=== block 1 ===
==> block_1/m3.png <==
The bar under the picture is 50 um long.
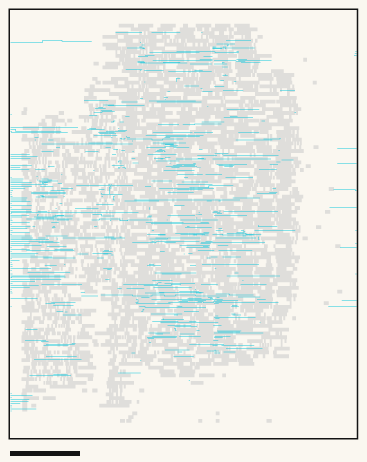

## src/rtl/pattern_pkg.sv

```systemverilog
// Shared definitions for the pattern pipe-out source and its checker.
// Both ends import this package so they generate and expect the same
// word sequences for every pattern mode.
package pattern_pkg;

    // Default word width of the pattern stream.
    localparam int PAT_DATA_W = 32;

    // Galois LFSR feedback mask that the LFSR pattern uses.
    localparam logic [31:0] LFSR_POLY_DEFAULT = 32'h80200003;

    // Pattern select encodings, as written by the host through a wire endpoint.
    typedef enum logic [1:0] {
        PAT_COUNTER  = 2'd0,
        PAT_WALK_ONE = 2'd1,
        PAT_LFSR     = 2'd2,
        PAT_CONST    = 2'd3
    } pattern_sel_t;

    // Source control states.
    typedef enum logic [1:0] {
        S_IDLE  = 2'd0,
        S_FLUSH = 2'd1,
        S_RUN   = 2'd2
    } pipe_state_t;

    // Walking-one and LFSR patterns lock up on an all-zero value, so a zero
    // seed has to be replaced with 1 when one of them is selected.
    function automatic logic seed_needs_nonzero(input pattern_sel_t mode);
        return (mode == PAT_WALK_ONE) || (mode == PAT_LFSR);
    endfunction

endpackage

```

## src/rtl/pattern_pipeout_source_if.sv

```systemverilog
// okPipeOut-side handshake between the pattern source and the pipe-out
// endpoint: the endpoint strobes ep_read, the source presents the head word.
interface pattern_pipeout_source_if #(
    parameter int DATA_W = 32
);
    logic              ep_read;
    logic [DATA_W-1:0] ep_datain;
    logic              ready;

    // Source side: serves words, consumes read strobes.
    modport master (
        input  ep_read,
        output ep_datain,
        output ready
    );

    // Endpoint side: issues read strobes, receives words.
    modport slave (
        output ep_read,
        input  ep_datain,
        input  ready
    );
endinterface

```

## src/rtl/pattern_step.sv

```systemverilog
// Combinational next-value function of the pattern generator.
// The checker instantiates the same block so both sides step identically.
module pattern_step
    import pattern_pkg::*;
#(
    parameter int                DATA_W    = 32,
    parameter logic [DATA_W-1:0] LFSR_POLY = DATA_W'(LFSR_POLY_DEFAULT)
) (
    input  pattern_sel_t      mode,
    input  logic [DATA_W-1:0] v,
    output logic [DATA_W-1:0] v_next
);

    // Advance the current value by one step of the selected pattern.
    always_comb begin
        v_next = v;
        case (mode)
            PAT_COUNTER:  v_next = v + DATA_W'(1);
            PAT_WALK_ONE: v_next = {v[DATA_W-2:0], v[DATA_W-1]};
            PAT_LFSR:     v_next = (v >> 1) ^ (v[0] ? LFSR_POLY : '0);
            PAT_CONST:    v_next = v;
            default:      v_next = v;
        endcase
    end

endmodule

```

## src/rtl/pattern_pipeout_source.sv

```systemverilog
// Pattern pipe-out source: generates a known word sequence into a small
// prefetch buffer and serves it first-word-fall-through to an okPipeOut
// endpoint, with delivered-word and underrun statistics for the host.
module pattern_pipeout_source
    import pattern_pkg::*;
#(
    parameter int                DATA_W    = 32,
    parameter int                DEPTH     = 16,
    parameter logic [DATA_W-1:0] LFSR_POLY = DATA_W'(LFSR_POLY_DEFAULT),
    localparam int               PTR_W     = $clog2(DEPTH),
    localparam int               LVL_W     = PTR_W + 1
) (
    input  logic                      clk,
    input  logic                      rst_n,
    input  logic                      restart,
    input  logic [1:0]                pattern_sel,
    input  logic [DATA_W-1:0]         seed,
    pattern_pipeout_source_if.master  pipe,
    output logic [LVL_W-1:0]          fill_level,
    output logic [31:0]               word_count,
    output logic [31:0]               underrun_count
);

    // ------------------------------------------------------------------
    // State
    // ------------------------------------------------------------------
    pipe_state_t       state_reg;
    pipe_state_t       state_next;
    pattern_sel_t      mode_reg;
    logic [DATA_W-1:0] gen_reg;
    logic [DATA_W-1:0] gen_step;
    logic [PTR_W-1:0]  wr_ptr_reg;
    logic [PTR_W-1:0]  rd_ptr_reg;
    logic [LVL_W-1:0]  level_reg;
    logic [31:0]       word_count_reg;
    logic [31:0]       underrun_count_reg;

    // Prefetch storage; written one word per push, read asynchronously at
    // the head pointer so the endpoint sees data without read latency.
    logic [DATA_W-1:0] mem [DEPTH];

    // Per-cycle control decisions from the FSM.
    logic              do_load;
    logic              do_push;
    logic              do_pop;
    logic              do_underrun;
    logic              buf_empty;
    logic              buf_full;

    // Seed as it will be loaded, with the zero-lockup case patched.
    pattern_sel_t      sel_in;
    logic [DATA_W-1:0] seed_load;

    assign sel_in    = pattern_sel_t'(pattern_sel);
    assign seed_load = (seed_needs_nonzero(sel_in) && (seed == '0)) ? DATA_W'(1) : seed;

    assign buf_empty = (level_reg == '0);
    assign buf_full  = (level_reg == LVL_W'(DEPTH));

    // ------------------------------------------------------------------
    // Pattern generator step
    // ------------------------------------------------------------------
    pattern_step #(
        .DATA_W    (DATA_W),
        .LFSR_POLY (LFSR_POLY)
    ) u_step (
        .mode   (mode_reg),
        .v      (gen_reg),
        .v_next (gen_step)
    );

    // ------------------------------------------------------------------
    // FSM
    // ------------------------------------------------------------------

    // State register.
    always_ff @(posedge clk or negedge rst_n) begin
        if (!rst_n) begin
            state_reg <= S_IDLE;
        end else begin
            state_reg <= state_next;
        end
    end

    // Next state and per-cycle buffer actions; restart overrides everything,
    // including a read strobe in the same cycle.
    always_comb begin
        state_next  = state_reg;
        do_load     = 1'b0;
        do_push     = 1'b0;
        do_pop      = 1'b0;
        do_underrun = 1'b0;
        if (restart) begin
            state_next = S_FLUSH;
            do_load    = 1'b1;
        end else begin
            case (state_reg)
                S_IDLE: begin
                    // Buffer is always empty before the first restart.
                    do_underrun = pipe.ep_read;
                end
                S_FLUSH: begin
                    state_next = S_RUN;
                end
                S_RUN: begin
                    do_pop      = pipe.ep_read && !buf_empty;
                    do_underrun = pipe.ep_read && buf_empty;
                    do_push     = !buf_full || do_pop;
                end
                default: begin
                    state_next = S_IDLE;
                end
            endcase
        end
    end

    // ------------------------------------------------------------------
    // Datapath
    // ------------------------------------------------------------------

    // Generator value and latched mode: reload on restart, step on push.
    always_ff @(posedge clk or negedge rst_n) begin
        if (!rst_n) begin
            gen_reg  <= '0;
            mode_reg <= PAT_COUNTER;
        end else if (do_load) begin
            gen_reg  <= seed_load;
            mode_reg <= sel_in;
        end else if (do_push) begin
            gen_reg  <= gen_step;
        end
    end

    // Buffer write port; contents need no reset because the level gates reads.
    always_ff @(posedge clk) begin
        if (do_push) begin
            mem[wr_ptr_reg] <= gen_reg;
        end
    end

    // Pointers and fill level; pointers wrap naturally at DEPTH.
    always_ff @(posedge clk or negedge rst_n) begin
        if (!rst_n) begin
            wr_ptr_reg <= '0;
            rd_ptr_reg <= '0;
            level_reg  <= '0;
        end else if (do_load) begin
            wr_ptr_reg <= '0;
            rd_ptr_reg <= '0;
            level_reg  <= '0;
        end else begin
            if (do_push) begin
                wr_ptr_reg <= wr_ptr_reg + PTR_W'(1);
            end
            if (do_pop) begin
                rd_ptr_reg <= rd_ptr_reg + PTR_W'(1);
            end
            case ({do_push, do_pop})
                2'b10:   level_reg <= level_reg + LVL_W'(1);
                2'b01:   level_reg <= level_reg - LVL_W'(1);
                default: level_reg <= level_reg;
            endcase
        end
    end

    // Saturating delivered-word and underrun statistics.
    always_ff @(posedge clk or negedge rst_n) begin
        if (!rst_n) begin
            word_count_reg     <= '0;
            underrun_count_reg <= '0;
        end else if (do_load) begin
            word_count_reg     <= '0;
            underrun_count_reg <= '0;
        end else begin
            if (do_pop && (word_count_reg != '1)) begin
                word_count_reg <= word_count_reg + 32'd1;
            end
            if (do_underrun && (underrun_count_reg != '1)) begin
                underrun_count_reg <= underrun_count_reg + 32'd1;
            end
        end
    end

    // ------------------------------------------------------------------
    // Outputs
    // ------------------------------------------------------------------
    assign pipe.ep_datain = buf_empty ? '0 : mem[rd_ptr_reg];
    assign pipe.ready     = !buf_empty;
    assign fill_level     = level_reg;
    assign word_count     = word_count_reg;
    assign underrun_count = underrun_count_reg;

endmodule

```

## src/flat_wrapper.sv

```systemverilog
// flat-port wrapper written by rule: the top's interface ports become plain ports
module pattern_pipeout_source_flat import pattern_pkg::*;
#(
    parameter int                DATA_W    = 32,
    parameter int                DEPTH     = 16,
    parameter logic [DATA_W-1:0] LFSR_POLY = DATA_W'(LFSR_POLY_DEFAULT),
    localparam int               PTR_W     = $clog2(DEPTH),
    localparam int               LVL_W     = PTR_W + 1
)
  (clk, rst_n, restart, pattern_sel, seed, fill_level, word_count, underrun_count, pipe_ep_read, pipe_ep_datain, pipe_ready);
  pattern_pipeout_source_if #(.DATA_W(DATA_W)) pipe_i ();
  input  logic clk;
  input  logic rst_n;
  input  logic restart;
  input  logic [1:0] pattern_sel;
  input  logic [DATA_W-1:0] seed;
  output logic [LVL_W-1:0] fill_level;
  output logic [31:0] word_count;
  output logic [31:0] underrun_count;
  input wire logic [$bits(pipe_i.ep_read)-1:0] pipe_ep_read;
  output wire logic [$bits(pipe_i.ep_datain)-1:0] pipe_ep_datain;
  output wire logic [$bits(pipe_i.ready)-1:0] pipe_ready;
  assign pipe_i.ep_read = pipe_ep_read;
  assign pipe_ep_datain = pipe_i.ep_datain;
  assign pipe_ready = pipe_i.ready;
  pattern_pipeout_source #(.DATA_W(DATA_W), .DEPTH(DEPTH), .LFSR_POLY(LFSR_POLY)) u_core (.clk(clk), .rst_n(rst_n), .restart(restart), .pattern_sel(pattern_sel), .seed(seed), .pipe(pipe_i), .fill_level(fill_level), .word_count(word_count), .underrun_count(underrun_count));
endmodule
```

## config.mk

```make
export PLATFORM = sky130hd
export DESIGN_NAME = pattern_pipeout_source_flat
export DESIGN_NICKNAME = d
export VERILOG_FILES = /design/src/rtl/pattern_pkg.sv /design/src/rtl/pattern_pipeout_source_if.sv /design/src/rtl/pattern_step.sv /design/src/rtl/pattern_pipeout_source.sv /design/src/flat_wrapper.sv
export SDC_FILE = /design/constraint.sdc
export NUM_CORES = 1
export LEC_CHECK = 0
export ABC_AREA = 1
export CAP_MARGIN = 20
export CORE_ASPECT_RATIO = 1.25
export CORE_MARGIN = 8
export CORE_UTILIZATION = 42
export CTS_CLUSTER_DIAMETER = 80
export DETAILED_ROUTE_END_ITERATION = 7
export GPL_ROUTABILITY_DRIVEN = 0
export PLACE_DENSITY = 0.72
export SYNTH_ARGS = -nofsm -noshare
export SYNTH_HDL_FRONTEND = slang
export SYNTH_SLANG_ARGS = --single-unit
```

## constraint.sdc

```tcl
create_clock -name clk -period 3.7 [get_ports clk]
set_input_delay 0.37 -clock clk [delete_from_list [all_inputs] [get_ports clk]]
set_output_delay 0.37 -clock clk [all_outputs]
set_load 0.02 [all_outputs]
```

=== block 2 ===
**config.mk**
```make
export PLATFORM = sky130hd
export DESIGN_NAME = regfile_mp
export DESIGN_NICKNAME = d
export VERILOG_FILES = /design/src/rtl/regfile_pkg.sv /design/src/rtl/regfile_clear_seq.sv /design/src/rtl/regfile_mp.sv
export SDC_FILE = /design/constraint.sdc
export NUM_CORES = 1
export LEC_CHECK = 0
export CORE_ASPECT_RATIO = 1.75
export CORE_MARGIN = 3
export CORE_UTILIZATION = 30
export DETAILED_ROUTE_END_ITERATION = 8
export PLACE_DENSITY = 0.52
export SETUP_SLACK_MARGIN = 0.5
export SYNTH_ARGS = -nofsm -noshare
export SYNTH_HDL_FRONTEND = slang
export SYNTH_SLANG_ARGS = --single-unit
```
**constraint.sdc**
```tcl
create_clock -name clk -period 5.75 [get_ports clk]
set_input_delay 0.575 -clock clk [delete_from_list [all_inputs] [get_ports clk]]
set_output_delay 0.575 -clock clk [all_outputs]
set_load 0.02 [all_outputs]
```
**src/rtl/regfile_pkg.sv**
```systemverilog
// Shared types and helpers for the multi-port register file.
package regfile_pkg;

  typedef enum logic {
    ST_CLEAR = 1'b0,
    ST_RUN   = 1'b1
  } state_t;

  function automatic int unsigned depth(input int unsigned reg_width);
    return 32'd1 << reg_width;
  endfunction

  // Low bit of lane `lane` in a flat vector of `width`-bit lanes.
  function automatic int unsigned lane_lo(input int unsigned lane, input int unsigned width);
    return lane * width;
  endfunction

endpackage

```
**src/rtl/regfile_clear_seq.sv**
```systemverilog
// Clear sequencer: sweeps zeros through the array after reset or on request,
// then holds RUN; also flags writes that arrive while the sweep is active.
module regfile_clear_seq
  import regfile_pkg::*;
#(
  parameter int unsigned REG_WIDTH = 5,
  parameter int unsigned NUM_WR    = 1
) (
  input  logic                 clk,
  input  logic                 reset,
  input  logic                 clr_req,
  input  logic [NUM_WR-1:0]    wr_en,
  output logic                 ready,
  output logic                 wr_drop,
  output logic                 clr_we,
  output logic [REG_WIDTH-1:0] clr_idx
);

  localparam logic [REG_WIDTH-1:0] LAST_IDX = '1;

  state_t               state;
  state_t               state_nxt;
  logic [REG_WIDTH-1:0] idx_nxt;

  always_ff @(posedge clk) begin
    if (!reset) begin
      state   <= ST_CLEAR;
      clr_idx <= '0;
      wr_drop <= 1'b0;
    end else begin
      state   <= state_nxt;
      clr_idx <= idx_nxt;
      wr_drop <= (state == ST_CLEAR) && (|wr_en);
    end
  end

  always_comb begin
    state_nxt = state;
    idx_nxt   = clr_idx;
    clr_we    = 1'b0;
    case (state)
      ST_CLEAR: begin
        // Reset edges must not touch the array.
        clr_we = reset;
        if (clr_idx == LAST_IDX) begin
          state_nxt = ST_RUN;
          idx_nxt   = '0;
        end else begin
          idx_nxt = clr_idx + 1'b1;
        end
      end
      ST_RUN: begin
        if (clr_req) begin
          state_nxt = ST_CLEAR;
          idx_nxt   = '0;
        end
      end
      default: begin
        state_nxt = ST_CLEAR;
        idx_nxt   = '0;
      end
    endcase
  end

  assign ready = (state == ST_RUN);

endmodule

```
**src/rtl/regfile_mp.sv**
```systemverilog
// Multi-port register file: reset-free storage, priority write ports,
// combinational reads with optional same-cycle write bypass, entry 0 reads zero.
module regfile_mp
  import regfile_pkg::*;
#(
  parameter int unsigned DATA_WIDTH = 32,
  parameter int unsigned REG_WIDTH  = 5,
  parameter int unsigned NUM_RD     = 2,
  parameter int unsigned NUM_WR     = 1,
  parameter int unsigned BYPASS     = 1
) (
  input  logic                         clk,
  input  logic                         reset,
  input  logic                         clr_req,
  output logic                         ready,
  input  logic [NUM_RD*REG_WIDTH-1:0]  rd_addr,
  output logic [NUM_RD*DATA_WIDTH-1:0] rd_data,
  input  logic [NUM_WR-1:0]            wr_en,
  input  logic [NUM_WR*REG_WIDTH-1:0]  wr_addr,
  input  logic [NUM_WR*DATA_WIDTH-1:0] wr_data,
  output logic                         wr_drop
);

  localparam int unsigned DEPTH = depth(REG_WIDTH);

  logic [DATA_WIDTH-1:0] mem [DEPTH];
  logic                  clr_we;
  logic [REG_WIDTH-1:0]  clr_idx;
  logic                  wr_ok;

  regfile_clear_seq #(
    .REG_WIDTH (REG_WIDTH),
    .NUM_WR    (NUM_WR)
  ) u_clear_seq (
    .clk     (clk),
    .reset   (reset),
    .clr_req (clr_req),
    .wr_en   (wr_en),
    .ready   (ready),
    .wr_drop (wr_drop),
    .clr_we  (clr_we),
    .clr_idx (clr_idx)
  );

  assign wr_ok = ready && reset;

  // Later ports overwrite earlier ones, giving highest-index priority.
  always_ff @(posedge clk) begin
    if (clr_we) begin
      mem[clr_idx] <= '0;
    end else if (wr_ok) begin
      for (int unsigned w = 0; w < NUM_WR; w++) begin
        if (wr_en[w] && (wr_addr[lane_lo(w, REG_WIDTH) +: REG_WIDTH] != '0))
          mem[wr_addr[lane_lo(w, REG_WIDTH) +: REG_WIDTH]] <= wr_data[lane_lo(w, DATA_WIDTH) +: DATA_WIDTH];
      end
    end
  end

  for (genvar p = 0; p < NUM_RD; p++) begin : g_rd
    logic [REG_WIDTH-1:0]  addr;
    logic [DATA_WIDTH-1:0] data;

    assign addr = rd_addr[lane_lo(p, REG_WIDTH) +: REG_WIDTH];

    always_comb begin
      data = '0;
      if (ready && (addr != '0)) begin
        data = mem[addr];
        if (BYPASS != 0) begin
          for (int unsigned w = 0; w < NUM_WR; w++) begin
            if (wr_en[w] && (wr_addr[lane_lo(w, REG_WIDTH) +: REG_WIDTH] == addr))
              data = wr_data[lane_lo(w, DATA_WIDTH) +: DATA_WIDTH];
          end
        end
      end
    end

    assign rd_data[lane_lo(p, DATA_WIDTH) +: DATA_WIDTH] = data;
  end

endmodule

```
==> block_2/m2.png <==
The bar under the picture is 100 um long.
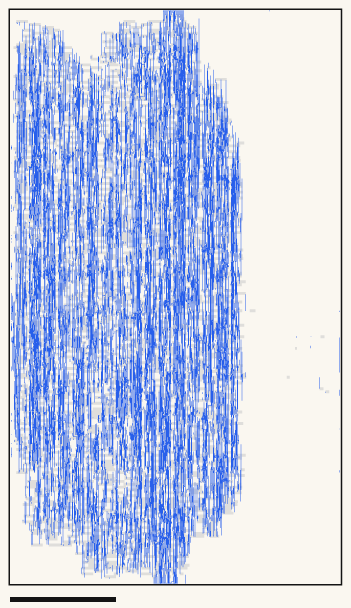
wire length on this layer: 92.7 mm
longest straight run: 147 um
share of all routed wire: 54%

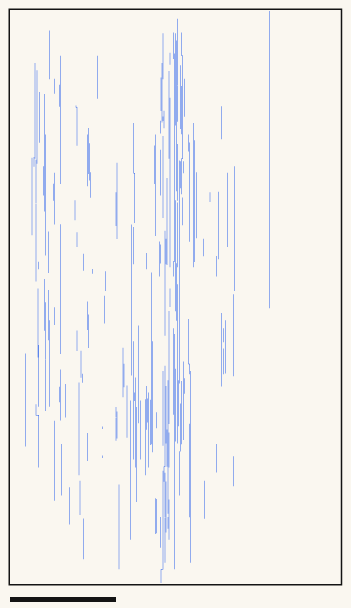
(block_2/m4.png)
The bar under the picture is 100 um long.
nets with wire on the layer: 99
share of all routed wire: 5.8%
main direction: vertical

==> impl_metrics.csv, block 2 <==
group,metric,value,unit
clock_network,clock-sinks,1031,
hold_path,min_from,"u_clear_seq.clr_idx[3]$_SDFFE_PN0P_",
layout,comb-cell-share,0.3045,
status,outcome,"finished, final reports clean",
logic_synthesis,yosys_area,48870,um^2
drt,dr_wl_met2,92.67,mm
layout,seq_cells,1031,
logic_synthesis,ys_warn_count,0,
worst_setup_path,crit_path_max_fanout,51,
grt,antenna_found_initial,8,
hold_path,whs_endpoint,"u_clear_seq.clr_idx[3]$_SDFFE_PN0P_",
layout,clkCellAreaFrac,0.05273,
timing,hold_viol_final,0,
worst_setup_path,cp-endpoint,"rd_data[30]",
hold_path,holdPathStages,2,
logic_synthesis,ys_ff,1031,
power,p_total,0.01582,W
floorplanning,rows,195,
power,p_leak,17.73,nW
place,gp_congestion,0.8297,
-- block 2: power breakdown --
| group | leakage, nW | switching, W | total (W) | internal (W) |
|---|---|---|---|---|
| logic | 6.87 | 0.000752 | 0.00127 | 0.000522 |
| clock network | 1.45 | 0.00287 | 0.00634 | 0.00347 |
| registers | 9.40 | 0.0000218 | 0.00820 | 0.00818 |
-- block 2: flip-flops by register name, indices dropped and copies added, names as in the netlist --
signal,flops
mem,1024
u_clear_seq.clr_idx,5
u_clear_seq.ready,1
u_clear_seq.wr_drop,1
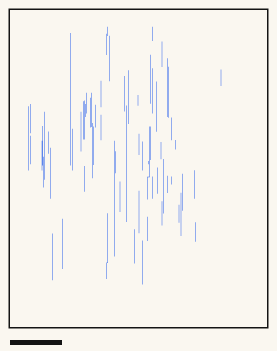
(block_1/m4.png)
The bar under the picture is 50 um long.
share of all routed wire: 3.1%
main direction: vertical
wire length on this layer: 2430 um
longest straight run: 128 um
Post-Route WL: 79.02 mm
vias: 20670

## Picture notes: block_1/m3.png
nets with wire on the layer: 291
main direction: horizontal

==> impl_metrics.csv, block 1 <==
group,metric,value,unit
power,p_total,0.01548,W
logic_synthesis,most_common_cell,"nand2_1",
floorplanning,rows,106,
layout,clockBufferCount,74,
worst_setup_path,path_depth,7,
timing,timing.hold.ws,0.1302,ns
layout,layout_top_cells,"601 x nand2_1, 512 x edfxtp_1, 294 x nor2_1, 153 x a21oi_1, 128 x clkdlybuf4s50_1",
place,io_buffers,139,
layout,comb-cell-share,0.2766,
layout,finalNonFillerCells,3673,
floorplanning,die.size.x,248.2,um
drt,antenna_left,0,
floorplanning,io-pin-count,140,
clock_network,tritoncts,"done",
floorplanning,coreArea,66840,um^2
status,outcome,"finished, final reports clean",
timing,setup_violations,0,
hold_path,hp-class,"in2reg",
logic_synthesis,syn-instance-count,2635,
timing,rsz0062_at_grt,"false",
timing,fin_setup_tns,0,ns
worst_setup_path,crit_type,"reg2out",
timing,max_slew_margin,0.4010,
logic_synthesis,adder_share,0.006630,
logic_synthesis,ys_ff,625,
logic_synthesis,ys_sh_simple,0.1623,
layout,largest_reg_flops,512,
drt,drt_pass1_iterations,5,
power,p_per_area,471.8,nW/um^2
timing,skew,0.01981,ns
power,pg_clk,0.00587,W
worst_setup_path,reg2reg_depth,12,
place,place_ws,0.6546,ns
layout,logic_area,9076,um^2
layout,syn2layout_area_growth,15.93,%
worst_setup_path,slowest_delay,0.69,ns
layout,buf_share,0.06364,
floorplanning,tap_cells,864,
drt,via_per_inst,5.626,
## block 1: routing by layer
metal  vias to the layer above  track usage  part of all wire
li1                       9583            -                 -
met1                      9992       0.2504              0.38
met2                       938       0.3580              0.51
met3                       153      0.03402             0.080
met4                         0      0.06537             0.031
met5                         -            0                 0
## block 1: what timing repair did
item                                    4_1_cts  5_1_grt
buffers inserted                              0        1
gates cloned                                  0        0
endpoints found under the hold margin        56        0
hold buffers                                  1        0
resized                                       0        3
endpoints found under the setup margin        1        5

==> notes/layouts.md <==
Pictures saved along the way, in no particular order.

Met1 routing.
(a)
The bar under the picture is 100 um long.
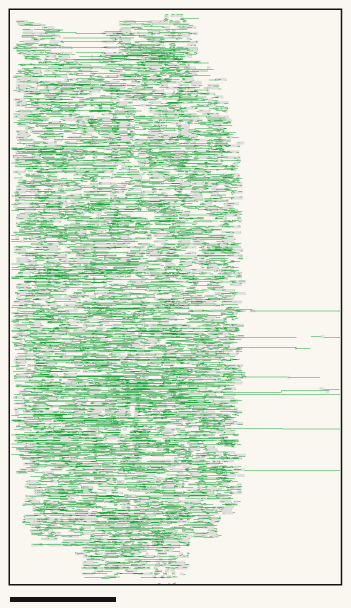
(b)
The bar under the picture is 50 um long.
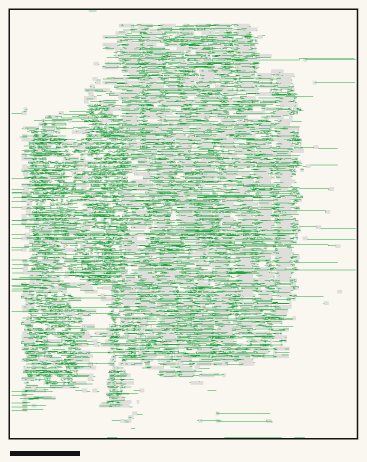
Block 1 is (b).
Block 2 is (a).

Key to (a):
longest straight run: 100 um
main direction: horizontal


=== block 3 ===
`config.mk`:
```
export PLATFORM = sky130hd
export DESIGN_NAME = minicpu_sequencer
export DESIGN_NICKNAME = d
export VERILOG_FILES = /design/src/rtl/minicpu_sequencer.sv
export SDC_FILE = /design/constraint.sdc
export NUM_CORES = 1
export LEC_CHECK = 0
export CORE_MARGIN = 2
export CORE_UTILIZATION = 40
export CTS_CLUSTER_SIZE = 30
export DETAILED_ROUTE_END_ITERATION = 10
export PLACE_DENSITY_LB_ADDON = 0.12
export SYNTH_ARGS = -nofsm -noshare
export SYNTH_HDL_FRONTEND = slang
export SYNTH_SLANG_ARGS = --single-unit
```
`constraint.sdc`:
```
create_clock -name Clock -period 3 [get_ports Clock]
set_clock_uncertainty 0.2 [all_clocks]
set_input_delay 0.3 -clock Clock [delete_from_list [all_inputs] [get_ports Clock]]
set_output_delay 0.3 -clock Clock [all_outputs]
set_load 0.05 [all_outputs]
```
`src/rtl/minicpu_sequencer.sv`:
```
// minicpu_sequencer
//   Program sequencer for the 8-bit mini CPU datapath. Holds 2**AW program
//   words of 12 bits ([11:8] opcode, [7:0] data) and issues them to the CPU's
//   In bus one at a time. After each word it captures cpu_Out and cpu_Overflow.
//   A run stops on a HALT_OP word (which is never issued), after the last
//   memory address (there is no wrap), or on overflow when STOP_ON_OVF=1.
//
//   Optional feature, enabled by defining MINICPU_SEQ_STEP_EN:
//     This adds input `step`. After each capture that does not end the run,
//     the FSM waits in PAUSE until step=1 and then fetches the next word.
//
// Ports
//   Clock        in   1   rising-edge clock
//   CLR          in   1   asynchronous active-high reset
//   prog_we      in   1   program write strobe (honoured only in IDLE)
//   prog_addr    in   AW  program write address
//   prog_data    in   12  program word
//   start        in   1   starts a run from address 0 (honoured only in IDLE)
//   step         in   1   leaves PAUSE (only with MINICPU_SEQ_STEP_EN)
//   cpu_In       out  12  word on the CPU In bus; NOP_WORD unless issuing
//   cpu_Out      in   8   CPU result
//   cpu_Overflow in   1   CPU overflow flag
//   busy         out  1   run in progress (FETCH/ISSUE/CAPTURE/PAUSE)
//   done         out  1   one-cycle pulse when a run ends
//   ovf_halt     out  1   sticky overflow seen during the run
//   result       out  8   cpu_Out captured at the last capture
//   pc           out  AW  address being fetched or issued
module minicpu_sequencer #(
  parameter int unsigned AW          = 4,
  parameter int unsigned SETTLE      = 1,
  parameter logic [3:0]  HALT_OP     = 4'hF,
  parameter logic [11:0] NOP_WORD    = 12'hF00,
  parameter logic        STOP_ON_OVF = 1'b1
) (
  input  logic          Clock,
  input  logic          CLR,
  input  logic          prog_we,
  input  logic [AW-1:0] prog_addr,
  input  logic [11:0]   prog_data,
  input  logic          start,
`ifdef MINICPU_SEQ_STEP_EN
  input  logic          step,
`endif
  output logic [11:0]   cpu_In,
  input  logic [7:0]    cpu_Out,
  input  logic          cpu_Overflow,
  output logic          busy,
  output logic          done,
  output logic          ovf_halt,
  output logic [7:0]    result,
  output logic [AW-1:0] pc
);

  localparam int unsigned DEPTH     = 2**AW;
  localparam logic [3:0]  SETTLE_M1 = 4'(SETTLE - 1);

  typedef enum logic [2:0] {
    S_IDLE,
    S_FETCH,
    S_ISSUE,
    S_CAPTURE,
`ifdef MINICPU_SEQ_STEP_EN
    S_PAUSE,
`endif
    S_DONE
  } state_t;

  state_t        r_state;
  logic [11:0]   r_mem [DEPTH];
  logic [3:0]    r_cnt;
  logic [AW-1:0] r_pc;
  logic [7:0]    r_result;
  logic          r_ovf_halt;
  logic          r_busy;
  logic          r_done;
  logic [11:0]   r_cpu_in;

  logic [11:0]   w_word;
  logic          w_mem_we;

  assign w_word   = r_mem[r_pc];
  assign w_mem_we = prog_we && (r_state == S_IDLE);

  // Program memory is deliberately outside the reset domain: CLR keeps it.
  always_ff @(posedge Clock) begin
    if (w_mem_we) begin
      r_mem[prog_addr] <= prog_data;
    end
  end

  // The cpu_In register doubles as the instruction register. It is loaded
  // from memory at the end of FETCH and held for the whole ISSUE phase.
  always_ff @(posedge Clock or posedge CLR) begin
    if (CLR) begin
      r_state    <= S_IDLE;
      r_cnt      <= '0;
      r_pc       <= '0;
      r_result   <= '0;
      r_ovf_halt <= 1'b0;
      r_busy     <= 1'b0;
      r_done     <= 1'b0;
      r_cpu_in   <= NOP_WORD;
    end else begin
      case (r_state)
        S_IDLE: begin
          r_done <= 1'b0;
          if (start) begin
            r_pc       <= '0;
            r_ovf_halt <= 1'b0;
            r_busy     <= 1'b1;
            r_state    <= S_FETCH;
          end
        end
        S_FETCH: begin
          if (w_word[11:8] == HALT_OP) begin
            r_busy  <= 1'b0;
            r_done  <= 1'b1;
            r_state <= S_DONE;
          end else begin
            r_cpu_in <= w_word;
            r_cnt    <= SETTLE_M1;
            r_state  <= S_ISSUE;
          end
        end
        S_ISSUE: begin
          if (r_cnt == '0) begin
            r_cpu_in <= NOP_WORD;
            r_state  <= S_CAPTURE;
          end else begin
            r_cnt <= r_cnt - 1'b1;
          end
        end
        S_CAPTURE: begin
          r_result <= cpu_Out;
          if (cpu_Overflow) begin
            r_ovf_halt <= 1'b1;
          end
          if ((cpu_Overflow && STOP_ON_OVF) || (r_pc == '1)) begin
            r_busy  <= 1'b0;
            r_done  <= 1'b1;
            r_state <= S_DONE;
          end else begin
            r_pc <= r_pc + 1'b1;
`ifdef MINICPU_SEQ_STEP_EN
            r_state <= S_PAUSE;
`else
            r_state <= S_FETCH;
`endif
          end
        end
`ifdef MINICPU_SEQ_STEP_EN
        S_PAUSE: begin
          if (step) begin
            r_state <= S_FETCH;
          end
        end
`endif
        S_DONE: begin
          r_done  <= 1'b0;
          r_state <= S_IDLE;
        end
        default: begin
          r_busy   <= 1'b0;
          r_done   <= 1'b0;
          r_cpu_in <= NOP_WORD;
          r_state  <= S_IDLE;
        end
      endcase
    end
  end

  assign cpu_In   = r_cpu_in;
  assign busy     = r_busy;
  assign done     = r_done;
  assign ovf_halt = r_ovf_halt;
  assign result   = r_result;
  assign pc       = r_pc;

endmodule

```
=== block 4 ===
### src/rtl/pa_riscv.sv
// Shared RISC-V datapath definitions: ALU operation encoding and the
// multiply-sequencer state type used by the datapath arbiter.
package pa_riscv;

   localparam int ALU_OP_W = 4;

   typedef enum logic [ALU_OP_W-1:0] {
      ALU_ADD = 4'd0,
      ALU_SUB = 4'd1,
      ALU_SLT = 4'd2,
      ALU_AND = 4'd3,
      ALU_OR  = 4'd4,
      ALU_XOR = 4'd5
   } alu_op_e;

   typedef enum logic [1:0] {
      SEQ_IDLE = 2'd0,
      SEQ_RUN  = 2'd1,
      SEQ_DONE = 2'd2
   } seq_state_e;

endpackage

### src/rtl/alu_mul_sequencer.sv
// Shift-add multiplier producing the low WIDTH bits of A*B, borrowing the
// shared ALU's ADD on the steps whose multiplier bit is set.
module alu_mul_sequencer
   import pa_riscv::*;
#(
   parameter int WIDTH      = 32,
   parameter bit EARLY_EXIT = 1'b1
) (
   input  logic             i_clk,
   input  logic             i_rst_n,
   input  logic             i_start,
   input  logic [WIDTH-1:0] i_multiplicand,
   input  logic [WIDTH-1:0] i_multiplier,
   output logic             o_busy,
   output logic             o_done,
   output logic [WIDTH-1:0] o_product,
   output logic             o_aluReq,
   input  logic             i_aluGrant,
   output logic [WIDTH-1:0] o_aluA,
   output logic [WIDTH-1:0] o_aluB,
   output logic [3:0]       o_aluOp,
   input  logic [WIDTH-1:0] i_aluResult
);

   localparam int            CW   = $clog2(WIDTH);
   localparam logic [CW-1:0] LAST = CW'(WIDTH - 1);

   seq_state_e       state, state_next;
   logic [WIDTH-1:0] acc, mcand, mplier, product;
   logic [WIDTH-1:0] acc_step;
   logic [CW-1:0]    count;
   logic             alu_req, advance, last_step;

   // NOTE: every signal gets a default before the case so no path leaves
   // a variable unassigned, which would otherwise infer a latch.
   always_comb begin
      state_next = state;
      alu_req    = 1'b0;
      advance    = 1'b0;
      last_step  = 1'b0;
      acc_step   = acc;
      unique case (state)
         SEQ_IDLE: begin
            if (i_start)
               state_next = (i_multiplier == '0) ? SEQ_DONE : SEQ_RUN;
         end
         SEQ_RUN: begin
            alu_req   = mplier[0];
            // A set bit must wait for the grant; a clear bit never needs the ALU.
            advance   = !mplier[0] || i_aluGrant;
            acc_step  = mplier[0] ? i_aluResult : acc;
            last_step = (count == LAST) || (EARLY_EXIT && ((mplier >> 1) == '0));
            if (advance && last_step)
               state_next = SEQ_DONE;
         end
         SEQ_DONE: state_next = SEQ_IDLE;
         default:  state_next = SEQ_IDLE;
      endcase
   end

   // NOTE: reset is synchronous (checked inside the clocked block) and all
   // state uses non-blocking assignments so every register samples pre-edge values.
   always_ff @(posedge i_clk) begin
      if (!i_rst_n) begin
         state   <= SEQ_IDLE;
         acc     <= '0;
         mcand   <= '0;
         mplier  <= '0;
         count   <= '0;
         product <= '0;
      end else begin
         state <= state_next;
         if (state == SEQ_IDLE && i_start) begin
            mcand  <= i_multiplicand;
            mplier <= i_multiplier;
            acc    <= '0;
            count  <= '0;
            if (i_multiplier == '0)
               product <= '0;
         end else if (state == SEQ_RUN && advance) begin
            acc    <= acc_step;
            mcand  <= mcand << 1;
            mplier <= mplier >> 1;
            count  <= count + CW'(1);
            if (last_step)
               product <= acc_step;
         end
      end
   end

   assign o_busy    = (state != SEQ_IDLE);
   assign o_done    = (state == SEQ_DONE);
   assign o_product = product;
   assign o_aluReq  = alu_req;
   assign o_aluA    = acc;
   assign o_aluB    = mcand;
   assign o_aluOp   = ALU_ADD;

endmodule

### config.mk
export PLATFORM = sky130hd
export DESIGN_NAME = alu_mul_sequencer
export DESIGN_NICKNAME = d
export VERILOG_FILES = /design/src/rtl/pa_riscv.sv /design/src/rtl/alu_mul_sequencer.sv
export SDC_FILE = /design/constraint.sdc
export NUM_CORES = 1
export LEC_CHECK = 0
export CAP_MARGIN = 20
export CORE_AREA = 2 2 114 116
export DETAILED_ROUTE_END_ITERATION = 7
export DIE_AREA = 0 0 116 118
export GPL_TIMING_DRIVEN = 0
export PLACE_DENSITY = 0.85
export REMOVE_ABC_BUFFERS = 1
export SETUP_SLACK_MARGIN = 0.05
export SLEW_MARGIN = 10
export SYNTH_ARGS = -nofsm -noshare
export SYNTH_HDL_FRONTEND = slang
export SYNTH_SLANG_ARGS = --single-unit
### constraint.sdc
create_clock -name i_clk -period 4.85 [get_ports i_clk]
set_clock_uncertainty 0.15 [all_clocks]
set_input_delay 0.97 -clock i_clk [delete_from_list [all_inputs] [get_ports i_clk]]
set_output_delay 0.97 -clock i_clk [all_outputs]
set_load 0.01 [all_outputs]
==> block_3/m3.png <==
The bar under the picture is 50 um long.
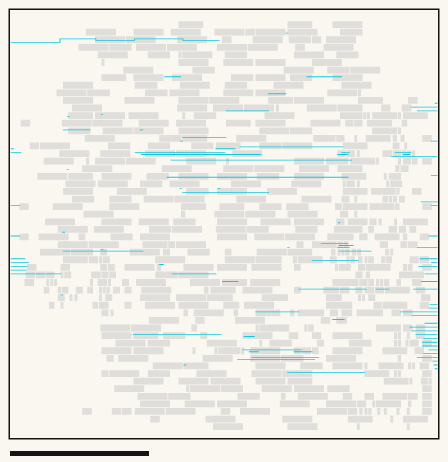
wire length on this layer: 965 um
longest straight run: 64.9 um
main direction: horizontal
nets with wire on the layer: 71

==> impl_metrics.csv, block 3 <==
group,metric,value,unit
layout,logic_area,2181,um^2
drt,drt_iter0_drc,356,
place,gp_congestion,0.7649,
floorplanning,die.size.x,153.5,um
logic_synthesis,netlist.area_leader.share,0.6452,
grt,globalRouteMet2Util,0.2636,
place,dp.cells,810,
floorplanning,rows,54,
timing,setup_violations,0,
run,warning_count,27,
status,outcome,"finished, final reports clean",
worst_setup_path,crit_type,"reg2out",
place,place_ws,0.2839,ns
clock_network,cts.clk_slew.worst_paths,0.06,ns
timing,period_used_share,0.9374,
drt,wire_per_inst,22.88,um
worst_setup_path,cp.required,2.50,ns
worst_setup_path,worstSetupEndpointType,"output port",
logic_synthesis,syn-instance-count,463,
logic_synthesis,synth_nets,495,
logic_synthesis,synth-edff-count,192,
hold_path,hp-class,"in2reg",
clock_network,cts_resized,0,
worst_setup_path,cp-endpoint,"pc[3]",
worst_setup_path,rrSetupSlack,0.33,ns
timing,worst_pin_slew,0.6058,ns
layout,largest_reg_flops,192,
clock_network,cts_inserted_buffers,24,
grt,first_global_vias,4954,
logic_synthesis,common_cells,"192 x edfxtp_1, 53 x mux4_2, 49 x nand2_1",
logic_synthesis,area_leaders,"edfxtp_1 65%, mux4_2 13%, dfrtp_1 8.4%",
logic_synthesis,yosys_area,8936,um^2
block 3: where the power goes:
group | switching (W) | internal (W)
logic | 0.00114 | 0.000823
clock network | 0.00117 | 0.00164
registers | 0.000174 | 0.00362
block 3: final cells by class:
type,instances,area share
multi-input combinational,210,0.2028
timing repair buffer,89,0.07634
clock buffer,27,0.05691
clock inverter,17,0.01292
sequential,226,0.6163
tap,280,0.03258
inverter,6,0.002095
block 3: critical path, cell delays in order, from the launching register on:
cell and delay [ns]:
dfrtp_1 0.67, buf_4 0.30, clkdlybuf4s50_1 0.83
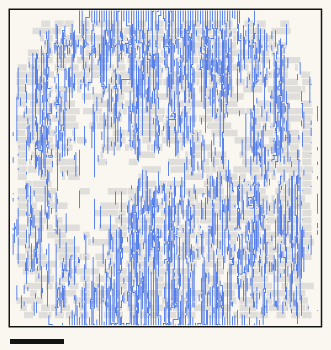
(block_4/m2.png)
The bar under the picture is 20 um long.
share of all routed wire: 50%
nets with wire on the layer: 820
wire length on this layer: 8980 um
main direction: vertical
vias: 5891
met2 Usage GRT: 0.4320

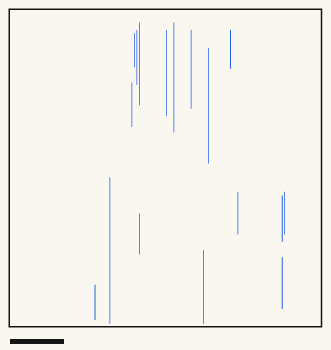
(block_4/m4.png)
The bar under the picture is 20 um long.
main direction: vertical
wire length on this layer: 416 um
nets with wire on the layer: 16
share of all routed wire: 2.3%
Post-Route WL: 17.90 mm

==> impl_metrics.csv, block 4 <==
group,metric,value,unit
status,outcome,"finished, final reports clean",
logic_synthesis,synthArstFlopShare,0,
floorplanning,die_height,118,um
worst_setup_path,crit_type,"reg2out",
layout,inv_count,34,
layout,fill_cells,989,
logic_synthesis,ys_sh_mux,0.006540,
timing,worst_pin_slew,0.8048,ns
hold_path,whs_endpoint,"o_product[31]$_SDFFE_PN0P_",
layout,final_core_util,0.7145,
worst_setup_path,reg2reg_depth,7,
logic_synthesis,area_leaders,"dfxtp_1 44%, nand2_1 12%, a22oi_1 7.7%",
logic_synthesis,syn_area,6122,um^2
logic_synthesis,ys_warn_count,0,
worst_setup_path,r2r-start,"state[1]$_SDFFE_PN0P_",
drt,drcViolationCount,0,
timing,hold_viol_final,0,
logic_synthesis,synth_seq_share,0.4414,
layout,nets,1006,
worst_setup_path,cp_slowest_cell,"clkinv_1",
block 4: power groups by stage:
stage / logic [W] / clock network [W] / registers (W)
5_1_grt: 0.000471 / 0.00130 / 0.00121
3_5_place_dp: 0.000432 / 0 / 0.00122
3_3_place_gp: 0.000393 / 0 / 0.00122
2_1_floorplan: 0.000177 / 0 / 0.00123
4_1_cts: 0.000436 / 0.00125 / 0.00120
6_report: 0.000435 / 0.00124 / 0.00120
block 4: sequential cells by signal, summed over array words and instances (netlist names):
signal and count:
mplier 32, o_aluA 32, o_aluB 32, o_product 32, count 5, state 2

=== block 5 ===
==> block_5/m3.png <==
The bar under the picture is 20 um long.
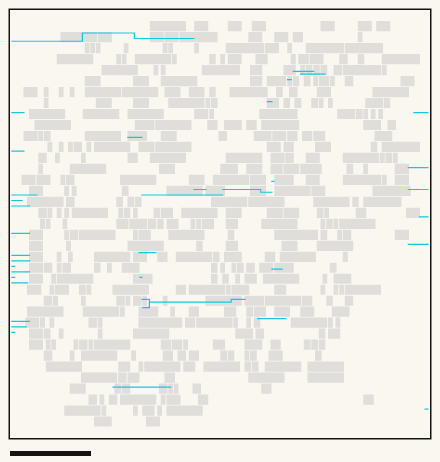

[src/rtl/seg7_scan_driver_if.sv]
// Host-side bundle for seg7_scan_driver: load handshake, value/format inputs,
// status flags and the multiplexed display outputs.
interface seg7_scan_driver_if #(
  parameter int NUM_DIGITS = 4,
  parameter int VAL_W      = 14
);
  logic                  load;
  logic [VAL_W-1:0]      value;
  logic [NUM_DIGITS-1:0] dp_in;
  logic                  blank_lz;
  logic                  busy;
  logic                  overflow;
  logic [NUM_DIGITS-1:0] an;
  logic [6:0]            seg;
  logic                  dp;

  modport master (
    output load, value, dp_in, blank_lz,
    input  busy, overflow, an, seg, dp
  );

  modport slave (
    input  load, value, dp_in, blank_lz,
    output busy, overflow, an, seg, dp
  );
endinterface

[src/rtl/seg7_scan_driver.sv]
// Binary-to-BCD (sequential double dabble) plus tick-driven digit scan for a
// common-anode 7-segment display with leading-zero blanking and overflow dashes.
//
// state  | meaning
// IDLE   | waiting for load; display regs stable
// CONV   | VAL_W double-dabble iterations, down-counter marks the last one
// UPDT   | commit BCD, dp, blank mode and overflow to the display regs
module seg7_scan_driver #(
  parameter int NUM_DIGITS = 4,
  parameter int VAL_W      = 14
) (
  input  logic          clk,
  input  logic          clr_n,
  input  logic          tick,
  seg7_scan_driver_if.slave bus
);
  localparam int BW = 4 * NUM_DIGITS;
  localparam int SW = BW + VAL_W;
  localparam int IW = (NUM_DIGITS > 1) ? $clog2(NUM_DIGITS) : 1;
  localparam int CW = (VAL_W > 1) ? $clog2(VAL_W) : 1;
  localparam logic [31:0] LIMIT = 32'(10 ** NUM_DIGITS);

  localparam logic [1:0] S_IDLE = 2'd0;
  localparam logic [1:0] S_CONV = 2'd1;
  localparam logic [1:0] S_UPDT = 2'd2;

  logic [1:0]            state;
  logic [CW-1:0]         cnt;
  logic [SW-1:0]         sreg;
  logic [SW-1:0]         sreg_adj;
  logic [NUM_DIGITS-1:0] dp_pend;
  logic [NUM_DIGITS-1:0] dp_reg;
  logic                  blz_pend;
  logic                  blz_reg;
  logic                  ovf_pend;
  logic                  ovf_reg;
  logic [BW-1:0]         disp;

  logic [IW-1:0]         idx;
  logic [IW-1:0]         idx_nxt;
  logic [NUM_DIGITS-1:0] blank;
  logic                  zero_above;
  logic [3:0]            cur_digit;
  logic                  cur_dp;
  logic                  cur_blank;
  logic [NUM_DIGITS-1:0] an_r;
  logic [6:0]            seg_r;
  logic                  dp_r;

  function automatic logic [6:0] font(input logic [3:0] d);
    case (d)
      4'd0:    font = 7'h40;
      4'd1:    font = 7'h79;
      4'd2:    font = 7'h24;
      4'd3:    font = 7'h30;
      4'd4:    font = 7'h19;
      4'd5:    font = 7'h12;
      4'd6:    font = 7'h02;
      4'd7:    font = 7'h78;
      4'd8:    font = 7'h00;
      4'd9:    font = 7'h10;
      default: font = 7'h7F;
    endcase
  endfunction

  always_comb begin
    sreg_adj = sreg;
    for (int i = 0; i < NUM_DIGITS; i++) begin
      if (sreg[VAL_W+4*i +: 4] >= 4'd5)
        sreg_adj[VAL_W+4*i +: 4] = sreg[VAL_W+4*i +: 4] + 4'd3;
    end
  end

  // dp and blank mode are staged with the conversion so they switch together with the digits
  always_ff @(posedge clk or negedge clr_n) begin
    if (!clr_n) begin
      state    <= S_IDLE;
      cnt      <= '0;
      sreg     <= '0;
      dp_pend  <= '0;
      dp_reg   <= '0;
      blz_pend <= 1'b0;
      blz_reg  <= 1'b0;
      ovf_pend <= 1'b0;
      ovf_reg  <= 1'b0;
      disp     <= '0;
    end else begin
      case (state)
        S_IDLE: begin
          if (bus.load) begin
            state    <= S_CONV;
            sreg     <= {{BW{1'b0}}, bus.value};
            cnt      <= CW'(VAL_W - 1);
            dp_pend  <= bus.dp_in;
            blz_pend <= bus.blank_lz;
            ovf_pend <= (32'(bus.value) >= LIMIT);
          end
        end
        S_CONV: begin
          sreg <= {sreg_adj[SW-2:0], 1'b0};
          if (cnt == '0) state <= S_UPDT;
          else           cnt   <= cnt - 1'b1;
        end
        S_UPDT: begin
          disp    <= sreg[SW-1 -: BW];
          dp_reg  <= dp_pend;
          blz_reg <= blz_pend;
          ovf_reg <= ovf_pend;
          state   <= S_IDLE;
        end
        default: state <= S_IDLE;
      endcase
    end
  end

  always_comb begin
    blank      = '0;
    zero_above = 1'b1;
    for (int i = NUM_DIGITS - 1; i >= 1; i--) begin
      zero_above = zero_above & (disp[4*i +: 4] == 4'd0);
      blank[i]   = blz_reg & zero_above;
    end
  end

  always_comb begin
    idx_nxt   = (idx == IW'(NUM_DIGITS - 1)) ? '0 : idx + 1'b1;
    cur_digit = disp[3:0];
    cur_dp    = dp_reg[0];
    cur_blank = blank[0];
    for (int i = 0; i < NUM_DIGITS; i++) begin
      if (idx_nxt == IW'(i)) begin
        cur_digit = disp[4*i +: 4];
        cur_dp    = dp_reg[i];
        cur_blank = blank[i];
      end
    end
  end

  always_ff @(posedge clk or negedge clr_n) begin
    if (!clr_n) begin
      idx   <= '0;
      an_r  <= '1;
      seg_r <= 7'h7F;
      dp_r  <= 1'b1;
    end else if (tick) begin
      idx   <= idx_nxt;
      an_r  <= ~(NUM_DIGITS'(1) << idx_nxt);
      seg_r <= ovf_reg ? 7'h3F : (cur_blank ? 7'h7F : font(cur_digit));
      dp_r  <= ovf_reg ? 1'b1 : ~cur_dp;
    end
  end

  assign bus.busy     = (state != S_IDLE);
  assign bus.overflow = ovf_reg;
  assign bus.an       = an_r;
  assign bus.seg      = seg_r;
  assign bus.dp       = dp_r;
endmodule
[src/flat_wrapper.sv]
// flat-port wrapper written by rule: the top's interface ports become plain ports
module seg7_scan_driver_flat 
#(
  parameter int NUM_DIGITS = 4,
  parameter int VAL_W      = 14
)
  (clk, clr_n, tick, bus_load, bus_value, bus_dp_in, bus_blank_lz, bus_busy, bus_overflow, bus_an, bus_seg, bus_dp);
  seg7_scan_driver_if #(.NUM_DIGITS(NUM_DIGITS), .VAL_W(VAL_W)) bus_i ();
  input  logic clk;
  input  logic clr_n;
  input  logic tick;
  input wire logic [$bits(bus_i.load)-1:0] bus_load;
  input wire logic [$bits(bus_i.value)-1:0] bus_value;
  input wire logic [$bits(bus_i.dp_in)-1:0] bus_dp_in;
  input wire logic [$bits(bus_i.blank_lz)-1:0] bus_blank_lz;
  output wire logic [$bits(bus_i.busy)-1:0] bus_busy;
  output wire logic [$bits(bus_i.overflow)-1:0] bus_overflow;
  output wire logic [$bits(bus_i.an)-1:0] bus_an;
  output wire logic [$bits(bus_i.seg)-1:0] bus_seg;
  output wire logic [$bits(bus_i.dp)-1:0] bus_dp;
  assign bus_i.load = bus_load;
  assign bus_i.value = bus_value;
  assign bus_i.dp_in = bus_dp_in;
  assign bus_i.blank_lz = bus_blank_lz;
  assign bus_busy = bus_i.busy;
  assign bus_overflow = bus_i.overflow;
  assign bus_an = bus_i.an;
  assign bus_seg = bus_i.seg;
  assign bus_dp = bus_i.dp;
  seg7_scan_driver #(.NUM_DIGITS(NUM_DIGITS), .VAL_W(VAL_W)) u_core (.clk(clk), .clr_n(clr_n), .tick(tick), .bus(bus_i));
endmodule
[config.mk]
export PLATFORM = sky130hd
export DESIGN_NAME = seg7_scan_driver_flat
export DESIGN_NICKNAME = d
export VERILOG_FILES = /design/src/rtl/seg7_scan_driver_if.sv /design/src/rtl/seg7_scan_driver.sv /design/src/flat_wrapper.sv
export SDC_FILE = /design/constraint.sdc
export NUM_CORES = 1
export LEC_CHECK = 0
export CORE_AREA = 2 2 102 104
export DETAILED_ROUTE_END_ITERATION = 7
export DIE_AREA = 0 0 104 106
export GPL_ROUTABILITY_DRIVEN = 0
export PLACE_DENSITY_LB_ADDON = 0.12
export SLEW_MARGIN = 30
export SYNTH_ARGS = -nofsm -noshare
export SYNTH_HDL_FRONTEND = slang
export SYNTH_SLANG_ARGS = --single-unit
[constraint.sdc]
create_clock -name clk -period 2.5 [get_ports clk]
set_input_delay 0.75 -clock clk [delete_from_list [all_inputs] [get_ports clk]]
set_output_delay 0.75 -clock clk [all_outputs]
set_load 0.05 [all_outputs]
=== block 6 ===
File: src/rtl/cmp_pkg.sv
// +----------------------------------------------------------------------------+
// | cmp_pkg : shared types and helpers for serial_magnitude_comparator         |
// | Rev 1.0 : initial release                                                  |
// +----------------------------------------------------------------------------+
`default_nettype none

package cmp_pkg;

  typedef enum logic [1:0] {
    IDLE = 2'd0,
    SCAN = 2'd1,
    DONE = 2'd2
  } state_t;

  typedef enum logic [1:0] {
    RES_LT = 2'd0,
    RES_EQ = 2'd1,
    RES_GT = 2'd2
  } res_t;

  function automatic int clog2(input int value);
    int r;
    r = 0;
    while ((1 << r) < value) r++;
    return r;
  endfunction

endpackage

`default_nettype wire

File: src/rtl/digit_cmp.sv
// +----------------------------------------------------------------------------+
// | digit_cmp : combinational unsigned compare of one DIGIT-bit slice          |
// | Rev 1.0 : initial release                                                  |
// +----------------------------------------------------------------------------+
`default_nettype none

module digit_cmp #(
  parameter int DIGIT = 2
) (
  input  logic [DIGIT-1:0] x,
  input  logic [DIGIT-1:0] y,
  output logic             gt,
  output logic             lt
);

  assign gt = (x > y);
  assign lt = (x < y);

endmodule

`default_nettype wire

File: src/rtl/serial_magnitude_comparator.sv
// +----------------------------------------------------------------------------+
// | serial_magnitude_comparator : MSB-first digit-serial compare, early stop.  |
// | Optional outcome counters when CMP_STATS_EN is defined.                    |
// | Rev 1.0 : initial release                                                  |
// +----------------------------------------------------------------------------+
`default_nettype none

module serial_magnitude_comparator
  import cmp_pkg::*;
#(
  parameter int WIDTH = 8,
  parameter int DIGIT = 2,
  parameter int CNT_W = 16
) (
  input  logic             clk,
  input  logic             rst_n,
  input  logic             start,
  input  logic [WIDTH-1:0] a,
  input  logic [WIDTH-1:0] b,
  input  logic             signed_mode,
  output logic             busy,
  output logic             done,
  output logic             less,
  output logic             equal,
  output logic             greater
`ifdef CMP_STATS_EN
  ,
  input  logic             stats_clr,
  output logic [CNT_W-1:0] cnt_less,
  output logic [CNT_W-1:0] cnt_equal,
  output logic [CNT_W-1:0] cnt_greater
`endif
);

  localparam int N     = WIDTH / DIGIT;
  localparam int IDX_W = (clog2(N) < 1) ? 1 : clog2(N);
  localparam logic [IDX_W-1:0] IDX_TOP = IDX_W'(N - 1);

  generate
    if (((WIDTH % DIGIT) != 0) || (CNT_W < 1)) begin : g_bad_param
      $error("serial_magnitude_comparator: WIDTH must be a multiple of DIGIT");
    end
  endgenerate

  state_t           state_q, state_d;
  logic [WIDTH-1:0] a_q, b_q;
  logic [IDX_W-1:0] idx_q;
  logic             less_q, equal_q, greater_q;
  logic [WIDTH-1:0] msb_flip;
  logic [DIGIT-1:0] dig_a, dig_b;
  logic             dig_gt, dig_lt;
  logic             finish;
  res_t             res;

  // Flipping the sign bit maps two's complement onto offset binary.
  assign msb_flip = {signed_mode, {(WIDTH-1){1'b0}}};
  assign dig_a    = a_q[idx_q*DIGIT +: DIGIT];
  assign dig_b    = b_q[idx_q*DIGIT +: DIGIT];

  digit_cmp #(.DIGIT(DIGIT)) u_digit_cmp (
    .x  (dig_a),
    .y  (dig_b),
    .gt (dig_gt),
    .lt (dig_lt)
  );

  assign finish = (state_q == SCAN) && (dig_gt || dig_lt || (idx_q == '0));

  always_comb begin
    res = RES_EQ;
    if (dig_lt)      res = RES_LT;
    else if (dig_gt) res = RES_GT;
  end

  always_comb begin
    state_d = state_q;
    case (state_q)
      IDLE:    if (start)  state_d = SCAN;
      SCAN:    if (finish) state_d = DONE;
      DONE:    state_d = IDLE;
      default: state_d = IDLE;
    endcase
  end

  always_ff @(posedge clk or negedge rst_n) begin
    if (!rst_n) state_q <= IDLE;
    else        state_q <= state_d;
  end

  always_ff @(posedge clk or negedge rst_n) begin
    if (!rst_n) begin
      a_q   <= '0;
      b_q   <= '0;
      idx_q <= '0;
    end else if ((state_q == IDLE) && start) begin
      a_q   <= a ^ msb_flip;
      b_q   <= b ^ msb_flip;
      idx_q <= IDX_TOP;
    end else if ((state_q == SCAN) && !finish) begin
      idx_q <= idx_q - 1'b1;
    end
  end

  always_ff @(posedge clk or negedge rst_n) begin
    if (!rst_n) begin
      less_q    <= 1'b0;
      equal_q   <= 1'b0;
      greater_q <= 1'b0;
    end else if (finish) begin
      less_q    <= (res == RES_LT);
      equal_q   <= (res == RES_EQ);
      greater_q <= (res == RES_GT);
    end
  end

  assign busy    = (state_q == SCAN);
  assign done    = (state_q == DONE);
  assign less    = less_q;
  assign equal   = equal_q;
  assign greater = greater_q;

`ifdef CMP_STATS_EN
  localparam logic [CNT_W-1:0] CNT_MAX = {CNT_W{1'b1}};

  logic [CNT_W-1:0] cnt_lt_q, cnt_eq_q, cnt_gt_q;

  // Clear takes priority, so a completion on the clearing edge is dropped.
  always_ff @(posedge clk or negedge rst_n) begin
    if (!rst_n) begin
      cnt_lt_q <= '0;
      cnt_eq_q <= '0;
      cnt_gt_q <= '0;
    end else if (stats_clr) begin
      cnt_lt_q <= '0;
      cnt_eq_q <= '0;
      cnt_gt_q <= '0;
    end else if (finish) begin
      if ((res == RES_LT) && (cnt_lt_q != CNT_MAX)) cnt_lt_q <= cnt_lt_q + 1'b1;
      if ((res == RES_EQ) && (cnt_eq_q != CNT_MAX)) cnt_eq_q <= cnt_eq_q + 1'b1;
      if ((res == RES_GT) && (cnt_gt_q != CNT_MAX)) cnt_gt_q <= cnt_gt_q + 1'b1;
    end
  end

  assign cnt_less    = cnt_lt_q;
  assign cnt_equal   = cnt_eq_q;
  assign cnt_greater = cnt_gt_q;
`endif

endmodule

`default_nettype wire

File: config.mk
export PLATFORM = sky130hd
export DESIGN_NAME = serial_magnitude_comparator
export DESIGN_NICKNAME = d
export VERILOG_FILES = /design/src/rtl/cmp_pkg.sv /design/src/rtl/digit_cmp.sv /design/src/rtl/serial_magnitude_comparator.sv
export SDC_FILE = /design/constraint.sdc
export NUM_CORES = 1
export LEC_CHECK = 0
export ABC_AREA = 1
export CORE_AREA = 8 8 74 50
export CTS_CLUSTER_DIAMETER = 50
export DETAILED_ROUTE_END_ITERATION = 16
export DIE_AREA = 0 0 82 58
export PLACE_DENSITY = 0.74
export SYNTH_ARGS = -nofsm -noshare
export SYNTH_HDL_FRONTEND = slang
export SYNTH_SLANG_ARGS = --single-unit
File: constraint.sdc
create_clock -name clk -period 2.1 [get_ports clk]
set_clock_uncertainty 0.2 [all_clocks]
set_input_delay 0.315 -clock clk [delete_from_list [all_inputs] [get_ports clk]]
set_output_delay 0.315 -clock clk [all_outputs]
set_load 0.02 [all_outputs]
=== block 7 ===
`src/rtl/fetch_unit.sv`:
```
// Instruction fetch stage: PC, credit-limited memory requests, in-order response buffer, redirect flush.
// Optional misaligned-redirect fault path enabled by defining FETCH_ALIGN_CHECK_EN.
module fetch_unit #(
   parameter logic [31:0] ResetPC        = 32'h0000_0000,
   parameter int          FifoDepth      = 2,
   parameter int          MaxOutstanding = 2
) (
   input  logic        iClk,
   input  logic        iRst_n,
   output logic        oMemReq,
   output logic [31:0] oMemAddr,
   input  logic        iMemGnt,
   input  logic        iMemRValid,
   input  logic [31:0] iMemRData,
   input  logic        iRedirect,
   input  logic [31:0] iRedirectPC,
   output logic        oValid,
   input  logic        iReady,
   output logic [31:0] oINS,
   output logic [31:0] oPC,
   output logic        oMisalign
);
   localparam int          AW  = $clog2(FifoDepth);
   localparam int          CW  = $clog2(FifoDepth + 1);
   localparam int          OW  = $clog2(MaxOutstanding + 1);
   localparam logic [31:0] FD  = FifoDepth;
   localparam logic [31:0] MO  = MaxOutstanding;
   localparam logic [31:0] NOP = 32'h0000_0013;

   logic [31:0]   pc_next_q, pc_next_d, resp_pc_q, resp_pc_d;
   logic [OW-1:0] live_q, live_d, drop_q, drop_d;
   logic [AW-1:0] rd_ptr_q, rd_ptr_d, wr_ptr_q, wr_ptr_d;
   logic [CW-1:0] cnt_q, cnt_d;
   logic [31:0]   fifo_ins_q [FifoDepth];
   logic [31:0]   fifo_ins_d [FifoDepth];
   logic [31:0]   fifo_pc_q  [FifoDepth];
   logic [31:0]   fifo_pc_d  [FifoDepth];
   logic          run, credit_ok, grant, keep, drp, push, pop, fifo_vld;
   logic [31:0]   redir_pc;

`ifdef FETCH_ALIGN_CHECK_EN
   typedef enum logic {RUN, HALT} state_e;
   state_e      state_q, state_d;
   logic        mis_vld_q, mis_vld_d;
   logic [31:0] mis_pc_q, mis_pc_d;
   logic        misaligned;

   assign run        = (state_q == RUN);
   assign misaligned = (iRedirectPC[1:0] != 2'b00);
`else
   logic unused_pc_lsb;

   assign run           = 1'b1;
   assign unused_pc_lsb = ^iRedirectPC[1:0];
`endif

   assign redir_pc  = {iRedirectPC[31:2], 2'b00};
   assign fifo_vld  = (cnt_q != '0);
   // Credit covers both buffer space for kept data and the memory's outstanding limit.
   assign credit_ok = (32'(cnt_q) + 32'(live_q) < FD) && (32'(live_q) + 32'(drop_q) < MO);
   assign oMemReq   = iRst_n && run && !iRedirect && credit_ok;
   assign oMemAddr  = pc_next_q;
   assign grant     = oMemReq && iMemGnt;
   assign drp       = iMemRValid && (drop_q != '0);
   assign keep      = iMemRValid && (drop_q == '0) && (live_q != '0);
   assign push      = keep && !iRedirect;
   assign pop       = fifo_vld && iReady && !iRedirect;

   always_comb begin
      oValid    = fifo_vld;
      oINS      = fifo_vld ? fifo_ins_q[rd_ptr_q] : NOP;
      oPC       = fifo_vld ? fifo_pc_q[rd_ptr_q]  : resp_pc_q;
      oMisalign = 1'b0;
`ifdef FETCH_ALIGN_CHECK_EN
      if (mis_vld_q) begin
         oValid    = 1'b1;
         oINS      = NOP;
         oPC       = mis_pc_q;
         oMisalign = 1'b1;
      end
`endif
   end

   always_comb begin
      pc_next_d  = pc_next_q;
      resp_pc_d  = resp_pc_q;
      live_d     = live_q;
      drop_d     = drop_q;
      rd_ptr_d   = rd_ptr_q;
      wr_ptr_d   = wr_ptr_q;
      cnt_d      = cnt_q;
      fifo_ins_d = fifo_ins_q;
      fifo_pc_d  = fifo_pc_q;
`ifdef FETCH_ALIGN_CHECK_EN
      state_d    = state_q;
      mis_vld_d  = mis_vld_q;
      mis_pc_d   = mis_pc_q;
`endif
      if (iRedirect) begin
         // Everything still in flight becomes stale; a response landing now is consumed from the right counter.
         rd_ptr_d  = '0;
         wr_ptr_d  = '0;
         cnt_d     = '0;
         live_d    = '0;
         drop_d    = drop_q + live_q - OW'(keep) - OW'(drp);
         pc_next_d = redir_pc;
         resp_pc_d = redir_pc;
`ifdef FETCH_ALIGN_CHECK_EN
         state_d   = misaligned ? HALT : RUN;
         mis_vld_d = misaligned;
         mis_pc_d  = iRedirectPC;
`endif
      end else begin
         if (grant) pc_next_d = pc_next_q + 32'd4;
         live_d = live_q + OW'(grant) - OW'(keep);
         drop_d = drop_q - OW'(drp);
         if (push) begin
            fifo_ins_d[wr_ptr_q] = iMemRData;
            fifo_pc_d[wr_ptr_q]  = resp_pc_q;
            wr_ptr_d             = wr_ptr_q + 1'b1;
            resp_pc_d            = resp_pc_q + 32'd4;
         end
         if (pop) rd_ptr_d = rd_ptr_q + 1'b1;
         cnt_d = cnt_q + CW'(push) - CW'(pop);
`ifdef FETCH_ALIGN_CHECK_EN
         if (mis_vld_q && iReady) mis_vld_d = 1'b0;
`endif
      end
   end

   always_ff @(posedge iClk or negedge iRst_n) begin
      if (!iRst_n) begin
         pc_next_q <= ResetPC;
         resp_pc_q <= ResetPC;
         live_q    <= '0;
         drop_q    <= '0;
         rd_ptr_q  <= '0;
         wr_ptr_q  <= '0;
         cnt_q     <= '0;
`ifdef FETCH_ALIGN_CHECK_EN
         state_q   <= RUN;
         mis_vld_q <= 1'b0;
         mis_pc_q  <= ResetPC;
`endif
      end else begin
         pc_next_q <= pc_next_d;
         resp_pc_q <= resp_pc_d;
         live_q    <= live_d;
         drop_q    <= drop_d;
         rd_ptr_q  <= rd_ptr_d;
         wr_ptr_q  <= wr_ptr_d;
         cnt_q     <= cnt_d;
`ifdef FETCH_ALIGN_CHECK_EN
         state_q   <= state_d;
         mis_vld_q <= mis_vld_d;
         mis_pc_q  <= mis_pc_d;
`endif
      end
   end

   // Buffer storage is qualified by cnt_q, so it needs no reset.
   always_ff @(posedge iClk) begin
      fifo_ins_q <= fifo_ins_d;
      fifo_pc_q  <= fifo_pc_d;
   end
endmodule

```
`config.mk`:
```
export PLATFORM = sky130hd
export DESIGN_NAME = fetch_unit
export DESIGN_NICKNAME = d
export VERILOG_FILES = /design/src/rtl/fetch_unit.sv
export SDC_FILE = /design/constraint.sdc
export NUM_CORES = 1
export LEC_CHECK = 0
export ABC_AREA = 1
export CAP_MARGIN = 15
export CORE_MARGIN = 2
export CORE_UTILIZATION = 47
export DETAILED_ROUTE_END_ITERATION = 7
export PLACE_DENSITY = 0.72
export SYNTH_ARGS = -nofsm -noshare
export SYNTH_HDL_FRONTEND = slang
export SYNTH_SLANG_ARGS = --single-unit
```
`constraint.sdc`:
```
create_clock -name iClk -period 5.2 [get_ports iClk]
set_input_delay 1.56 -clock iClk [delete_from_list [all_inputs] [get_ports iClk]]
set_output_delay 1.56 -clock iClk [all_outputs]
set_load 0.1 [all_outputs]
```
=== block 8 ===
## config.mk

```make
export PLATFORM = sky130hd
export DESIGN_NAME = risc_prog_loader
export DESIGN_NICKNAME = d
export VERILOG_FILES = /design/src/rtl/risc_prog_loader_pkg.sv /design/src/rtl/risc_prog_loader_fsm.sv /design/src/rtl/risc_prog_loader.sv
export SDC_FILE = /design/constraint.sdc
export NUM_CORES = 1
export LEC_CHECK = 0
export CORE_ASPECT_RATIO = 0.8
export CORE_MARGIN = 8
export CORE_UTILIZATION = 40
export CTS_CLUSTER_DIAMETER = 100
export DETAILED_ROUTE_END_ITERATION = 8
export HOLD_SLACK_MARGIN = 0.02
export PLACE_DENSITY_LB_ADDON = 0.12
export SYNTH_ARGS = -nofsm -noshare
export SYNTH_HDL_FRONTEND = slang
export SYNTH_HIERARCHICAL = 1
export SYNTH_SLANG_ARGS = --single-unit
```

## constraint.sdc

```tcl
create_clock -name clk -period 4.9 [get_ports clk]
set_input_delay 0.49 -clock clk [delete_from_list [all_inputs] [get_ports clk]]
set_output_delay 0.49 -clock clk [all_outputs]
set_load 0.02 [all_outputs]
```

## src/rtl/risc_prog_loader_pkg.sv

```systemverilog
// Shared constants and state encoding for the boot-time program loader.
package risc_prog_loader_pkg;
   localparam logic [7:0] LOADER_MAGIC = 8'hA5;
   localparam int         WORD_W       = 16;

   typedef enum logic [2:0] {
      S_IDLE,
      S_CNT,
      S_HI,
      S_LO,
      S_CSUM,
      S_DONE,
      S_ERR
   } state_e;
endpackage

```

## src/rtl/risc_prog_loader_fsm.sv

```systemverilog
// Frame parser: state register, checksum and word counters, and the
// registered handshake / core-control outputs.
module risc_loader_fsm
   import risc_prog_loader_pkg::*;
#(
   parameter int          ADDR_W = 8,
   parameter logic [7:0]  MAGIC  = LOADER_MAGIC
) (
   input  logic              clk,
   input  logic              rst,
   input  logic [7:0]        in_data,
   input  logic              in_valid,
   input  logic              rearm,
   output logic              in_ready,
   output logic              wr_req,
   output logic [ADDR_W-1:0] wr_addr,
   output logic [WORD_W-1:0] wr_data,
   output logic              cpu_rst,
   output logic              done,
   output logic              err
);
   state_e            state_q;
   logic [7:0]        csum_q;
   logic [7:0]        hi_q;
   logic [7:0]        cnt_q;
   logic [ADDR_W-1:0] idx_q;
   logic              in_ready_q;
   logic              cpu_rst_q;
   logic              done_q;
   logic              err_q;
   logic              accept;

   assign accept   = in_valid && in_ready_q;
   assign wr_req   = accept && (state_q == S_LO);
   assign wr_addr  = idx_q;
   assign wr_data  = {hi_q, in_data};
   assign in_ready = in_ready_q;
   assign cpu_rst  = cpu_rst_q;
   assign done     = done_q;
   assign err      = err_q;

   always_ff @(posedge clk or posedge rst) begin
      if (rst) begin
         state_q    <= S_IDLE;
         csum_q     <= '0;
         hi_q       <= '0;
         cnt_q      <= '0;
         idx_q      <= '0;
         in_ready_q <= 1'b1;
         cpu_rst_q  <= 1'b1;
         done_q     <= 1'b0;
         err_q      <= 1'b0;
      end else begin
         case (state_q)
            S_IDLE: if (accept && in_data == MAGIC) state_q <= S_CNT;
            S_CNT: if (accept) begin
               cnt_q   <= in_data;
               csum_q  <= '0;
               idx_q   <= '0;
               state_q <= (in_data == 8'd0) ? S_CSUM : S_HI;
            end
            S_HI: if (accept) begin
               hi_q    <= in_data;
               csum_q  <= csum_q ^ in_data;
               state_q <= S_LO;
            end
            // cnt_q counts remaining words so N=255 terminates without wrap issues
            S_LO: if (accept) begin
               csum_q  <= csum_q ^ in_data;
               idx_q   <= idx_q + 1'b1;
               cnt_q   <= cnt_q - 8'd1;
               state_q <= (cnt_q == 8'd1) ? S_CSUM : S_HI;
            end
            S_CSUM: if (accept) begin
               in_ready_q <= 1'b0;
               if (in_data == csum_q) begin
                  state_q   <= S_DONE;
                  done_q    <= 1'b1;
                  cpu_rst_q <= 1'b0;
               end else begin
                  state_q <= S_ERR;
                  err_q   <= 1'b1;
               end
            end
            S_DONE, S_ERR: if (rearm) begin
               state_q    <= S_IDLE;
               in_ready_q <= 1'b1;
               cpu_rst_q  <= 1'b1;
               done_q     <= 1'b0;
               err_q      <= 1'b0;
            end
            default: state_q <= S_IDLE;
         endcase
      end
   end
endmodule

```

## src/rtl/risc_prog_loader.sv

```systemverilog
// Boot loader top: parses the framed byte stream and registers the
// memory write port one cycle after each low-byte handshake.
module risc_prog_loader
   import risc_prog_loader_pkg::*;
#(
   parameter int         ADDR_W = 8,
   parameter logic [7:0] MAGIC  = LOADER_MAGIC
) (
   input  logic              clk,
   input  logic              rst,
   input  logic [7:0]        in_data,
   input  logic              in_valid,
   output logic              in_ready,
   input  logic              rearm,
   output logic              mem_we,
   output logic [ADDR_W-1:0] mem_addr,
   output logic [WORD_W-1:0] mem_wdata,
   output logic              cpu_rst,
   output logic              done,
   output logic              err
);
   logic              wr_req;
   logic [ADDR_W-1:0] wr_addr;
   logic [WORD_W-1:0] wr_data;
   logic              mem_we_q;
   logic [ADDR_W-1:0] mem_addr_q;
   logic [WORD_W-1:0] mem_wdata_q;

   risc_loader_fsm #(.ADDR_W(ADDR_W), .MAGIC(MAGIC)) u_fsm (
      .clk      (clk),
      .rst      (rst),
      .in_data  (in_data),
      .in_valid (in_valid),
      .rearm    (rearm),
      .in_ready (in_ready),
      .wr_req   (wr_req),
      .wr_addr  (wr_addr),
      .wr_data  (wr_data),
      .cpu_rst  (cpu_rst),
      .done     (done),
      .err      (err)
   );

   always_ff @(posedge clk or posedge rst) begin
      if (rst) begin
         mem_we_q    <= 1'b0;
         mem_addr_q  <= '0;
         mem_wdata_q <= '0;
      end else begin
         mem_we_q <= wr_req;
         if (wr_req) begin
            mem_addr_q  <= wr_addr;
            mem_wdata_q <= wr_data;
         end
      end
   end

   assign mem_we    = mem_we_q;
   assign mem_addr  = mem_addr_q;
   assign mem_wdata = mem_wdata_q;
endmodule

```

==> block_6/m2.png <==
The bar under the picture is 20 um long.
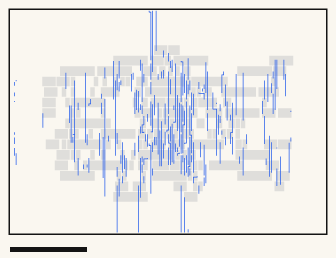
nets with wire on the layer: 134
longest straight run: 25.2 um

==> impl_metrics.csv, block 6 <==
group,metric,value,unit
status,outcome,"finished, final reports clean",
worst_setup_path,crit_type,"reg2reg",
layout,sh_seq_area,0.3990,
place,io_buffers,24,
worst_setup_path,reg2reg_depth,10,
power,p_per_area,1538,nW/um^2
floorplanning,coreArea,2665,um^2
floorplanning,floorplan.core_util,0.4197,
place,gp_congestion,0.8470,
drt,dr_wl_met2,973,um
logic_synthesis,yosys-stat-cells,134,
drt,drcViolationCount,0,
power,switching_power,0.0009694,W
layout,regArea,578.1,um^2
logic_synthesis,syn_area,1119,um^2
clock_network,clock_tree.root_cell,"clkbuf_8",
logic_synthesis,common_cells,"58 x nand2_1, 23 x dfrtp_1, 11 x o21ai_0",
logic_synthesis,ys_sh_aoi,0.08501,
layout,nets,186,
drt,antenna_left,0,
drt,routed_wl,2.353,mm
hold_path,hp-class,"in2async",
power,p_int,0.001259,W
layout,layout_top_cells,"57 x nand2_1, 24 x clkdlybuf4s50_1, 21 x dfrtp_1, 9 x nor2_1, 8 x o21ai_0",
power,seq_power_share,0.362,
layout,clockBufferCount,4,
clock_network,cts_hold_buf,0,
timing,timing.hold.ws,0.1934,ns
timing,max_slew_margin,0.8021,
place,place_ws,0.1146,ns
timing,setup_slack,0.1206,ns
logic_synthesis,netlist.area_leader.share,0.5145,
clock_network,cts_max_path_buffers,2,
drt,routed.top_layer,"met4",
logic_synthesis,ys_types,20,
timing,rsz0062_at_grt,"true",
timing,timing.fmax,0.5052,GHz
worst_setup_path,cp_slowest_cell,"dfrtp_2",
timing,worst_pin_slew,0.2968,ns
layout,final_layout_size_suffix_gt1_frac,0.1235,
worst_setup_path,crit_chain,"buf_6, o21ai_0, o22ai_1, ha_1, nand2_1, nand2_2, nand3_1, nand2_2, nand2_1, o21ai_0",
run,max_cap_violations,0,
clock_network,clock-sinks,23,
grt,grt_overflow,0,
logic_synthesis,yosys_area,1119,um^2
logic_synthesis,ys_ff,23,
grt,globalRouteMet2Util,0.1390,
timing,fin_setup_tns,0,ns
layout,seq_cells,23,
worst_setup_path,start_kind,"flip-flop",
[block 6: registers in the layout, indices dropped and copies added, names as in the netlist]
| register | cells |
|---|---|
| greater | 1 |
| less | 1 |
| idx_q | 2 |
| state_q | 2 |
| equal | 1 |
| b_q | 8 |
| a_q | 8 |
[block 6: kinds of logic after synthesis]
logic type      after synthesis
simple gates                 75
flops                        23
compound gates               17
buf+inv                      14
fa+ha+maj                     3
xor+xnor                      2
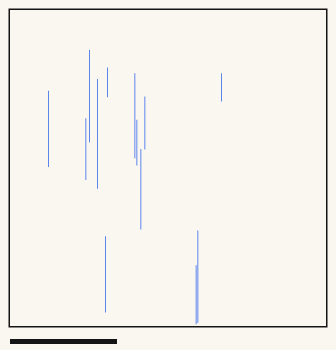
(block_7/m4.png)
The bar under the picture is 50 um long.
wire length on this layer: 412 um
nets with wire on the layer: 11
Post-Route WL: 24.20 mm
vias: 8028

==> impl_metrics.csv, block 7 <==
group,metric,value,unit
place,place_ws,0.8605,ns
clock_network,clock_latency,0.43,ns
power,p_per_area,383.6,nW/um^2
power,p_total,0.004593,W
place,io_buffers,161,
layout,final_core_util,0.5918,
clock_network,cts_hold_buf,0,
timing,worst_pin_slew,0.9999,ns
timing,timing.hold.ws,0.5371,ns
floorplanning,floorplan.core_util,0.4797,
worst_setup_path,rrSetupSlack,2.35,ns
hold_path,whs_endpoint,"fifo_pc_q[63]$_DFFE_PP_",
grt,first_global_vias,7391,
grt,globalRouteMet2Util,0.3444,
logic_synthesis,synth_seq_share,0.5590,
logic_synthesis,common_cells,"361 x nand2_1, 124 x edfxtp_1, 99 x inv_1",
power,combPwrFrac,0.320,
floorplanning,io-pin-count,169,
logic_synthesis,syn_area,9706,um^2
drt,wl_met3,1.778,mm
logic_synthesis,ys_sh_simple,0.2520,
layout,logic_area,3676,um^2
grt,antenna_found_initial,0,
drt,antenna_left,0,
drt,drt_iter0_drc,596,
worst_setup_path,r2r-start,"live_q[1]$_DFF_PN0_",
power,ir_worst_vdd,0.2289,mV
worst_setup_path,reg2reg_depth,12,
power,power_combinational,0.00147,W
status,outcome,"finished, final reports clean",
worst_setup_path,start_kind,"flip-flop",
layout,logic_gates,767,
worst_setup_path,reg2reg_to,"drop_q[1]$_DFF_PN0_",
grt,grt_pass1_wl,38.32,mm
grt,grt_overflow,0,
place,gp_congestion,0.9204,
worst_setup_path,arrival,2.60,ns
logic_synthesis,synthXorXnorAreaFrac,0.01444,
clock_network,htreeDepth,4,
drt,wire_per_inst,15.69,um
floorplanning,die.size.x,147.7,um
layout,finalNonFillerCells,1542,
power,pg_clk,0.00125,W
layout,final_layout_size_suffix_gt1_frac,0.1140,
logic_synthesis,ys_sh_aoi,0.09024,
power,largestPowerGroup,"sequential cells",
grt,globalRouteTotalUtil,0.2241,
logic_synthesis,avgSynthCellArea,8.775,um^2
clock_network,clock-sinks,192,
logic_synthesis,most_common_cell,"nand2_1",
timing,slew_viol_final,0,
clock_network,cts_inserted_buffers,17,
layout,regArea,5426,um^2
logic_synthesis,yosys-stat-cells,1106,
worst_setup_path,crit_path_max_fanout,15,
grt,grtUsageMet3,0.03951,
worst_setup_path,crit_type,"reg2out",
logic_synthesis,yosys_area,9706,um^2
logic_synthesis,syn-instance-count,1106,
timing,period_minus_slack,4.165,ns
timing,fin_setup_tns,0,ns
clock_network,clock_tree.root_cell,"clkbuf_16",
drt,drt-met1-wl,10.98,mm
[block 7: sequential cells by signal (all words and copies together) (netlist names)]
register / cells
oMemAddr: 30
fifo_pc_q: 60
cnt_q: 2
rd_ptr_q: 1
resp_pc_q: 30
drop_q: 2
wr_ptr_q: 1
fifo_ins_q: 64
live_q: 2
[block 7: worst max-delay path, stage by stage, from the launching register on]
cell	delay (ns)
dfrtp_1	0.46
nor2_4	0.06
inv_1	0.39
clkdlybuf4s50_1	1.26
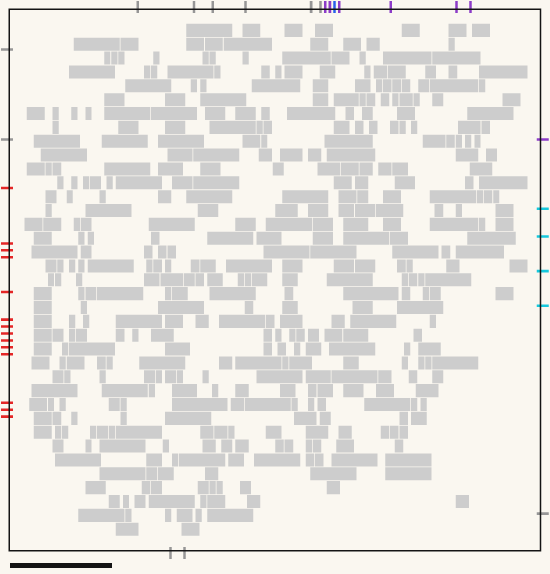
(block_5/pinout.png)
The bar under the picture is 20 um long. Pins as bars across the die edge, other pins in gray.
legend:
  bus_seg:
    color: purple
    pins: 7
    direction: output
    edge: 6 north, 1 east
  tick:
    color: blue
    pins: 1
    direction: input
    edge: north
  bus_an:
    color: cyan
    pins: 4
    direction: output
    edge: east
  bus_value:
    color: red
    pins: 14
    direction: input
    edge: west
all pins by edge: 16 west, 13 north, 6 east, 2 south

Notes on block_5/m3.png above:
wire length on this layer: 230 um
main direction: horizontal
share of all routed wire: 2.9%

==> impl_metrics.csv, block 5 <==
group,metric,value,unit
timing,period_minus_slack,2.446,ns
layout,clkCellAreaFrac,0.04917,
worst_setup_path,start_kind,"flip-flop",
grt,grt_overflow,0,
logic_synthesis,ys_sh_mux,0.07115,
worst_setup_path,rrSetupSlack,0.29,ns
clock_network,clock_tree.root_cell,"clkbuf_8",
layout,comb-cell-share,0.3719,
drt,drt_pass1_iterations,4,
timing,worst_pin_slew,0.6298,ns
drt,drcViolationCount,0,
grt,grt_max_degree,40,
timing,setup_violations,0,
layout,regArea,1967,um^2
grt,grt_pass1_wl,13.72,mm
timing,rsz0062_at_grt,"false",
layout,layout_top_cells,"66 x nand2_1, 66 x dfrtp_1, 34 x clkdlybuf4s50_1, 28 x nor2_1, 21 x o21ai_0",
power,pg_clk,0.00111,W
floorplanning,io-pin-count,37,
timing,timing.hold.ws,0.3470,ns
logic_synthesis,syn-instance-count,381,
drt,via_per_inst,5.064,
drt,wire_per_inst,14.39,um
worst_setup_path,crit_chain,"clkdlybuf4s50_1",
drt,antenna_left,0,
logic_synthesis,top_logic_kind,"AND-OR/OR-AND gates",
logic_synthesis,ys_ff,78,
logic_synthesis,netlist.area_leader.share,0.4288,
hold_path,hp-class,"in2async",
layout,logic_gates,264,
floorplanning,floorplan.core_util,0.3851,
power,p_total,0.006374,W
clock_network,clock-sinks,78,
grt,grt_use_met1,0.2065,
power,p_leak,2.034,nW
floorplanning,tap_cells,136,
worst_setup_path,crit_type,"reg2out",
worst_setup_path,slowest_delay,0.80,ns
power,pwr-share-clk,0.174,
worst_setup_path,reg2reg_to,"u_core.bus.seg[0]$_DFFE_PN1P_",
layout,nets,457,
layout,logic_area,1713,um^2
grt,grt.busiest_layer,"met2",
layout,final_layout_size_suffix_gt1_frac,0.1690,
logic_synthesis,ys_sh_simple,0.1498,
worst_setup_path,path_depth,1,
power,power_combinational,0.00300,W
clock_network,cts.clk_slew.worst_paths,0.09,ns
place,hpwl,5.777,mm
layout,clockBufferCount,9,
grt,antenna_found_initial,0,
layout,buf_share,0.1002,
power,sequentialPower,0.00227,W
place,io_buffers,36,
floorplanning,die.size.x,104,um
status,outcome,"finished, final reports clean",
power,ir_worst_vdd,0.4004,mV
logic_synthesis,synth-edff-count,0,
logic_synthesis,ys_warn_count,0,
timing,hold_viol_final,0,
power,p_per_area,1384,nW/um^2
grt,globalRouteTotalUtil,0.1559,
worst_setup_path,reg2reg_depth,6,
layout,finalNonFillerCells,562,
worst_setup_path,crit_start,"u_core.bus.seg[6]$_DFFE_PN1P_",
[block 5: stage by stage]
step / setup slack, ns / cell area, um^2
after detailed placement: 0.3308 / 4380
after floorplan: 0.7161 / 3851
final: 0.05412 / 4606
after global routing: 0.01563 / 4606
after CTS: 0.03226 / 4606
after global placement: 0.3602 / 4380
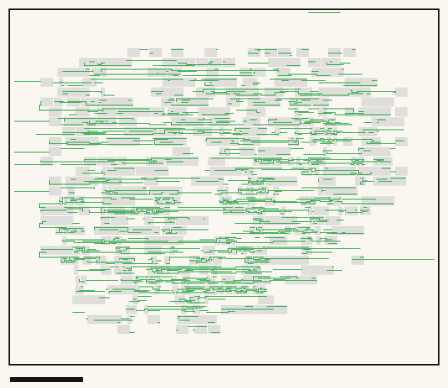
(block_8/m1.png)
The bar under the picture is 20 um long.
share of all routed wire: 51%
wire length on this layer: 3880 um
nets with wire on the layer: 324

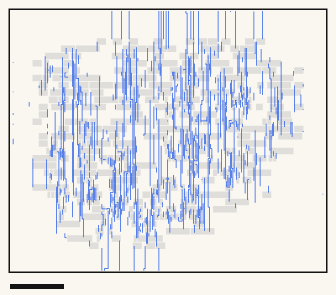
(block_8/m2.png)
The bar under the picture is 20 um long.
wire length on this layer: 3380 um
nets with wire on the layer: 284
longest straight run: 50.0 um
main direction: vertical
share of all routed wire: 44%

==> impl_metrics.csv, block 8 <==
group,metric,value,unit
layout,logic_gates,210,
power,p_per_area,525.4,nW/um^2
grt,antenna_found_initial,0,
layout,comb-cell-share,0.3872,
grt,grt.busiest_layer,"met2",
clock_network,cts_hold_buf,0,
timing,rsz0062_at_grt,"false",
power,pwr-share-clk,0.246,
logic_synthesis,area_leaders,"dfrtp_1 47%, mux2_4 9.1%, nand2_1 4.3%",
floorplanning,die_height,97.39,um
hold_path,whs_endpoint,"u_fsm/cpu_rst$_DFFE_PP1P_",
clock_network,clock-sinks,64,
clock_network,cts_setup_buffers,0,
timing,timing.fmax,0.3983,GHz
logic_synthesis,avgSynthCellArea,10.93,um^2
logic_synthesis,netlist.area_leader.share,0.4685,
timing,slew_viol_final,0,
drt,drcViolationCount,0,
floorplanning,die_area,11470,um^2
layout,finalNonFillerCells,450,
worst_setup_path,reg2reg_depth,5,
logic_synthesis,most_common_cell,"dfrtp_1",
power,largestPowerGroup,"sequential cells",
power,seq_power_share,0.421,
logic_synthesis,yosys-stat-cells,303,
worst_setup_path,cp_slowest_cell,"clkdlybuf4s50_1",
status,outcome,"finished, final reports clean",
worst_setup_path,slowest_delay,0.56,ns
drt,wl_met3,300,um
layout,lay_top_count,"dfrtp_1",
logic_synthesis,synth-edff-count,0,
timing,period_used_share,0.5124,
logic_synthesis,top_logic_kind,"simple AND/OR/NAND/NOR gates",
worst_setup_path,start_kind,"input port",
timing,worst_pin_slew,0.9404,ns
clock_network,clock_latency,0.34,ns
layout,final_core_util,0.4947,
drt,drt_pass1_iterations,4,
layout,syn2layout_area_growth,19.23,%
layout,final_layout_size_suffix_gt1_frac,0.1491,
worst_setup_path,crit_start,"in_valid",
timing,setup_violations,0,
place,gp_congestion,0.8245,
logic_synthesis,synth_seq_share,0.4843,
power,p_leak,1.721,nW
logic_synthesis,synthArstFlopShare,1.000,
worst_setup_path,cp.required,5.12,ns
power,power_combinational,0.000689,W
logic_synthesis,flop_cell,"dfrtp_1",
clock_network,clock_tree.root_cell,"clkbuf_8",
worst_setup_path,crit_path_max_fanout,22,
layout,layout_top_cells,"62 x dfrtp_1, 40 x clkdlybuf4s50_1, 38 x nand2_1, 22 x o21ai_0, 20 x mux2_4",
drt,antenna_left,0,
drt,dr_wl_met2,3.384,mm
==> block 8: flip-flops by register name, summed over array words and instances, names as in the netlist <==
name	flops
mem_addr	8
u_fsm/wr_addr	8
u_fsm/csum_q	8
u_fsm/in_ready	1
u_fsm/err	1
mem_we	1
u_fsm/hi_q	8
u_fsm/done	1
u_fsm/cnt_q	8
u_fsm/cpu_rst	1
u_fsm/state_q	3
mem_wdata	16

==> notes/layouts.md <==
Pictures saved along the way, in no particular order.

Routing congestion.
panel A
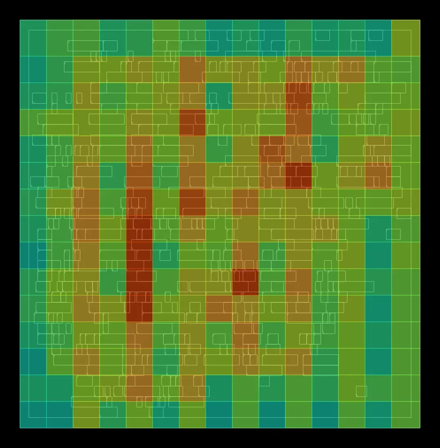
panel B
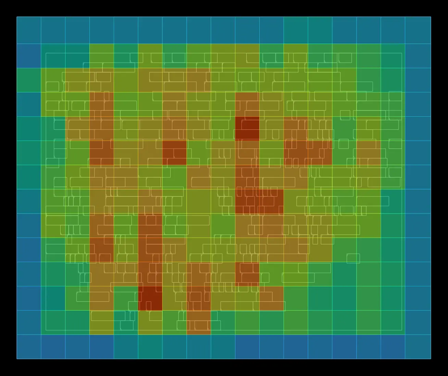
panel C
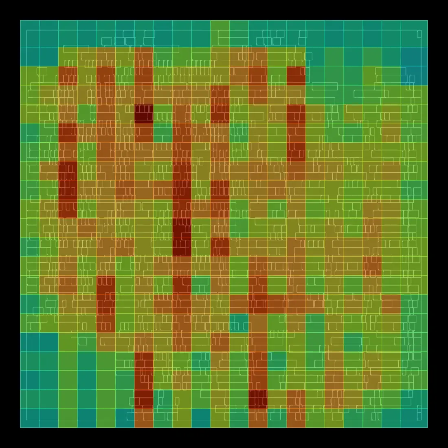
panel D
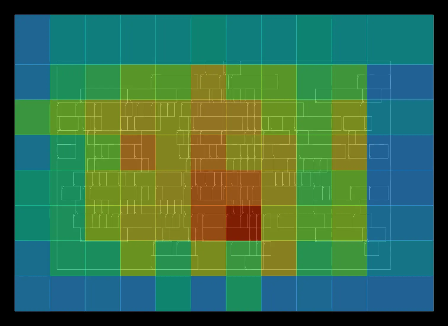
| picture | from |
|---|---|
| panel D | block 6 |
| panel A | block 5 |
| panel B | block 8 |
| panel C | block 7 |
Of these, lowest track usage: panel D



==> gallery <==
Metal 3.
picture 1
The bar under the picture is 20 um long.
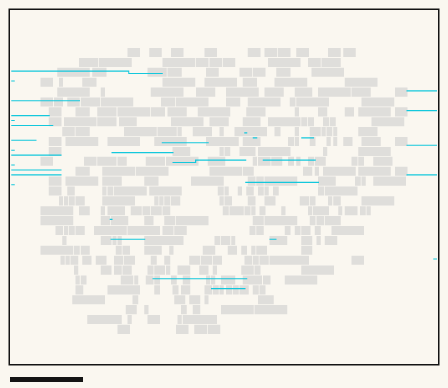
picture 2
The bar under the picture is 20 um long.
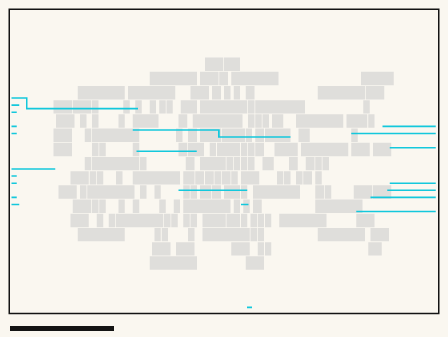
picture 3
The bar under the picture is 100 um long.
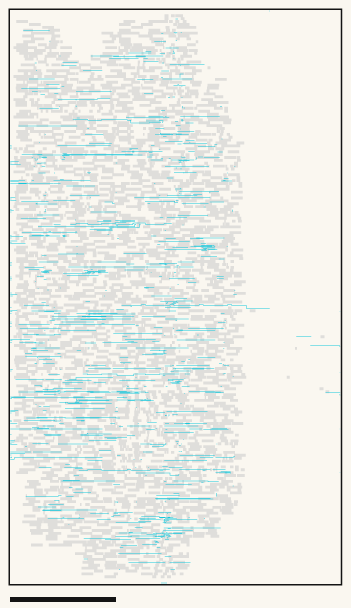
picture 4
The bar under the picture is 20 um long.
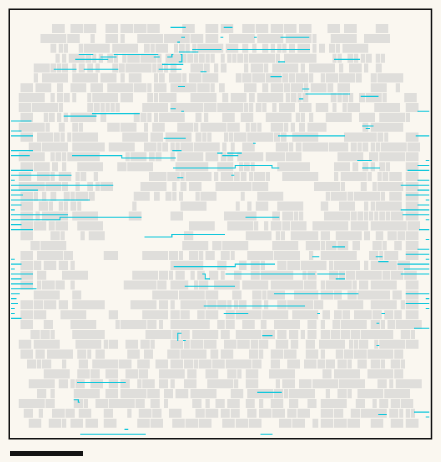
picture 5
The bar under the picture is 50 um long.
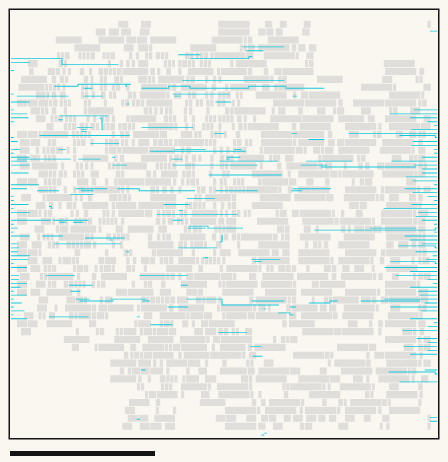
Block 8 is picture 1.
Block 4 is picture 4.
Block 6 is picture 2.
Block 7 is picture 5.
Block 2 is picture 3.
Of these, smallest die: picture 2

Key to picture 1:
wire length on this layer: 301 um
longest straight run: 32.2 um


==> screenshots <==
Signal wires on met2.
shot_01.png
The bar under the picture is 50 um long.
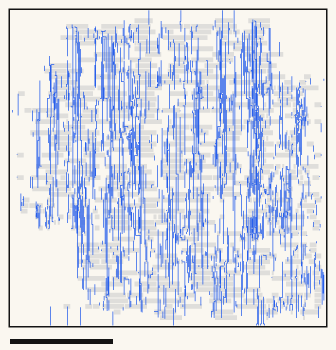
shot_02.png
The bar under the picture is 50 um long.
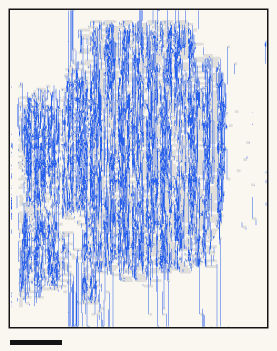
shot_03.png
The bar under the picture is 50 um long.
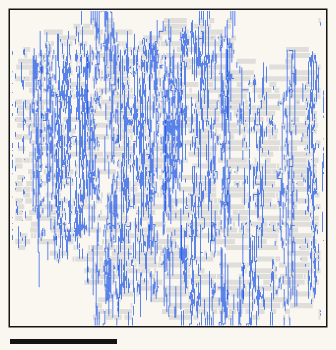
shot_04.png
The bar under the picture is 20 um long.
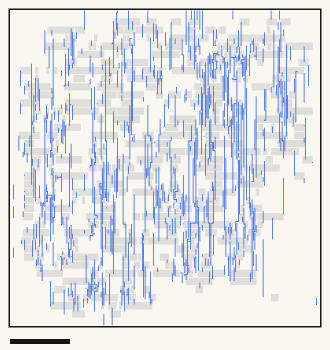
- shot_01.png = block 3
- shot_02.png = block 1
- shot_04.png = block 5
- shot_03.png = block 7
Of these, smallest die: shot_04.png
Of these, largest die: shot_02.png

Power and IR drop assume default switching activity.
